==================== shift_add_multiplier
shift_add_multiplier/layer_met3.png
Drawn at 2 px/um. Cells faint in the background.
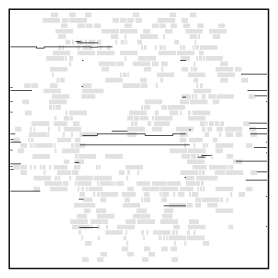

### src/rtl/shift_add_multiplier_pkg.sv
// Shared ALU package for the sequential shift-add multiplier.
// Holds the control FSM encoding and the operand/iteration constants.
package shift_add_multiplier_pkg;

    localparam int MULT_WIDTH = 16;
    localparam int MULT_ITER  = 16;

    typedef enum logic [1:0] {
        IDLE = 2'd0,
        RUN  = 2'd1,
        DONE = 2'd2
    } mult_state_t;

endpackage

### src/rtl/shift_add_multiplier_adder.sv
// 16-bit ripple-carry adder, the multiplier's only arithmetic element.
// The carry ripples bit by bit through a local variable, least significant bit first.
module shift_add_multiplier_adder #(
    parameter int WIDTH = 16
) (
    input  logic [WIDTH-1:0] in1,
    input  logic [WIDTH-1:0] in2,
    input  logic             carry_in,
    output logic [WIDTH-1:0] sum,
    output logic             carry_out
);

    always_comb begin
        logic c;
        c   = carry_in;
        sum = '0;
        for (int i = 0; i < WIDTH; i++) begin
            sum[i] = in1[i] ^ in2[i] ^ c;
            c      = (in1[i] & in2[i]) | (c & (in1[i] ^ in2[i]));
        end
        carry_out = c;
    end

endmodule

### src/rtl/shift_add_multiplier.sv
// Sequential unsigned 16x16 -> 32 multiplier: one conditional add plus a right shift per cycle.
// Fixed 16-iteration latency with a start/busy/done handshake toward the ALU control FSM.
module shift_add_multiplier
    import shift_add_multiplier_pkg::*;
#(
    parameter int WIDTH = MULT_WIDTH,
    parameter int CNT_W = 5
) (
    input  logic               clk,
    input  logic               reset_n,
    input  logic               start,
    input  logic [WIDTH-1:0]   in1,
    input  logic [WIDTH-1:0]   in2,
    output logic               busy,
    output logic               done,
    output logic [2*WIDTH-1:0] product
);

    localparam logic [CNT_W-1:0] LAST_COUNT = CNT_W'(MULT_ITER - 1);

    mult_state_t        r_state;
    mult_state_t        w_stateNext;
    logic [CNT_W-1:0]   r_count;
    logic [WIDTH-1:0]   r_a;
    logic [2*WIDTH-1:0] r_p;
    logic [2*WIDTH-1:0] r_product;

    logic               w_accept;
    logic               w_lastIter;
    logic [WIDTH-1:0]   w_sum;
    logic               w_carry;
    logic [2*WIDTH-1:0] w_pNext;

    shift_add_multiplier_adder #(
        .WIDTH(WIDTH)
    ) u_adder (
        .in1      (r_p[2*WIDTH-1:WIDTH]),
        .in2      (r_a),
        .carry_in (1'b0),
        .sum      (w_sum),
        .carry_out(w_carry)
    );

    // The add's carry-out lands in the top bit, so the partial product can never overflow.
    always_comb begin
        w_pNext = {1'b0, r_p[2*WIDTH-1:1]};
        if (r_p[0]) begin
            w_pNext = {w_carry, w_sum, r_p[WIDTH-1:1]};
        end
    end

    always_comb begin
        w_accept   = start && ((r_state == IDLE) || (r_state == DONE));
        w_lastIter = (r_state == RUN) && (r_count == LAST_COUNT);
    end

    always_comb begin
        w_stateNext = r_state;
        case (r_state)
            IDLE:    w_stateNext = start ? RUN : IDLE;
            RUN:     w_stateNext = (r_count == LAST_COUNT) ? DONE : RUN;
            DONE:    w_stateNext = start ? RUN : IDLE;
            default: w_stateNext = IDLE;
        endcase
    end

    always_ff @(posedge clk or negedge reset_n) begin
        if (!reset_n) begin
            r_state <= IDLE;
        end else begin
            r_state <= w_stateNext;
        end
    end

    // Starts are only honoured when ready, so a start pulse mid-run leaves A/P/count untouched.
    always_ff @(posedge clk or negedge reset_n) begin
        if (!reset_n) begin
            r_a       <= '0;
            r_p       <= '0;
            r_count   <= '0;
            r_product <= '0;
        end else if (w_accept) begin
            r_a     <= in1;
            r_p     <= {{WIDTH{1'b0}}, in2};
            r_count <= '0;
        end else if (r_state == RUN) begin
            r_p     <= w_pNext;
            r_count <= r_count + CNT_W'(1);
            if (w_lastIter) begin
                r_product <= w_pNext;
            end
        end
    end

    assign busy    = (r_state == RUN);
    assign done    = (r_state == DONE);
    assign product = r_product;

endmodule
### config.mk
export PLATFORM = sky130hd
export DESIGN_NAME = shift_add_multiplier
export DESIGN_NICKNAME = d
export VERILOG_FILES = /design/src/rtl/shift_add_multiplier_pkg.sv /design/src/rtl/shift_add_multiplier_adder.sv /design/src/rtl/shift_add_multiplier.sv
export SDC_FILE = /design/constraint.sdc
export NUM_CORES = 1
export LEC_CHECK = 0
export CORE_MARGIN = 1
export CORE_UTILIZATION = 25
export CTS_BUF_LIST = sky130_fd_sc_hd__clkbuf_8
export DETAILED_ROUTE_END_ITERATION = 10
export PLACE_DENSITY = 0.46
export SETUP_SLACK_MARGIN = 0.4
export SLEW_MARGIN = 20
export SYNTH_ARGS = -nofsm -noshare
export SYNTH_HDL_FRONTEND = slang
export SYNTH_SLANG_ARGS = --single-unit
### constraint.sdc
create_clock -name clk -period 13.1 [get_ports clk]
set_input_delay 3.275 -clock clk [delete_from_list [all_inputs] [get_ports clk]]
set_output_delay 3.275 -clock clk [all_outputs]
set_load 0.02 [all_outputs]
==================== col_histogram
$ cat config.mk
export PLATFORM = sky130hd
export DESIGN_NAME = col_histogram
export DESIGN_NICKNAME = d
export VERILOG_FILES = /design/src/rtl/col_histogram.sv
export SDC_FILE = /design/constraint.sdc
export NUM_CORES = 1
export LEC_CHECK = 0
export ABC_AREA = 1
export CAP_MARGIN = 20
export CORE_UTILIZATION = 43
export DETAILED_ROUTE_END_ITERATION = 7
export GPL_TIMING_DRIVEN = 0
export HOLD_SLACK_MARGIN = 0.02
export PLACE_DENSITY = 0.54
export SYNTH_ARGS = -nofsm -noshare
export SYNTH_HDL_FRONTEND = slang
export SYNTH_SLANG_ARGS = --single-unit
$ cat constraint.sdc
create_clock -name clk -period 3.4 [get_ports clk]
set_input_delay 0.51 -clock clk [delete_from_list [all_inputs] [get_ports clk]]
set_output_delay 0.51 -clock clk [all_outputs]
set_load 0.01 [all_outputs]
$ cat src/rtl/col_histogram.sv
// Per-column histogram of colour-matched pixels for an 80x60 raster.
// Each accepted pixel updates a saturating column counter. The column index
// is presented one cycle after acceptance and the updated count one cycle
// later still. At frame end the block waits for the output pipeline to
// drain, pulses start, then zeroes the counter array before accepting the
// next frame.
module col_histogram #(
  parameter int NUM_COLS = 80,
  parameter int NUM_ROWS = 60,
  parameter int COL_W    = 7,
  parameter int ROW_W    = 6,
  parameter int CNT_W    = 6
) (
  input  logic             clk,
  input  logic             rst,
  input  logic             px_valid,
  input  logic             px_match,
  input  logic [COL_W-1:0] px_col,
  input  logic [ROW_W-1:0] px_row,
  output logic [COL_W-1:0] px_pos_ret,
  output logic [CNT_W-1:0] reg_histograma,
  output logic             start,
  output logic             busy,
  output logic             drop_err
);

  localparam logic [1:0] S_ACCUM = 2'd0;
  localparam logic [1:0] S_FLUSH = 2'd1;
  localparam logic [1:0] S_START = 2'd2;
  localparam logic [1:0] S_CLEAR = 2'd3;

  localparam logic [COL_W-1:0] LAST_COL = COL_W'(NUM_COLS - 1);
  localparam logic [ROW_W-1:0] LAST_ROW = ROW_W'(NUM_ROWS - 1);
  localparam logic [COL_W-1:0] COL_LIM  = COL_W'(NUM_COLS);

  logic [1:0]       r_state;
  logic             r_flush_cnt;
  logic [COL_W-1:0] r_clr_idx;
  logic [CNT_W-1:0] r_cnt [NUM_COLS];
  logic [CNT_W-1:0] r_new_s1;
  logic             r_s1_vld;

  logic             w_col_ok;
  logic             w_accept;
  logic             w_last_px;
  logic [CNT_W-1:0] w_cur;
  logic [CNT_W-1:0] w_new;

  assign w_col_ok  = (px_col < COL_LIM);
  assign w_accept  = (r_state == S_ACCUM) && px_valid && w_col_ok;
  assign w_last_px = (px_col == LAST_COL) && (px_row == LAST_ROW);

  assign busy  = (r_state != S_ACCUM);
  assign start = (r_state == S_START);

  // Combinational read of the addressed counter; out-of-range columns read 0.
  always_comb begin
    w_cur = '0;
    if (w_col_ok) begin
      w_cur = r_cnt[px_col];
    end
  end

  // Saturating increment: a full counter stays full instead of wrapping.
  always_comb begin
    w_new = w_cur;
    if (px_match && (w_cur != '1)) begin
      w_new = w_cur + 1'b1;
    end
  end

  // Frame sequencing: accumulate, drain the output pipeline, pulse, clear.
  always_ff @(posedge clk or negedge rst) begin
    if (!rst) begin
      r_state     <= S_ACCUM;
      r_flush_cnt <= 1'b0;
      r_clr_idx   <= '0;
    end else begin
      case (r_state)
        S_ACCUM: begin
          r_flush_cnt <= 1'b0;
          r_clr_idx   <= '0;
          if (w_accept && w_last_px) begin
            r_state <= S_FLUSH;
          end
        end
        S_FLUSH: begin
          if (r_flush_cnt) begin
            r_flush_cnt <= 1'b0;
            r_state     <= S_START;
          end else begin
            r_flush_cnt <= 1'b1;
          end
        end
        S_START: begin
          r_clr_idx <= '0;
          r_state   <= S_CLEAR;
        end
        S_CLEAR: begin
          if (r_clr_idx == LAST_COL) begin
            r_clr_idx <= '0;
            r_state   <= S_ACCUM;
          end else begin
            r_clr_idx <= r_clr_idx + 1'b1;
          end
        end
        default: begin
          r_state <= S_ACCUM;
        end
      endcase
    end
  end

  // Counter array: written on the accepting edge, so a following pixel to
  // the same column already reads the updated value without forwarding.
  always_ff @(posedge clk or negedge rst) begin
    if (!rst) begin
      for (int unsigned i = 0; i < NUM_COLS; i++) begin
        r_cnt[i] <= '0;
      end
    end else begin
      for (int unsigned i = 0; i < NUM_COLS; i++) begin
        if (w_accept && (px_col == COL_W'(i))) begin
          r_cnt[i] <= w_new;
        end else if ((r_state == S_CLEAR) && (r_clr_idx == COL_W'(i))) begin
          r_cnt[i] <= '0;
        end
      end
    end
  end

  // Output pipeline: index one cycle after acceptance, count two cycles after.
  // Outputs hold between accepted pixels.
  always_ff @(posedge clk or negedge rst) begin
    if (!rst) begin
      px_pos_ret     <= '0;
      r_new_s1       <= '0;
      r_s1_vld       <= 1'b0;
      reg_histograma <= '0;
    end else begin
      r_s1_vld <= w_accept;
      if (w_accept) begin
        px_pos_ret <= px_col;
        r_new_s1   <= w_new;
      end
      if (r_s1_vld) begin
        reg_histograma <= r_new_s1;
      end
    end
  end

  // Sticky flag for valid pixels that arrive while the frame is being closed.
  always_ff @(posedge clk or negedge rst) begin
    if (!rst) begin
      drop_err <= 1'b0;
    end else if (px_valid && busy) begin
      drop_err <= 1'b1;
    end
  end

endmodule

==================== uart_rx_sequencer
$ cat config.mk
export PLATFORM = sky130hd
export DESIGN_NAME = uart_rx_sequencer
export DESIGN_NICKNAME = d
export VERILOG_FILES = /design/src/rtl/uart_rx_sequencer.sv
export SDC_FILE = /design/constraint.sdc
export NUM_CORES = 1
export LEC_CHECK = 0
export ABC_AREA = 1
export CAP_MARGIN = 15
export CORE_ASPECT_RATIO = 1.1
export CORE_MARGIN = 2
export CORE_UTILIZATION = 55
export DETAILED_ROUTE_END_ITERATION = 8
export PLACE_DENSITY_LB_ADDON = 0.3
export SLEW_MARGIN = 20
export SYNTH_ARGS = -nofsm -noshare
export SYNTH_HDL_FRONTEND = slang
export SYNTH_SLANG_ARGS = --single-unit
$ cat constraint.sdc
create_clock -name clk -period 3.5 [get_ports clk]
set_clock_uncertainty 0.2 [all_clocks]
set_input_delay 0.7 -clock clk [delete_from_list [all_inputs] [get_ports clk]]
set_output_delay 0.7 -clock clk [all_outputs]
set_load 0.01 [all_outputs]
$ cat src/rtl/uart_rx_sequencer.sv
// UART receive frame sequencer driven by a 16x oversampling tick; one FSM owns tick/bit counters and the shift register.
// Optional parity stage is built when UART_RX_PARITY_EN is defined (adds PARITY_ODD and parity_error).
module uart_rx_sequencer #(
    parameter int DATA_BITS  = 8,
    parameter int SB_TICKS   = 16
`ifdef UART_RX_PARITY_EN
    ,
    parameter bit PARITY_ODD = 1'b0
`endif
) (
    input  logic                 clk,
    input  logic                 reset_n,
    input  logic                 en,
    input  logic                 s_tick,
    input  logic                 rx,
    output logic [DATA_BITS-1:0] data,
    output logic                 rx_done,
    output logic                 frame_error,
    output logic                 busy
`ifdef UART_RX_PARITY_EN
    ,
    output logic                 parity_error
`endif
);

    // rx_done is a one-cycle valid with no ready: the consumer must take data/frame_error
    // in that cycle or later; they stay stable until the next rx_done.
    typedef enum logic [2:0] {
        S_IDLE,
        S_START,
        S_DATA,
`ifdef UART_RX_PARITY_EN
        S_PARITY,
`endif
        S_STOP
    } state_t;

    localparam logic [2:0] LAST_BIT  = 3'(DATA_BITS - 1);
    localparam logic [4:0] STOP_LAST = 5'(SB_TICKS - 1);

    state_t               state_q, state_d;
    logic [4:0]           tick_q, tick_d;
    logic [2:0]           bit_q, bit_d;
    logic [DATA_BITS-1:0] shift_q, shift_d;
    logic [DATA_BITS-1:0] data_q, data_d;
    logic                 done_q, done_d;
    logic                 fe_q, fe_d;
`ifdef UART_RX_PARITY_EN
    logic                 pe_q, pe_d;
    logic                 pend_q, pend_d;
`endif

    always_comb begin
        state_d = state_q;
        tick_d  = tick_q;
        bit_d   = bit_q;
        shift_d = shift_q;
        data_d  = data_q;
        done_d  = 1'b0;
        fe_d    = fe_q;
`ifdef UART_RX_PARITY_EN
        pe_d    = pe_q;
        pend_d  = pend_q;
`endif
        case (state_q)
            S_IDLE: begin
                if (en && !rx) begin
                    state_d = S_START;
                    tick_d  = '0;
                end
            end
            S_START: begin
                if (s_tick) begin
                    if (tick_q == 5'd7) begin
                        tick_d  = '0;
                        state_d = rx ? S_IDLE : S_DATA;
                        bit_d   = '0;
                    end else begin
                        tick_d = tick_q + 5'd1;
                    end
                end
            end
            S_DATA: begin
                if (s_tick) begin
                    if (tick_q == 5'd15) begin
                        tick_d  = '0;
                        // LSB-first line: shifting right leaves the first bit in bit 0
                        shift_d = {rx, shift_q[DATA_BITS-1:1]};
                        if (bit_q == LAST_BIT) begin
`ifdef UART_RX_PARITY_EN
                            state_d = S_PARITY;
`else
                            state_d = S_STOP;
`endif
                        end else begin
                            bit_d = bit_q + 3'd1;
                        end
                    end else begin
                        tick_d = tick_q + 5'd1;
                    end
                end
            end
`ifdef UART_RX_PARITY_EN
            S_PARITY: begin
                if (s_tick) begin
                    if (tick_q == 5'd15) begin
                        tick_d  = '0;
                        pend_d  = ^shift_q ^ rx ^ PARITY_ODD;
                        state_d = S_STOP;
                    end else begin
                        tick_d = tick_q + 5'd1;
                    end
                end
            end
`endif
            S_STOP: begin
                if (s_tick) begin
                    if (tick_q == STOP_LAST) begin
                        tick_d  = '0;
                        data_d  = shift_q;
                        fe_d    = ~rx;
                        done_d  = 1'b1;
`ifdef UART_RX_PARITY_EN
                        pe_d    = pend_q;
`endif
                        state_d = S_IDLE;
                    end else begin
                        tick_d = tick_q + 5'd1;
                    end
                end
            end
            default: begin
                state_d = S_IDLE;
                tick_d  = '0;
            end
        endcase
    end

    always_ff @(posedge clk) begin
        if (!reset_n) begin
            state_q <= S_IDLE;
            tick_q  <= '0;
            bit_q   <= '0;
            shift_q <= '0;
            data_q  <= '0;
            done_q  <= 1'b0;
            fe_q    <= 1'b0;
`ifdef UART_RX_PARITY_EN
            pe_q    <= 1'b0;
            pend_q  <= 1'b0;
`endif
        end else begin
            state_q <= state_d;
            tick_q  <= tick_d;
            bit_q   <= bit_d;
            shift_q <= shift_d;
            data_q  <= data_d;
            done_q  <= done_d;
            fe_q    <= fe_d;
`ifdef UART_RX_PARITY_EN
            pe_q    <= pe_d;
            pend_q  <= pend_d;
`endif
        end
    end

    assign data        = data_q;
    assign rx_done     = done_q;
    assign frame_error = fe_q;
    assign busy        = (state_q != S_IDLE);
`ifdef UART_RX_PARITY_EN
    assign parity_error = pe_q;
`endif

endmodule

==================== fetch_stage_ctrl
===== src/rtl/fetch_stage_ctrl.sv =====
// Fetch stage: PC register, imem address and IF/ID register; flush beats stall beats advance.
// imem_addr is the combinational next PC; IF/ID updates one edge later; stall freezes everything.
module fetch_stage_ctrl #(
  parameter int              XLEN      = 32,
  parameter logic [XLEN-1:0] RESET_PC  = '0,
  parameter logic [31:0]     NOP_INSTR = 32'h0000_0013,
  parameter int              CNT_W     = 32
) (
  input  logic             clk,
  input  logic             reset,
  input  logic             stall,
  input  logic             flush,
  input  logic [XLEN-1:0]  branch_target,
  input  logic [31:0]      imem_rdata,
  output logic [XLEN-1:0]  imem_addr,
  output logic [XLEN-1:0]  pc_IF,
  output logic [XLEN-1:0]  pc_ID,
  output logic [31:0]      instr_ID,
  output logic             valid_ID,
  output logic [CNT_W-1:0] cnt_cycles,
  output logic [CNT_W-1:0] cnt_issued,
  output logic [CNT_W-1:0] cnt_stall,
  output logic [CNT_W-1:0] cnt_flush
);

  typedef enum logic [1:0] {BOOT, RUN, HOLD, SQUASH} state_t;

  state_t          state, state_nxt;
  logic [XLEN-1:0] pc_nxt;
  logic            load_id;
  logic [31:0]     id_instr_nxt;
  logic            id_valid_nxt;

  function automatic logic [CNT_W-1:0] sat_inc(input logic [CNT_W-1:0] v);
    return (&v) ? v : v + CNT_W'(1);
  endfunction

  always_comb begin
    state_nxt    = RUN;
    pc_nxt       = pc_IF + XLEN'(4);
    load_id      = 1'b1;
    id_instr_nxt = imem_rdata;
    id_valid_nxt = 1'b1;
    // imem_rdata is not yet meaningful in the first cycle after reset
    if (state == BOOT) begin
      id_instr_nxt = NOP_INSTR;
      id_valid_nxt = 1'b0;
    end
    if (flush) begin
      state_nxt    = SQUASH;
      pc_nxt       = {branch_target[XLEN-1:2], 2'b00};
      id_instr_nxt = NOP_INSTR;
      id_valid_nxt = 1'b0;
    end else if (stall) begin
      state_nxt = HOLD;
      pc_nxt    = pc_IF;
      load_id   = 1'b0;
    end
    imem_addr = reset ? RESET_PC : pc_nxt;
  end

  always_ff @(posedge clk or posedge reset) begin
    if (reset) begin
      state      <= BOOT;
      pc_IF      <= RESET_PC;
      pc_ID      <= '0;
      instr_ID   <= NOP_INSTR;
      valid_ID   <= 1'b0;
      cnt_cycles <= '0;
      cnt_issued <= '0;
      cnt_stall  <= '0;
      cnt_flush  <= '0;
    end else begin
      state      <= state_nxt;
      pc_IF      <= pc_nxt;
      cnt_cycles <= sat_inc(cnt_cycles);
      if (load_id) begin
        pc_ID    <= pc_IF;
        instr_ID <= id_instr_nxt;
        valid_ID <= id_valid_nxt;
      end
      if (load_id && id_valid_nxt) cnt_issued <= sat_inc(cnt_issued);
      if (stall && !flush)         cnt_stall  <= sat_inc(cnt_stall);
      if (flush)                   cnt_flush  <= sat_inc(cnt_flush);
    end
  end

endmodule


===== config.mk =====
export PLATFORM = sky130hd
export DESIGN_NAME = fetch_stage_ctrl
export DESIGN_NICKNAME = d
export VERILOG_FILES = /design/src/rtl/fetch_stage_ctrl.sv
export SDC_FILE = /design/constraint.sdc
export NUM_CORES = 1
export LEC_CHECK = 0
export CELL_PAD_IN_SITES_DETAIL_PLACEMENT = 2
export CELL_PAD_IN_SITES_GLOBAL_PLACEMENT = 2
export CORE_UTILIZATION = 39
export CTS_CLUSTER_SIZE = 24
export DETAILED_ROUTE_END_ITERATION = 12
export DONT_BUFFER_PORTS = 1
export PLACE_DENSITY_LB_ADDON = 0.15
export SLEW_MARGIN = 10
export SYNTH_ARGS = -nofsm -noshare
export SYNTH_HDL_FRONTEND = slang
export SYNTH_SLANG_ARGS = --single-unit

===== constraint.sdc =====
create_clock -name clk -period 14.15 [get_ports clk]
set_input_delay 1.415 -clock clk [delete_from_list [all_inputs] [get_ports clk]]
set_output_delay 1.415 -clock clk [all_outputs]
set_load 0.02 [all_outputs]

fetch_stage_ctrl/layer_met2.png
Drawn at 3 px/um.
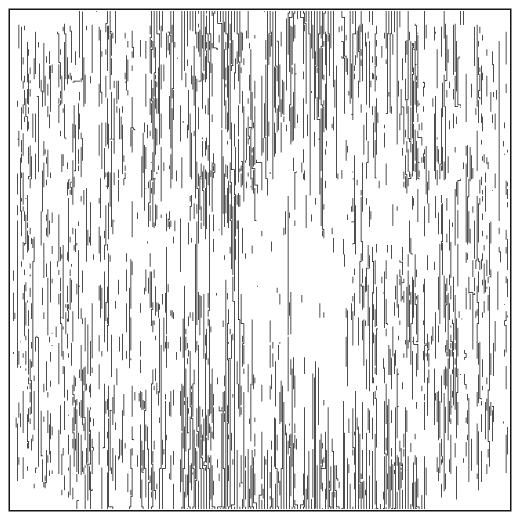
985 nets have wire on it. The wires run mostly vertical. The layer holds 47% of the routed length. The layer carries 14900 um of wire.

==> ci_impl_report.md, fetch_stage_ctrl <==
## Implementation flow summary

| Metric | Value |
|---|---|
| Status | finished clean |
| Tool warning count | 31 |
| Total Routing Usage GR | 0.2301 |
| First-pass GRT wire length | 50770 um |
| Uppermost routed layer | met4 |
| Clock Path Buffers | 3 |
| CTS resizes | 0 |
| Initial drt markers | 350 |
| Net Sw Frac | 0.2997 |
| N_diodes | 1 |
| Logic inverters | 16 |
| Placed cells | 1311 |
| Routed len/inst | ~23 um |
| Pint | approximately 1.2 mW |
| Synth Instances | a little over 1000 |
shift_add_multiplier/layer_met4.png
Drawn at 2 px/um. Cells faint in the background.
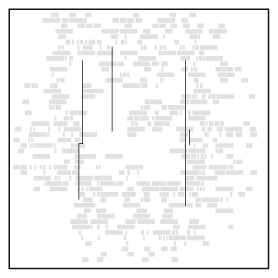
3 nets have wire on it. The wires run mostly vertical. The layer carries 194 um of wire. The layer holds 2.1% of the routed length.

shift_add_multiplier/layer_met1.png
Drawn at 3 px/um. Cells faint in the background.
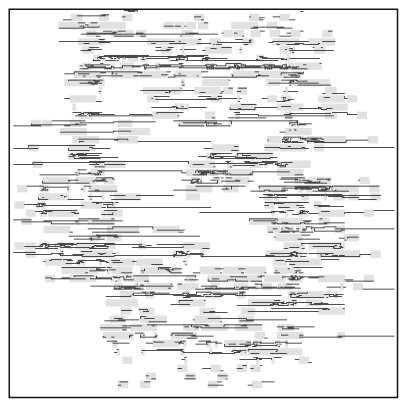
The layer carries 4400 um of wire. The wires run mostly horizontal. The longest straight run is 45.5 um. The layer holds 49% of the routed length. 409 nets have wire on it.

About shift_add_multiplier/layer_met3.png:
34 nets have wire on it. The layer holds 3.9% of the routed length.

==> ci_impl_report.md, shift_add_multiplier <==
## Implementation flow summary

| Metric | Value |
|---|---|
| Status | finished clean |
| Critical path class | reg -> reg |
| Total Routing Usage GR | 0.1208 |
| Final core occ | 0.3221 |
| Largest stage delay on the critical path | 0.40 ns |
| Seq/total area | 0.4270 |
| First-pass GRT wire length | 14920 um |
| Port Buffers | 68 |
| Final Hold Fails | 0 |
| Slew headroom | 0.3320 |
| Yosys stat chip area | 0.004028 mm2 |
| MUX area fraction | 0.1177 |
| CP required | 13.35 ns |
| WL met3 | 350 um |
| Initial drt markers | 166 |
| Most frequent logic cell in the layout | dfrtp_1 |
| DRC Markers | 0 |
| Top Usage Layer GRT | met2 |
| Cell with the most instances after synthesis | dfrtp_1 |
| Placed inst area | between 0.004 and 0.005 mm2 |
| DP HPWL | approximately 5700 um |
| Worst reg2reg setup slack | 6.72 ns |
| Number of cells in Yosys stat | approximately 340 |
| Grt met3 use | 0.02703 |
| Critical Path Source Type | register |
| DIE HEIGHT | 128.9 um |
| Area delta synth->final | 26.59% |
| Multi-input gate share of total cell area | 0.3117 |
| Syn Std Cell Area | 0.004028 mm2 |
| Psw | 0.5387 mW |
| Routed len/inst | 14.48 um |
| GRT overflow | 0 |
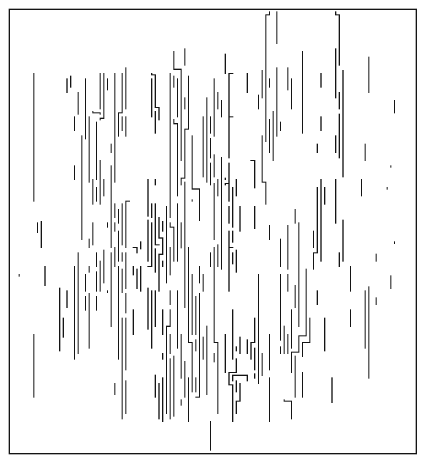
uart_rx_sequencer/layer_met2.png
Drawn at 8 px/um.
The layer holds 47% of the routed length. The layer carries 1120 um of wire. The wires run mostly vertical.

uart_rx_sequencer/layer_met3.png
Drawn at 4 px/um. Cells faint in the background.
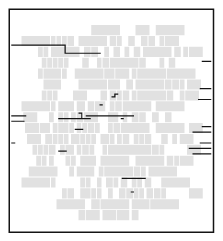
The wires run mostly horizontal. The layer holds 3.8% of the routed length. The layer carries 91.2 um of wire. 18 nets have wire on it. The longest straight run is 13.3 um.

==> ci_impl_report.md, uart_rx_sequencer <==
## Implementation flow summary

| Metric | Value |
|---|---|
| Nature of the critical path endpoint | primary output |
| Tmin final | approximately 2.4 ns |
| Critical path endpoint | busy |
| Fin crit share | 0.6915 |
| Yosys stat chip area | 0.001319 mm2 |
| Routed len/inst | 10.47 um |
| Clock net power | 0.205 mW |
| WL met2 | roughly 1100 um |
| Design area | ~0.0015 mm2 |
| Slew headroom | 0.4891 |
| Initial drt markers | 22 |
| FFs & Latches | 28 |
| Tool warning count | 26 |
| Xor/xnor share | 0.006641 |
| Grt met3 use | 0.02973 |
| Crit-path slowest cell | clkdlybuf4s50_1 |
| Multi-input gate share of total cell area | 0.3923 |
| FF-to-FF path depth | 6 |
| DR pass1 iterations | 6 |
| Sequential share of power | 0.484 |
| Pwr dens | between 400 and 500 mW/mm2 |
| Post-synth EDFFs | 0 |
| R2R Path Start | tick_q[0] |
| Core Rows | 18 |
| Syn avg cell area | ~7.2 um2 |
| Fin cells | 227 |
| Largest logic family | simple AND/OR/NAND/NOR gates |
| Mapped Nets | 191 |
| Synth async-reset ratio | 0 |
| Status | finished clean |
| Unrepaired setup endpoints after global routing | false |
| Vias in the first global route | 1054 |
| Pint | between 0.5 and 0.6 mW |
| MUX area fraction | 0 |
| Cts hold-fix bufs | 0 |
| CP delay by family, top | buffers and inverters |
| M2 GR Usage | 0.3289 |
| N_diodes | 0 |
col_histogram/layer_met2.png
Drawn at 2 px/um.
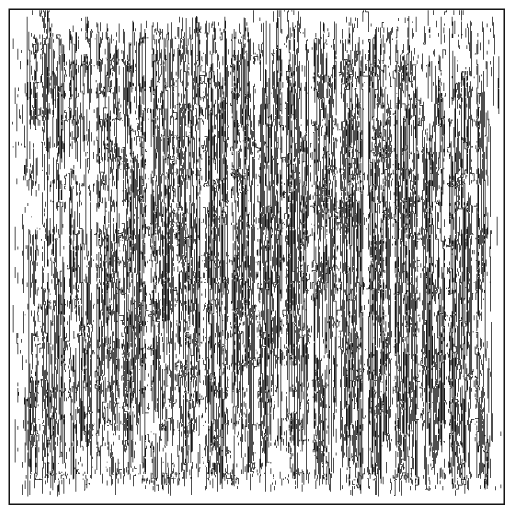
The longest straight run is 119 um. The layer holds 41% of the routed length.

==> ci_impl_report.md, col_histogram <==
## Implementation flow summary

| Metric | Value |
|---|---|
| Setup TNS | -0.0005911 ns |
| Multi-input gate share of total cell area | 0.4000 |
| Status | finished, violations left |
| Mi-comb count | 2833 |
| Logic inverters | 74 |
| CP delay by family, top | buffers and inverters |
| Biggest regs | r_cnt: 480 flops, px_pos_ret: 7 flops, r_clr_idx: 7 flops |
| And+or+nand+nor area frac | 0.4068 |
| Filler Cell Count | 5726 |
| Largest stage delay on the critical path | around 0.40 ns |
| DRC Markers | 4 |
| Clock Path Buffers | 3 |
| Most flop-heavy register | r_cnt |
| Failing checks | DRC, setup timing |
| Yosys stat chip area | between 0.02 and 0.03 mm2 |
| CTS tree | done |
| Final setup viols | 1 |
| Setup WS post-layout | -0.0005911 ns |
| M1 GR Usage | 0.5740 |
| Fin crit share | 1.000 |
| N_diodes | 2 |

==================== rf_writeback_ctrl
rf_writeback_ctrl/layer_met4.png
Drawn at 1.5 px/um. Cells faint in the background.
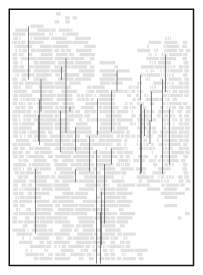

`config.mk`:
```
export PLATFORM = sky130hd
export DESIGN_NAME = rf_writeback_ctrl
export DESIGN_NICKNAME = d
export VERILOG_FILES = /design/src/rtl/rv_pkg.sv /design/src/rtl/wb_fifo.sv /design/src/rtl/rf_writeback_ctrl.sv
export SDC_FILE = /design/constraint.sdc
export NUM_CORES = 1
export LEC_CHECK = 0
export CORE_ASPECT_RATIO = 1.4
export CORE_UTILIZATION = 48
export CTS_CLUSTER_SIZE = 30
export DETAILED_ROUTE_END_ITERATION = 10
export PLACE_DENSITY = 0.81
export SKIP_LAST_GASP = 1
export SLEW_MARGIN = 15
export SYNTH_ARGS = -nofsm -noshare
export SYNTH_HDL_FRONTEND = slang
export SYNTH_HIERARCHICAL = 1
export SYNTH_SLANG_ARGS = --single-unit
```
`constraint.sdc`:
```
create_clock -name clk_i -period 2.92 [get_ports clk_i]
set_input_delay 0.438 -clock clk_i [delete_from_list [all_inputs] [get_ports clk_i]]
set_output_delay 0.438 -clock clk_i [all_outputs]
set_load 0.02 [all_outputs]
```
`src/rtl/rv_pkg.sv`:
```
// Shared register-file types and widths for the writeback path.
package rv_pkg;

  localparam int XLEN      = 32;
  localparam int RF_ADDR_W = 5;
  localparam int RF_REGS   = 32;

  typedef struct packed {
    logic [RF_ADDR_W-1:0] rd;
    logic [XLEN-1:0]      data;
  } wb_entry_t;

  // Which source owns the register-file write port this cycle.
  typedef enum logic [1:0] {
    SRC_NONE = 2'd0,
    SRC_ALU  = 2'd1,
    SRC_FIFO = 2'd2,
    SRC_LSU  = 2'd3
  } wb_src_e;

endpackage

```
`src/rtl/wb_fifo.sv`:
```
// Small synchronous FIFO of writeback entries used to park LSU results
// while the ALU or older buffered loads own the write port.
module wb_fifo
  import rv_pkg::*;
#(
  parameter int DEPTH = 4
) (
  input  logic                     clk_i,
  input  logic                     rst_ni,
  input  logic                     push_i,
  input  wb_entry_t                push_data_i,
  input  logic                     pop_i,
  output wb_entry_t                head_o,
  output logic                     full_o,
  output logic                     empty_o,
  output logic [$clog2(DEPTH):0]   count_o
);

  localparam int PTR_W = $clog2(DEPTH);
  localparam int CNT_W = PTR_W + 1;

  wb_entry_t        mem [DEPTH];
  logic [PTR_W-1:0] wr_ptr;
  logic [PTR_W-1:0] rd_ptr;
  logic [CNT_W-1:0] count;
  logic             do_push;
  logic             do_pop;

  assign full_o  = (count == CNT_W'(DEPTH));
  assign empty_o = (count == '0);
  assign count_o = count;
  assign head_o  = mem[rd_ptr];

  assign do_push = push_i && !full_o;
  assign do_pop  = pop_i && !empty_o;

  // NOTE: the storage array has no reset; validity is tracked solely by
  // count/pointers, so stale contents are never observed after reset.
  always_ff @(posedge clk_i) begin
    if (do_push) mem[wr_ptr] <= push_data_i;
  end

  // Pointers wrap naturally because DEPTH is a power of two.
  always_ff @(posedge clk_i or negedge rst_ni) begin
    if (!rst_ni) begin
      wr_ptr <= '0;
      rd_ptr <= '0;
      count  <= '0;
    end else begin
      if (do_push) wr_ptr <= wr_ptr + PTR_W'(1);
      if (do_pop)  rd_ptr <= rd_ptr + PTR_W'(1);
      case ({do_push, do_pop})
        2'b10:   count <= count + CNT_W'(1);
        2'b01:   count <= count - CNT_W'(1);
        default: count <= count;
      endcase
    end
  end

endmodule

```
`src/rtl/rf_writeback_ctrl.sv`:
```
// Register-file write-port controller: merges ALU results and LSU load
// responses (ALU > buffered load > bypassed load) and tracks pending loads.
module rf_writeback_ctrl
  import rv_pkg::*;
#(
  parameter int FIFO_DEPTH = 4
) (
  input  logic                 clk_i,
  input  logic                 rst_ni,
  input  logic                 alu_valid_i,
  input  logic [RF_ADDR_W-1:0] alu_rd_i,
  input  logic [XLEN-1:0]      alu_data_i,
  input  logic                 lsu_valid_i,
  output logic                 lsu_ready_o,
  input  logic [RF_ADDR_W-1:0] lsu_rd_i,
  input  logic [XLEN-1:0]      lsu_data_i,
  input  logic                 ld_issue_i,
  input  logic [RF_ADDR_W-1:0] ld_issue_rd_i,
  output logic                 rf_we_o,
  output logic [RF_ADDR_W-1:0] rf_waddr_o,
  output logic [XLEN-1:0]      rf_wdata_o,
  output logic [RF_REGS-1:0]   busy_o
);

  localparam int CNT_W = $clog2(FIFO_DEPTH) + 1;

  wb_entry_t        fifo_head;
  logic             fifo_full;
  logic             fifo_empty;
  logic [CNT_W-1:0] fifo_count;
  logic             fifo_push;
  logic             fifo_pop;
  logic             lsu_hs;
  wb_src_e          sel_src;
  wb_entry_t        sel_entry;
  logic             sel_is_load;
  logic             wr_en;
  logic [RF_REGS-1:0] busy_set;
  logic [RF_REGS-1:0] busy_clr;

  // Ready comes from registered occupancy only, so it never combinationally
  // depends on lsu_valid_i.
  assign lsu_ready_o = (fifo_count != CNT_W'(FIFO_DEPTH));
  assign lsu_hs      = lsu_valid_i && lsu_ready_o;

  wb_fifo #(.DEPTH(FIFO_DEPTH)) u_fifo (
    .clk_i       (clk_i),
    .rst_ni      (rst_ni),
    .push_i      (fifo_push),
    .push_data_i ('{rd: lsu_rd_i, data: lsu_data_i}),
    .pop_i       (fifo_pop),
    .head_o      (fifo_head),
    .full_o      (fifo_full),
    .empty_o     (fifo_empty),
    .count_o     (fifo_count)
  );

  // NOTE: every signal assigned here gets a default first, so no path can
  // leave a value unassigned and infer a latch.
  always_comb begin
    sel_src   = SRC_NONE;
    sel_entry = '0;
    fifo_push = 1'b0;
    fifo_pop  = 1'b0;
    if (alu_valid_i) begin
      sel_src   = SRC_ALU;
      sel_entry = '{rd: alu_rd_i, data: alu_data_i};
      fifo_push = lsu_hs;
    end else if (!fifo_empty) begin
      // Older buffered loads drain first; a new response queues behind them.
      sel_src   = SRC_FIFO;
      sel_entry = fifo_head;
      fifo_pop  = 1'b1;
      fifo_push = lsu_hs;
    end else if (lsu_hs) begin
      sel_src   = SRC_LSU;
      sel_entry = '{rd: lsu_rd_i, data: lsu_data_i};
    end
  end

  assign sel_is_load = (sel_src == SRC_FIFO) || (sel_src == SRC_LSU);
  // x0 is hardwired: the slot is consumed but nothing is written.
  assign wr_en       = (sel_src != SRC_NONE) && (sel_entry.rd != '0);

  assign busy_set = (ld_issue_i && ld_issue_rd_i != '0)
                    ? (RF_REGS'(1) << ld_issue_rd_i) : '0;
  assign busy_clr = (sel_is_load && wr_en)
                    ? (RF_REGS'(1) << sel_entry.rd) : '0;

  // NOTE: sequential state uses non-blocking assignments so all registers
  // update together from values sampled before the edge.
  always_ff @(posedge clk_i or negedge rst_ni) begin
    if (!rst_ni) begin
      rf_we_o    <= 1'b0;
      rf_waddr_o <= '0;
      rf_wdata_o <= '0;
      busy_o     <= '0;
    end else begin
      rf_we_o <= wr_en;
      if (wr_en) begin
        rf_waddr_o <= sel_entry.rd;
        rf_wdata_o <= sel_entry.data;
      end
      // Set after clear: a new issue to the same register wins.
      busy_o <= (busy_o & ~busy_clr) | busy_set;
    end
  end

  // Ready must never be high while the buffer is full.
  a_ready_vs_full: assert property (@(posedge clk_i) disable iff (!rst_ni)
                                    !(fifo_full && lsu_ready_o));

endmodule
```
==================== bfp_stream_normalizer
### src/rtl/bfp_stream_normalizer.sv
// bfp_stream_normalizer: collects FP16 elements into blocks and emits them
// as sign plus significand aligned to the block's shared maximum exponent.
module bfp_stream_normalizer #(
    parameter int ELEM_W     = 16,
    parameter int EXP_W      = 5,
    parameter int MAN_W      = 10,
    parameter int BLOCK_SIZE = 4,
    parameter int IDX_W      = $clog2(BLOCK_SIZE)
) (
    input  logic              clk,
    input  logic              rst_n,
    input  logic              in_valid,
    output logic              in_ready,
    input  logic [ELEM_W-1:0] in_data,
    input  logic              in_last,
    output logic              out_valid,
    input  logic              out_ready,
    output logic              out_sign,
    output logic [MAN_W:0]    out_mant,
    output logic [EXP_W-1:0]  out_exp,
    output logic [IDX_W-1:0]  out_index,
    output logic              out_last
);
    typedef enum logic {COLLECT, EMIT} state_t;

    localparam logic [EXP_W:0] SAT = (EXP_W+1)'(MAN_W + 1);

    state_t            state;
    logic [ELEM_W-1:0] mem [BLOCK_SIZE];
    logic [IDX_W-1:0]  cnt, k;
    logic [EXP_W-1:0]  run_max, shared_exp;
    logic [IDX_W:0]    len;

    logic [EXP_W-1:0]  in_exp, in_eff, new_max;
    logic              close;
    logic [ELEM_W-1:0] cur;
    logic [EXP_W-1:0]  cur_exp, cur_eff, shift;
    logic [MAN_W:0]    cur_sig, mant;
    logic              is_last;

    always_comb begin
        in_exp  = in_data[ELEM_W-2 -: EXP_W];
        in_eff  = (in_exp == '0) ? EXP_W'(1) : in_exp;
        new_max = (in_eff > run_max) ? in_eff : run_max;
        close   = (cnt == IDX_W'(BLOCK_SIZE - 1)) || in_last;
        cur     = mem[k];
        cur_exp = cur[ELEM_W-2 -: EXP_W];
        cur_eff = (cur_exp == '0) ? EXP_W'(1) : cur_exp;
        cur_sig = {cur_exp != '0, cur[MAN_W-1:0]};
        shift   = shared_exp - cur_eff;
        mant    = ({1'b0, shift} >= SAT) ? '0 : cur_sig >> shift;
        is_last = ({1'b0, k} == len - 1'b1);
    end

    // Handshake flags come straight from the state register; data is gated to zero when idle.
    assign in_ready  = (state == COLLECT);
    assign out_valid = (state == EMIT);
    assign out_sign  = out_valid & cur[ELEM_W-1];
    assign out_mant  = out_valid ? mant : '0;
    assign out_exp   = out_valid ? shared_exp : '0;
    assign out_index = out_valid ? k : '0;
    assign out_last  = out_valid & is_last;

    always_ff @(posedge clk or negedge rst_n) begin
        if (!rst_n) begin
            state      <= COLLECT;
            cnt        <= '0;
            k          <= '0;
            run_max    <= '0;
            shared_exp <= '0;
            len        <= '0;
            for (int i = 0; i < BLOCK_SIZE; i++) mem[i] <= '0;
        end else if (state == COLLECT) begin
            if (in_valid) begin
                mem[cnt] <= in_data;
                if (close) begin
                    len        <= {1'b0, cnt} + 1'b1;
                    shared_exp <= new_max;
                    run_max    <= '0;
                    cnt        <= '0;
                    state      <= EMIT;
                end else begin
                    run_max <= new_max;
                    cnt     <= cnt + 1'b1;
                end
            end
        end else if (out_ready) begin
            if (is_last) begin
                k     <= '0;
                state <= COLLECT;
            end else begin
                k <= k + 1'b1;
            end
        end
    end
endmodule

### config.mk
export PLATFORM = sky130hd
export DESIGN_NAME = bfp_stream_normalizer
export DESIGN_NICKNAME = d
export VERILOG_FILES = /design/src/rtl/bfp_stream_normalizer.sv
export SDC_FILE = /design/constraint.sdc
export NUM_CORES = 1
export LEC_CHECK = 0
export CORE_MARGIN = 4
export CORE_UTILIZATION = 50
export DETAILED_ROUTE_END_ITERATION = 12
export MAX_ROUTING_LAYER = met4
export PLACE_DENSITY_LB_ADDON = 0.2
export RECOVER_POWER = 100
export SETUP_SLACK_MARGIN = 0.02
export SLEW_MARGIN = 15
export SYNTH_ARGS = -nofsm -noshare
export SYNTH_HDL_FRONTEND = slang
export SYNTH_SLANG_ARGS = --single-unit
### constraint.sdc
create_clock -name clk -period 6.98 [get_ports clk]
set_input_delay 1.396 -clock clk [delete_from_list [all_inputs] [get_ports clk]]
set_output_delay 1.396 -clock clk [all_outputs]
set_load 0.02 [all_outputs]
==================== ic1_boot_loader_flat
<file path="src/rtl/ic1_boot_loader_if.sv">
// ic1_boot_loader_if
//   Bundles the two buses of the boot loader: the inbound 8-bit valid/ready
//   byte stream and the outbound single-cycle program-memory write port.
//
//   Signals
//     in_valid                 byte-stream valid (from link bridge)
//     in_data[7:0]             byte-stream data
//     in_ready                 byte-stream ready (from loader)
//     ic1_c_axi_mst_wr_valid   one-cycle write strobe to program memory
//     ic1_axi_mst_wr_addr      byte write address
//     ic1_axi_mst_wr_data      write data
//
//   Modports
//     master  the loader: consumes the byte stream, drives the write port
//     slave   the environment: link bridge plus program memory
interface ic1_boot_loader_if;
    logic        in_valid;
    logic [7:0]  in_data;
    logic        in_ready;
    logic        ic1_c_axi_mst_wr_valid;
    logic [31:0] ic1_axi_mst_wr_addr;
    logic [31:0] ic1_axi_mst_wr_data;

    modport master (
        input  in_valid,
        input  in_data,
        output in_ready,
        output ic1_c_axi_mst_wr_valid,
        output ic1_axi_mst_wr_addr,
        output ic1_axi_mst_wr_data
    );

    modport slave (
        output in_valid,
        output in_data,
        input  in_ready,
        input  ic1_c_axi_mst_wr_valid,
        input  ic1_axi_mst_wr_addr,
        input  ic1_axi_mst_wr_data
    );
endinterface

</file>
<file path="src/rtl/ic1_boot_loader.sv">
// ic1_boot_loader
//   Byte-serial program loader. Parses a frame
//     MAGIC | base[4 bytes LE] | N[2 bytes LE] | N words (LE bytes) | checksum
//   from the byte stream, writes each assembled word to program memory with a
//   one-cycle strobe at base + 4*i, and releases the core reset only after the
//   checksum (mod-256 sum of the data bytes) matches.
//
//   Ports
//     clk         system clock
//     c_sys_rst   synchronous active-high reset
//     bus         ic1_boot_loader_if.master (byte stream in, write port out)
//     c_core_rst  core reset, high unless a verified image is loaded
//     load_done   image loaded and verified
//     load_err    frame error, sticky until the next MAGIC or reset
module ic1_boot_loader #(
    parameter int         MAX_WORDS = 4096,
    parameter logic [7:0] MAGIC     = 8'hA5
) (
    input  logic                  clk,
    input  logic                  c_sys_rst,
    ic1_boot_loader_if.master     bus,
    output logic                  c_core_rst,
    output logic                  load_done,
    output logic                  load_err
);

    localparam logic [16:0] MAX_W = 17'(MAX_WORDS);

    typedef enum logic [2:0] {
        SYNC     = 3'd0,
        HDR_ADDR = 3'd1,
        HDR_CNT  = 3'd2,
        DATA     = 3'd3,
        CHK      = 3'd4,
        DONE     = 3'd5,
        ERR      = 3'd6
    } state_t;

    state_t      state;
    state_t      state_nxt;

    logic [1:0]  byte_cnt;
    logic [31:0] base_addr;
    logic [15:0] word_cnt;
    logic [15:0] word_idx;
    logic [23:0] word_acc;   // low three bytes of the word being assembled
    logic [7:0]  csum;

    logic        wr_valid;
    logic [31:0] wr_addr;
    logic [31:0] wr_data;

    logic        accept;
    logic        is_magic;
    logic [31:0] addr_shift;
    logic [15:0] cnt_shift;
    logic [31:0] word_full;
    logic        last_word;

    logic        wr_fire;
    logic        done_nxt;
    logic        err_nxt;
    logic        core_rst_nxt;

    // The stream is never back-pressured: memory has no stall and every
    // state consumes one byte per cycle.
    assign bus.in_ready = 1'b1;

    assign accept     = bus.in_valid & bus.in_ready;
    assign is_magic   = (bus.in_data == MAGIC);
    // Header fields and data words all arrive LSB first, so each new byte is
    // shifted in at the top.
    assign addr_shift = {bus.in_data, base_addr[31:8]};
    assign cnt_shift  = {bus.in_data, word_cnt[15:8]};
    assign word_full  = {bus.in_data, word_acc};
    assign last_word  = (word_idx == (word_cnt - 16'd1));

    assign bus.ic1_c_axi_mst_wr_valid = wr_valid;
    assign bus.ic1_axi_mst_wr_addr    = wr_addr;
    assign bus.ic1_axi_mst_wr_data    = wr_data;

    // State register.
    always_ff @(posedge clk) begin
        if (c_sys_rst) begin
            state <= SYNC;
        end else begin
            state <= state_nxt;
        end
    end

    // Next-state decode; MAGIC is only recognised in SYNC, DONE and ERR.
    always_comb begin
        state_nxt = state;
        case (state)
            SYNC, DONE, ERR: begin
                if (accept && is_magic) begin
                    state_nxt = HDR_ADDR;
                end else begin
                    state_nxt = state;
                end
            end
            HDR_ADDR: begin
                if (accept && (byte_cnt == 2'd3)) begin
                    if (addr_shift[1:0] != 2'b00) begin
                        state_nxt = ERR;
                    end else begin
                        state_nxt = HDR_CNT;
                    end
                end else begin
                    state_nxt = HDR_ADDR;
                end
            end
            HDR_CNT: begin
                if (accept && (byte_cnt == 2'd1)) begin
                    if ({1'b0, cnt_shift} > MAX_W) begin
                        state_nxt = ERR;
                    end else if (cnt_shift == 16'd0) begin
                        state_nxt = CHK;
                    end else begin
                        state_nxt = DATA;
                    end
                end else begin
                    state_nxt = HDR_CNT;
                end
            end
            DATA: begin
                if (accept && (byte_cnt == 2'd3) && last_word) begin
                    state_nxt = CHK;
                end else begin
                    state_nxt = DATA;
                end
            end
            CHK: begin
                if (accept) begin
                    if (bus.in_data == csum) begin
                        state_nxt = DONE;
                    end else begin
                        state_nxt = ERR;
                    end
                end else begin
                    state_nxt = CHK;
                end
            end
            default: begin
                state_nxt = SYNC;
            end
        endcase
    end

    // Output decode: values the registered outputs take on the next edge.
    always_comb begin
        wr_fire      = (state == DATA) && accept && (byte_cnt == 2'd3);
        done_nxt     = (state_nxt == DONE);
        err_nxt      = (state_nxt == ERR);
        core_rst_nxt = (state_nxt != DONE);
    end

    // Datapath, write port and status registers.
    always_ff @(posedge clk) begin
        if (c_sys_rst) begin
            byte_cnt   <= 2'd0;
            base_addr  <= 32'd0;
            word_cnt   <= 16'd0;
            word_idx   <= 16'd0;
            word_acc   <= 24'd0;
            csum       <= 8'd0;
            wr_valid   <= 1'b0;
            wr_addr    <= 32'd0;
            wr_data    <= 32'd0;
            c_core_rst <= 1'b1;
            load_done  <= 1'b0;
            load_err   <= 1'b0;
        end else begin
            wr_valid   <= wr_fire;
            c_core_rst <= core_rst_nxt;
            load_done  <= done_nxt;
            load_err   <= err_nxt;
            if (wr_fire) begin
                // 32-bit wrap-around of base + 4*i is intentional.
                wr_addr <= base_addr + {14'd0, word_idx, 2'b00};
                wr_data <= word_full;
            end else begin
                wr_addr <= wr_addr;
                wr_data <= wr_data;
            end
            if (accept) begin
                case (state)
                    SYNC, DONE, ERR: begin
                        if (is_magic) begin
                            byte_cnt <= 2'd0;
                            csum     <= 8'd0;
                            word_idx <= 16'd0;
                        end else begin
                            byte_cnt <= byte_cnt;
                        end
                    end
                    HDR_ADDR: begin
                        base_addr <= addr_shift;
                        byte_cnt  <= byte_cnt + 2'd1;
                    end
                    HDR_CNT: begin
                        word_cnt <= cnt_shift;
                        word_idx <= 16'd0;
                        if (byte_cnt == 2'd1) begin
                            byte_cnt <= 2'd0;
                        end else begin
                            byte_cnt <= byte_cnt + 2'd1;
                        end
                    end
                    DATA: begin
                        word_acc <= word_full[31:8];
                        csum     <= csum + bus.in_data;
                        byte_cnt <= byte_cnt + 2'd1;
                        if (byte_cnt == 2'd3) begin
                            word_idx <= word_idx + 16'd1;
                        end else begin
                            word_idx <= word_idx;
                        end
                    end
                    default: begin
                        byte_cnt <= byte_cnt;
                    end
                endcase
            end else begin
                byte_cnt <= byte_cnt;
            end
        end
    end

endmodule
</file>
<file path="src/flat_wrapper.sv">
// flat-port wrapper written by rule: the top's interface ports become plain ports
module ic1_boot_loader_flat 
#(
    parameter int         MAX_WORDS = 4096,
    parameter logic [7:0] MAGIC     = 8'hA5
)
  (clk, c_sys_rst, c_core_rst, load_done, load_err, bus_in_valid, bus_in_data, bus_in_ready, bus_ic1_c_axi_mst_wr_valid, bus_ic1_axi_mst_wr_addr, bus_ic1_axi_mst_wr_data);
  ic1_boot_loader_if bus_i ();
  input  logic clk;
  input  logic c_sys_rst;
  output logic c_core_rst;
  output logic load_done;
  output logic load_err;
  input wire logic [$bits(bus_i.in_valid)-1:0] bus_in_valid;
  input wire logic [$bits(bus_i.in_data)-1:0] bus_in_data;
  output wire logic [$bits(bus_i.in_ready)-1:0] bus_in_ready;
  output wire logic [$bits(bus_i.ic1_c_axi_mst_wr_valid)-1:0] bus_ic1_c_axi_mst_wr_valid;
  output wire logic [$bits(bus_i.ic1_axi_mst_wr_addr)-1:0] bus_ic1_axi_mst_wr_addr;
  output wire logic [$bits(bus_i.ic1_axi_mst_wr_data)-1:0] bus_ic1_axi_mst_wr_data;
  assign bus_i.in_valid = bus_in_valid;
  assign bus_i.in_data = bus_in_data;
  assign bus_in_ready = bus_i.in_ready;
  assign bus_ic1_c_axi_mst_wr_valid = bus_i.ic1_c_axi_mst_wr_valid;
  assign bus_ic1_axi_mst_wr_addr = bus_i.ic1_axi_mst_wr_addr;
  assign bus_ic1_axi_mst_wr_data = bus_i.ic1_axi_mst_wr_data;
  ic1_boot_loader #(.MAX_WORDS(MAX_WORDS), .MAGIC(MAGIC)) u_core (.clk(clk), .c_sys_rst(c_sys_rst), .bus(bus_i), .c_core_rst(c_core_rst), .load_done(load_done), .load_err(load_err));
endmodule
</file>
<file path="config.mk">
export PLATFORM = sky130hd
export DESIGN_NAME = ic1_boot_loader_flat
export DESIGN_NICKNAME = d
export VERILOG_FILES = /design/src/rtl/ic1_boot_loader_if.sv /design/src/rtl/ic1_boot_loader.sv /design/src/flat_wrapper.sv
export SDC_FILE = /design/constraint.sdc
export NUM_CORES = 1
export LEC_CHECK = 0
export CAP_MARGIN = 20
export CORE_ASPECT_RATIO = 2
export CORE_MARGIN = 3
export CORE_UTILIZATION = 55
export CTS_CLUSTER_SIZE = 24
export DETAILED_ROUTE_END_ITERATION = 10
export PLACE_DENSITY = 0.8
export SKIP_LAST_GASP = 1
export SYNTH_ARGS = -nofsm -noshare
export SYNTH_HDL_FRONTEND = slang
export SYNTH_SLANG_ARGS = --single-unit
</file>
<file path="constraint.sdc">
create_clock -name clk -period 4.74 [get_ports clk]
set_clock_uncertainty 0.1 [all_clocks]
set_input_delay 0.948 -clock clk [delete_from_list [all_inputs] [get_ports clk]]
set_output_delay 0.948 -clock clk [all_outputs]
set_load 0.03 [all_outputs]
</file>
==================== rv_muldiv_iter
<file path="config.mk">
export PLATFORM = sky130hd
export DESIGN_NAME = rv_muldiv_iter
export DESIGN_NICKNAME = d
export VERILOG_FILES = /design/src/rtl/rv_muldiv_pkg.sv /design/src/rtl/rv_muldiv_iter.sv
export SDC_FILE = /design/constraint.sdc
export NUM_CORES = 1
export LEC_CHECK = 0
export CAP_MARGIN = 0
export CORE_MARGIN = 3
export CORE_UTILIZATION = 40
export DETAILED_ROUTE_END_ITERATION = 10
export PLACE_DENSITY = 0.6
export SETUP_SLACK_MARGIN = 0.05
export SLEW_MARGIN = 20
export SYNTH_ARGS = -nofsm -noshare
export SYNTH_HDL_FRONTEND = slang
export SYNTH_SLANG_ARGS = --single-unit
</file>
<file path="constraint.sdc">
create_clock -name clk -period 11.92 [get_ports clk]
set_input_delay 2.384 -clock clk [delete_from_list [all_inputs] [get_ports clk]]
set_output_delay 2.384 -clock clk [all_outputs]
set_load 0.01 [all_outputs]
</file>
<file path="src/rtl/rv_muldiv_pkg.sv">
// rv_muldiv_pkg
// Shared types and decode helpers for the iterative RV-M multiply/divide unit.
//   muldiv_op_e    : funct3 encoding of the eight M-extension ops
//   muldiv_state_e : controller states
//   muldiv_ctx_t   : per-op context latched at accept
//   is_div / is_rem / op_a_signed / op_b_signed : funct3 decode helpers
package rv_muldiv_pkg;

    typedef enum logic [2:0] {
        OP_MUL    = 3'd0,
        OP_MULH   = 3'd1,
        OP_MULHSU = 3'd2,
        OP_MULHU  = 3'd3,
        OP_DIV    = 3'd4,
        OP_DIVU   = 3'd5,
        OP_REM    = 3'd6,
        OP_REMU   = 3'd7
    } muldiv_op_e;

    typedef enum logic [1:0] {
        IDLE = 2'd0,
        CALC = 2'd1,
        DONE = 2'd2
    } muldiv_state_e;

    // Context kept for the whole op: which result to select and how to
    // fix up the sign of the unsigned-magnitude result.
    typedef struct packed {
        muldiv_op_e op;
        logic       neg_q;   // negate product / quotient
        logic       neg_r;   // negate remainder
    } muldiv_ctx_t;

    function automatic logic is_div(input muldiv_op_e op);
        return op inside {OP_DIV, OP_DIVU, OP_REM, OP_REMU};
    endfunction

    function automatic logic is_rem(input muldiv_op_e op);
        return op inside {OP_REM, OP_REMU};
    endfunction

    // MUL only keeps the low word, which is the same for any signedness,
    // so it is handled as unsigned.
    function automatic logic op_a_signed(input muldiv_op_e op);
        return op inside {OP_MULH, OP_MULHSU, OP_DIV, OP_REM};
    endfunction

    function automatic logic op_b_signed(input muldiv_op_e op);
        return op inside {OP_MULH, OP_DIV, OP_REM};
    endfunction

endpackage

</file>
<file path="src/rtl/rv_muldiv_iter.sv">
// rv_muldiv_iter
// Multi-cycle RV-M execution unit: radix-2 shift-add multiplier and
// restoring divider sharing one adder and one 2*XLEN working register.
// Operands are reduced to magnitudes at accept; the result sign is fixed
// up on the final iteration.
//
// Ports:
//   clk, rst_n        clock, async active-low reset
//   flush             synchronous abort of any in-flight op
//   in_valid/in_ready op request handshake (funct3, rs1, rs2, tag_in)
//   out_valid/out_ready result handshake (rd, tag_out)
//   busy              controller not idle
module rv_muldiv_iter
    import rv_muldiv_pkg::*;
#(
    parameter int XLEN  = 32,
    parameter int TAG_W = 5
) (
    input  logic             clk,
    input  logic             rst_n,
    input  logic             flush,
    input  logic             in_valid,
    output logic             in_ready,
    input  logic [2:0]       funct3,
    input  logic [XLEN-1:0]  rs1,
    input  logic [XLEN-1:0]  rs2,
    input  logic [TAG_W-1:0] tag_in,
    output logic             out_valid,
    input  logic             out_ready,
    output logic [XLEN-1:0]  rd,
    output logic [TAG_W-1:0] tag_out,
    output logic             busy
);

    localparam int CNT_W = $clog2(XLEN);
    localparam logic [CNT_W-1:0] LAST    = CNT_W'(XLEN - 1);
    localparam logic [XLEN-1:0]  MIN_NEG = {1'b1, {(XLEN-1){1'b0}}};

    muldiv_state_e     state;
    logic [CNT_W-1:0]  cnt;
    // MUL: {partial sum, multiplier}.  DIV: {partial remainder, dividend/quotient}.
    logic [2*XLEN-1:0] acc;
    logic [XLEN-1:0]   b_mag;
    muldiv_ctx_t       ctx;
    logic [TAG_W-1:0]  tag_q;

    // ---------------- accept-side decode ----------------
    muldiv_op_e       op_in;
    logic             sa, sb, accept, div_zero, div_ovf;
    logic [XLEN-1:0]  a_mag_in, b_mag_in, special_rd;

    assign op_in    = muldiv_op_e'(funct3);
    assign sa       = op_a_signed(op_in) & rs1[XLEN-1];
    assign sb       = op_b_signed(op_in) & rs2[XLEN-1];
    assign a_mag_in = sa ? -rs1 : rs1;
    assign b_mag_in = sb ? -rs2 : rs2;

    assign div_zero = is_div(op_in) && (rs2 == '0);
    assign div_ovf  = is_div(op_in) && op_a_signed(op_in) &&
                      (rs1 == MIN_NEG) && (rs2 == '1);

    always_comb begin
        special_rd = '0;
        if (div_zero)
            special_rd = is_rem(op_in) ? rs1 : '1;
        else
            special_rd = is_rem(op_in) ? '0 : rs1;
    end

    assign in_ready  = !flush && ((state == IDLE) || ((state == DONE) && out_ready));
    assign accept    = in_valid && in_ready;
    assign out_valid = (state == DONE);
    assign busy      = (state != IDLE);

    // ---------------- shared iteration datapath ----------------
    // MUL adds the multiplicand when the multiplier LSB is set.
    // DIV subtracts the divisor from {rem, next dividend bit} via a + ~b + 1;
    // the carry out means no borrow, i.e. the quotient bit is 1.
    logic [XLEN:0]     add_a, add_b;
    logic              add_cin;
    logic [XLEN+1:0]   add_sum;
    logic [2*XLEN-1:0] acc_step;
    logic              no_borrow;

    always_comb begin
        add_a   = '0;
        add_b   = '0;
        add_cin = 1'b0;
        if (is_div(ctx.op)) begin
            add_a   = {acc[2*XLEN-1:XLEN], acc[XLEN-1]};
            add_b   = ~{1'b0, b_mag};
            add_cin = 1'b1;
        end else begin
            add_a   = {1'b0, acc[2*XLEN-1:XLEN]};
            add_b   = acc[0] ? {1'b0, b_mag} : '0;
        end
    end

    assign add_sum   = {1'b0, add_a} + {1'b0, add_b} + {{(XLEN+1){1'b0}}, add_cin};
    assign no_borrow = add_sum[XLEN+1];

    always_comb begin
        acc_step = '0;
        if (is_div(ctx.op)) begin
            // Restored remainder always fits XLEN bits since it stays below the divisor.
            acc_step = {(no_borrow ? add_sum[XLEN-1:0] : add_a[XLEN-1:0]),
                        acc[XLEN-2:0], no_borrow};
        end else begin
            acc_step = {add_sum[XLEN:0], acc[XLEN-1:1]};
        end
    end

    // ---------------- sign correction and result select ----------------
    logic [2*XLEN-1:0] prod;
    logic [XLEN-1:0]   quo, rem, final_rd;

    assign prod = ctx.neg_q ? -acc_step : acc_step;
    assign quo  = ctx.neg_q ? -acc_step[XLEN-1:0]      : acc_step[XLEN-1:0];
    assign rem  = ctx.neg_r ? -acc_step[2*XLEN-1:XLEN] : acc_step[2*XLEN-1:XLEN];

    always_comb begin
        final_rd = '0;
        unique case (ctx.op)
            OP_MUL:                        final_rd = prod[XLEN-1:0];
            OP_MULH, OP_MULHSU, OP_MULHU:  final_rd = prod[2*XLEN-1:XLEN];
            OP_DIV, OP_DIVU:               final_rd = quo;
            OP_REM, OP_REMU:               final_rd = rem;
            default:                       final_rd = '0;
        endcase
    end

    // ---------------- controller ----------------
    always_ff @(posedge clk or negedge rst_n) begin
        if (!rst_n) begin
            state   <= IDLE;
            cnt     <= '0;
            acc     <= '0;
            b_mag   <= '0;
            ctx     <= '0;
            tag_q   <= '0;
            rd      <= '0;
            tag_out <= '0;
        end else if (flush) begin
            state <= IDLE;
        end else if (accept) begin
            ctx.op    <= op_in;
            ctx.neg_q <= sa ^ sb;
            ctx.neg_r <= sa;
            tag_q     <= tag_in;
            acc       <= {{XLEN{1'b0}}, a_mag_in};
            b_mag     <= b_mag_in;
            cnt       <= '0;
            if (div_zero || div_ovf) begin
                // Result is known without iterating; out_valid stays up
                // when this is a back-to-back accept from DONE.
                rd      <= special_rd;
                tag_out <= tag_in;
                state   <= DONE;
            end else begin
                state <= CALC;
            end
        end else begin
            unique case (state)
                CALC: begin
                    acc <= acc_step;
                    cnt <= cnt + CNT_W'(1);
                    if (cnt == LAST) begin
                        rd      <= final_rd;
                        tag_out <= tag_q;
                        state   <= DONE;
                    end
                end
                DONE: begin
                    if (out_ready)
                        state <= IDLE;
                end
                default: ;
            endcase
        end
    end

endmodule

</file>
rf_writeback_ctrl/layer_met2.png
Drawn at 3 px/um.
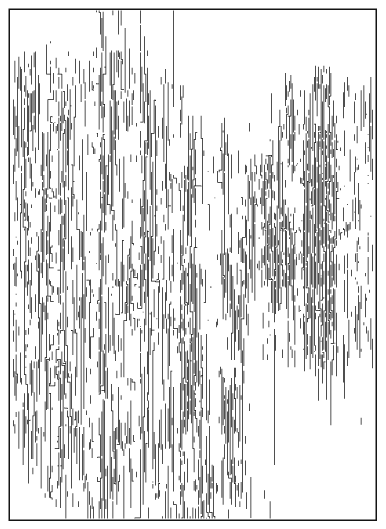
The layer holds 51% of the routed length. The wires run mostly vertical. The layer carries 11600 um of wire. The longest straight run is 48.4 um.

rf_writeback_ctrl/layer_met3.png
Drawn at 1.5 px/um. Cells faint in the background.
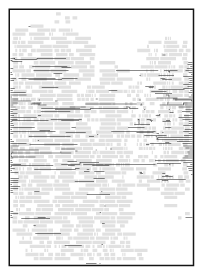
172 nets have wire on it. The longest straight run is 39.6 um.

About rf_writeback_ctrl/layer_met4.png:
The wires run mostly vertical. The longest straight run is 75.5 um. 17 nets have wire on it. The layer holds 3.6% of the routed length.

==> ci_impl_report.md, rf_writeback_ctrl <==
## Implementation flow summary

| Metric | Value |
|---|---|
| Status | finished clean |
| Most common logic cells in the final layout | 152 x clkdlybuf4s50_1, 148 x edfxtp_1, 79 x nand2_1, 76 x dfrtp_1, 42 x o21ai_0 |
| Setup WS post-layout | 0.2546 ns |
| Clock buffers | 29 |
| DR pass1 iterations | 5 |
| CTS tree | done |
| Crit path depth | 3 |
| Distinct lib cells | about 57 |
| Xor/xnor share | 0.005443 |
| Worst clock skew | 0.01675 ns |
| Final Hold Fails | 0 |
| Via count | roughly 6300 |
| Register share after synthesis | 0.6599 |
| Sum of buffers and inverters on the critical path | 2 |
| Crit path DAT | 2.23 ns |
| Largest stage delay on the critical path | approximately 0.65 ns |
| Buffering overhead | 0.1463 |
| M1 GR Usage | 0.2701 |
| Worst reg2reg setup slack | 0.34 ns |
| Main flop type | edfxtp_1 |
| M2 GR Usage | 0.3943 |
| Vias in the first global route | ~6600 |
| Nature of the critical path endpoint | primary output |
| Mapped Nets | roughly 730 |
| Fin crit share | 0.9128 |
| WL met2 | 11630 um |
| Worst-path cell chain | nor3b_4 -> inv_2 -> clkdlybuf4s50_1 |
| Initial antenna violation count | 1 |
| FF-to-FF path depth | 10 |
| Number of cells in Yosys stat | 639 |
| Top cells by area | edfxtp_1 46%, dfrtp_1 20%, mux4_2 8.6% |
| R2R Path Start | u_fifo/count_o[0] |
| IO Pins | 155 |
| Tool warning count | 29 |
| Fraction of layout cells with a size suffix above 1 | 0.1343 |
| Hold Path Depth | 0 |
| Ao+oa area frac | 0.1008 |
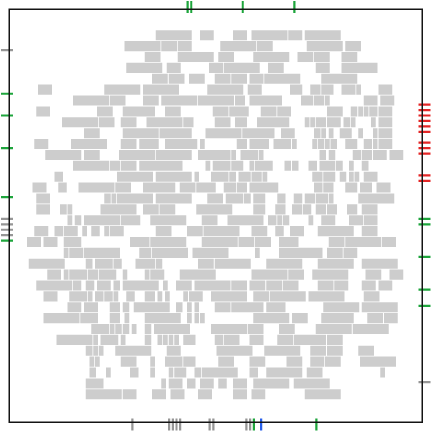
bfp_stream_normalizer/io_placement.png
Drawn at 4 px/um. Pins as bars across the die edge, other pins in grey.
Key: red = `out_mant` [pins 11, direction output, edge right]; green = `in_data` [pins 16, direction input, edge 5 left, 5 right, 4 top, 2 bottom]; blue = `out_sign` [pins 1, direction output, edge bottom]
All pins by edge: 17 right, 12 bottom, 10 left, 4 top.

==> ci_impl_report.md, bfp_stream_normalizer <==
## Implementation flow summary

| Metric | Value |
|---|---|
| Status | finished, violations left |
| Failing checks | capacitance limit, slew limit |
| Post-synth EDFFs | 0 |
| Via count | 3108 |
| MUX area fraction | 0.2775 |
| Cell with the most instances after synthesis | dfrtp_1 |
| Mi-comb count | between 200 and 300 |
| Initial drt markers | between 100 and 150 |
| Unrepaired setup endpoints after global routing | false |
| CORE AREA | 0.008721 mm2 |
| Register share after synthesis | 0.4559 |
| Yosys stat chip area | 0.004501 mm2 |
| Worst clock skew | between 0.015 and 0.02 ns |
| Total setup buffers inserted after CTS | 0 |
| Largest stage delay on the critical path | roughly 0.73 ns |
| Hold path startpoint | shared_exp[0] |
| Pins Over Slew Limit | 57 |
| Synth Instances | 381 |
| R2R Path Start | k[1] |
| Clock buffers | 9 |
| Fraction of layout cells with a size suffix above 1 | 0.2453 |
| Filler Cell Count | between 700 and 800 |
| Max-Cap Viols | 1 |
| Most flop-heavy register | mem |
| Area delta synth->final | 15.71% |
| Initial antenna violation count | 0 |
| Gate Area | 0.002303 mm2 |
| Clk slew on worst S/H paths | 0.10 ns |
| Area share, top type | 0.4559 |
| Logic inverters | 16 |
| Hold_ws | 0.5046 ns |
| Gpl congestion | roughly 0.90 |
| Largest logic family | multiplexers |
| Max Freq | 159.3 MHz |
| FF-to-FF path depth | 5 |
| FFs & Latches | 82 |
| Critical path class | reg -> out |
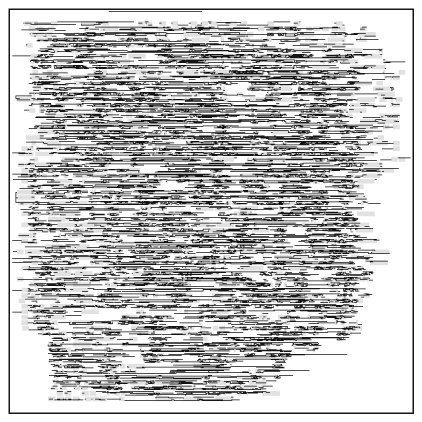
rv_muldiv_iter/layer_met1.png
Drawn at 2 px/um. Cells faint in the background.
The layer holds 44% of the routed length. 2034 nets have wire on it. The longest straight run is 57.5 um.

==> ci_impl_report.md, rv_muldiv_iter <==
## Implementation flow summary

| Metric | Value |
|---|---|
| Status | finished clean |
| Starting Density | 0.4114 |
| Pins Over Slew Limit | 0 |
| Fin cells | 2571 |
| Area delta synth->final | 13.57% |
| Tap cells | 504 |
| Met1 WL | 26920 um |
| M1 GR Usage | 0.4101 |
| DP HPWL | 46250 um |
| Initial antenna violation count | 0 |
| Main flop type | dfrtp_1 |
| Routed Antenna Nets | 0 |
| Final #Nets | around 2200 |
| Buffering overhead | 0.07958 |
| CP delay by family, top | simple AND/OR/NAND/NOR gates |
| FFs & Latches | 150 |
ic1_boot_loader_flat/layer_met3.png
Drawn at 2 px/um. Cells faint in the background.
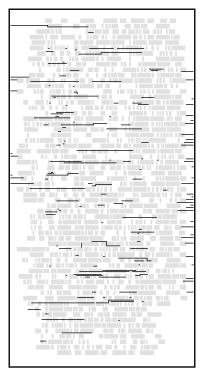
The longest straight run is 31.3 um. 99 nets have wire on it. The wires run mostly horizontal. The layer holds 4.5% of the routed length.

==> ci_impl_report.md, ic1_boot_loader_flat <==
## Implementation flow summary

| Metric | Value |
|---|---|
| Synth async-reset ratio | 0 |
| Critical path class | in -> reg |
| Synth Instances | roughly 1000 |
| Crit path depth | 8 |
| Tmin final | 3.311 ns |
| Hold Path Depth | 2 |
| Final Hold Fails | 0 |
| Grt met3 use | 0.04981 |
| Clk slew on worst S/H paths | ~0.070 ns |
| Worst hold endpoint | u_core.bus.ic1_axi_mst_wr_data[1] |
| GRT overflow | 0 |
| Status | finished clean |
| Starting Density | 0.5644 |
| Unrepaired setup endpoints after global routing | false |
| Port Buffers | 78 |
| Crit-path slowest cell | clkdlybuf4s50_1 |
| Syn avg cell area | 7.884 um2 |
| Synthesized flop and latch total | 169 |
| Worst reg2reg setup slack | 1.64 ns |
| FFs & Latches | 169 |
| Ao+oa area frac | 0.1785 |
| Logic inverters | 15 |
| Final #Nets | 1129 |
| Core Rows | 62 |
| Max-Cap Viols | 0 |
| Main flop type | dfxtp_1 |
| Design area | roughly 0.0096 mm2 |

==> notes/layouts.md <==
Pictures saved along the way, in no particular order.

Track usage over the die.
picture 1
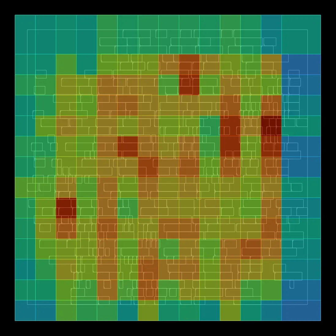
picture 2
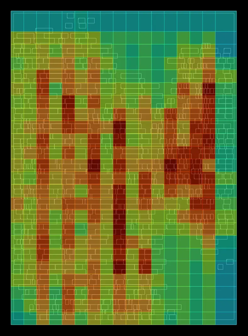
picture 3
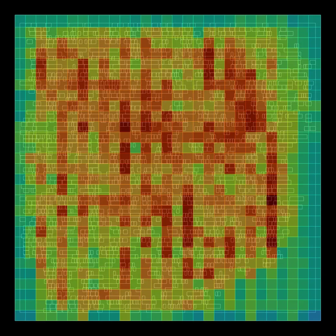
picture 4
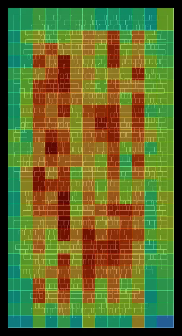
picture 2 -> rf_writeback_ctrl
picture 4 -> ic1_boot_loader_flat
picture 3 -> rv_muldiv_iter
picture 1 -> bfp_stream_normalizer



==> screenshots <==
The metal 3 layer.
Plate I
Drawn at 3 px/um. Cells faint in the background.
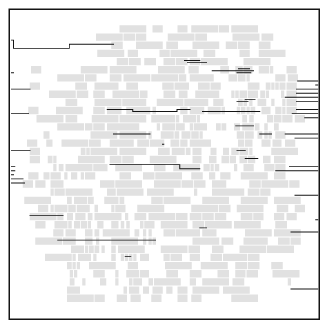
Plate II
Drawn at 1.5 px/um. Cells faint in the background.
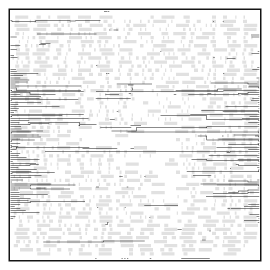
Plate III
Drawn at 1 px/um. Cells faint in the background.
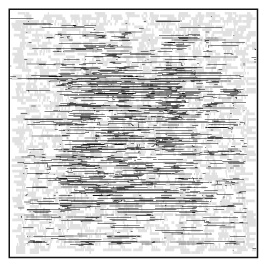
Plate IV
Drawn at 1.5 px/um. Cells faint in the background.
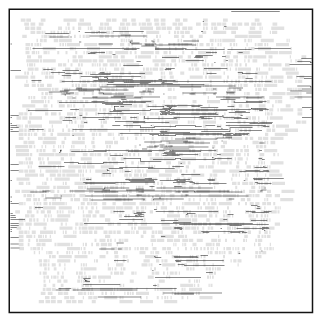
The one with the largest die is Plate III.
The one with the smallest die is Plate I.
| from | picture |
|---|---|
| rv_muldiv_iter | Plate IV |
| bfp_stream_normalizer | Plate I |
| fetch_stage_ctrl | Plate II |
| col_histogram | Plate III |

Key to Plate I:
The layer carries 393 um of wire. 41 nets have wire on it. The longest straight run is 32.7 um. The layer holds 4.0% of the routed length. The wires run mostly horizontal.


==> notes/layouts.md <==
Pictures saved along the way, in no particular order.

M4 wires.
shot_01.png
Drawn at 1.5 px/um. Cells faint in the background.
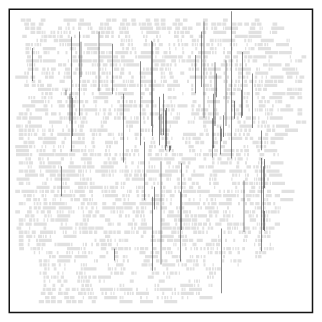
shot_02.png
Drawn at 1.5 px/um. Cells faint in the background.
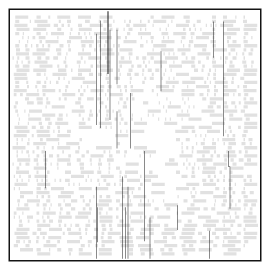
shot_03.png
Drawn at 2 px/um. Cells faint in the background.
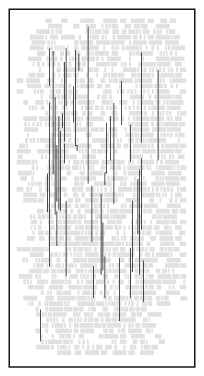
shot_04.png
Drawn at 1 px/um. Cells faint in the background.
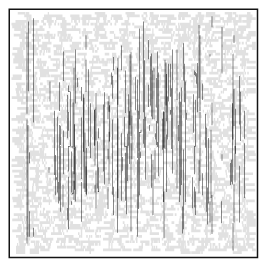
Of these, smallest die: shot_03.png
Of these, largest die: shot_04.png
| picture | from |
|---|---|
| shot_04.png | col_histogram |
| shot_01.png | rv_muldiv_iter |
| shot_03.png | ic1_boot_loader_flat |
| shot_02.png | fetch_stage_ctrl |

Power is estimated from default activity; no workload was simulated.
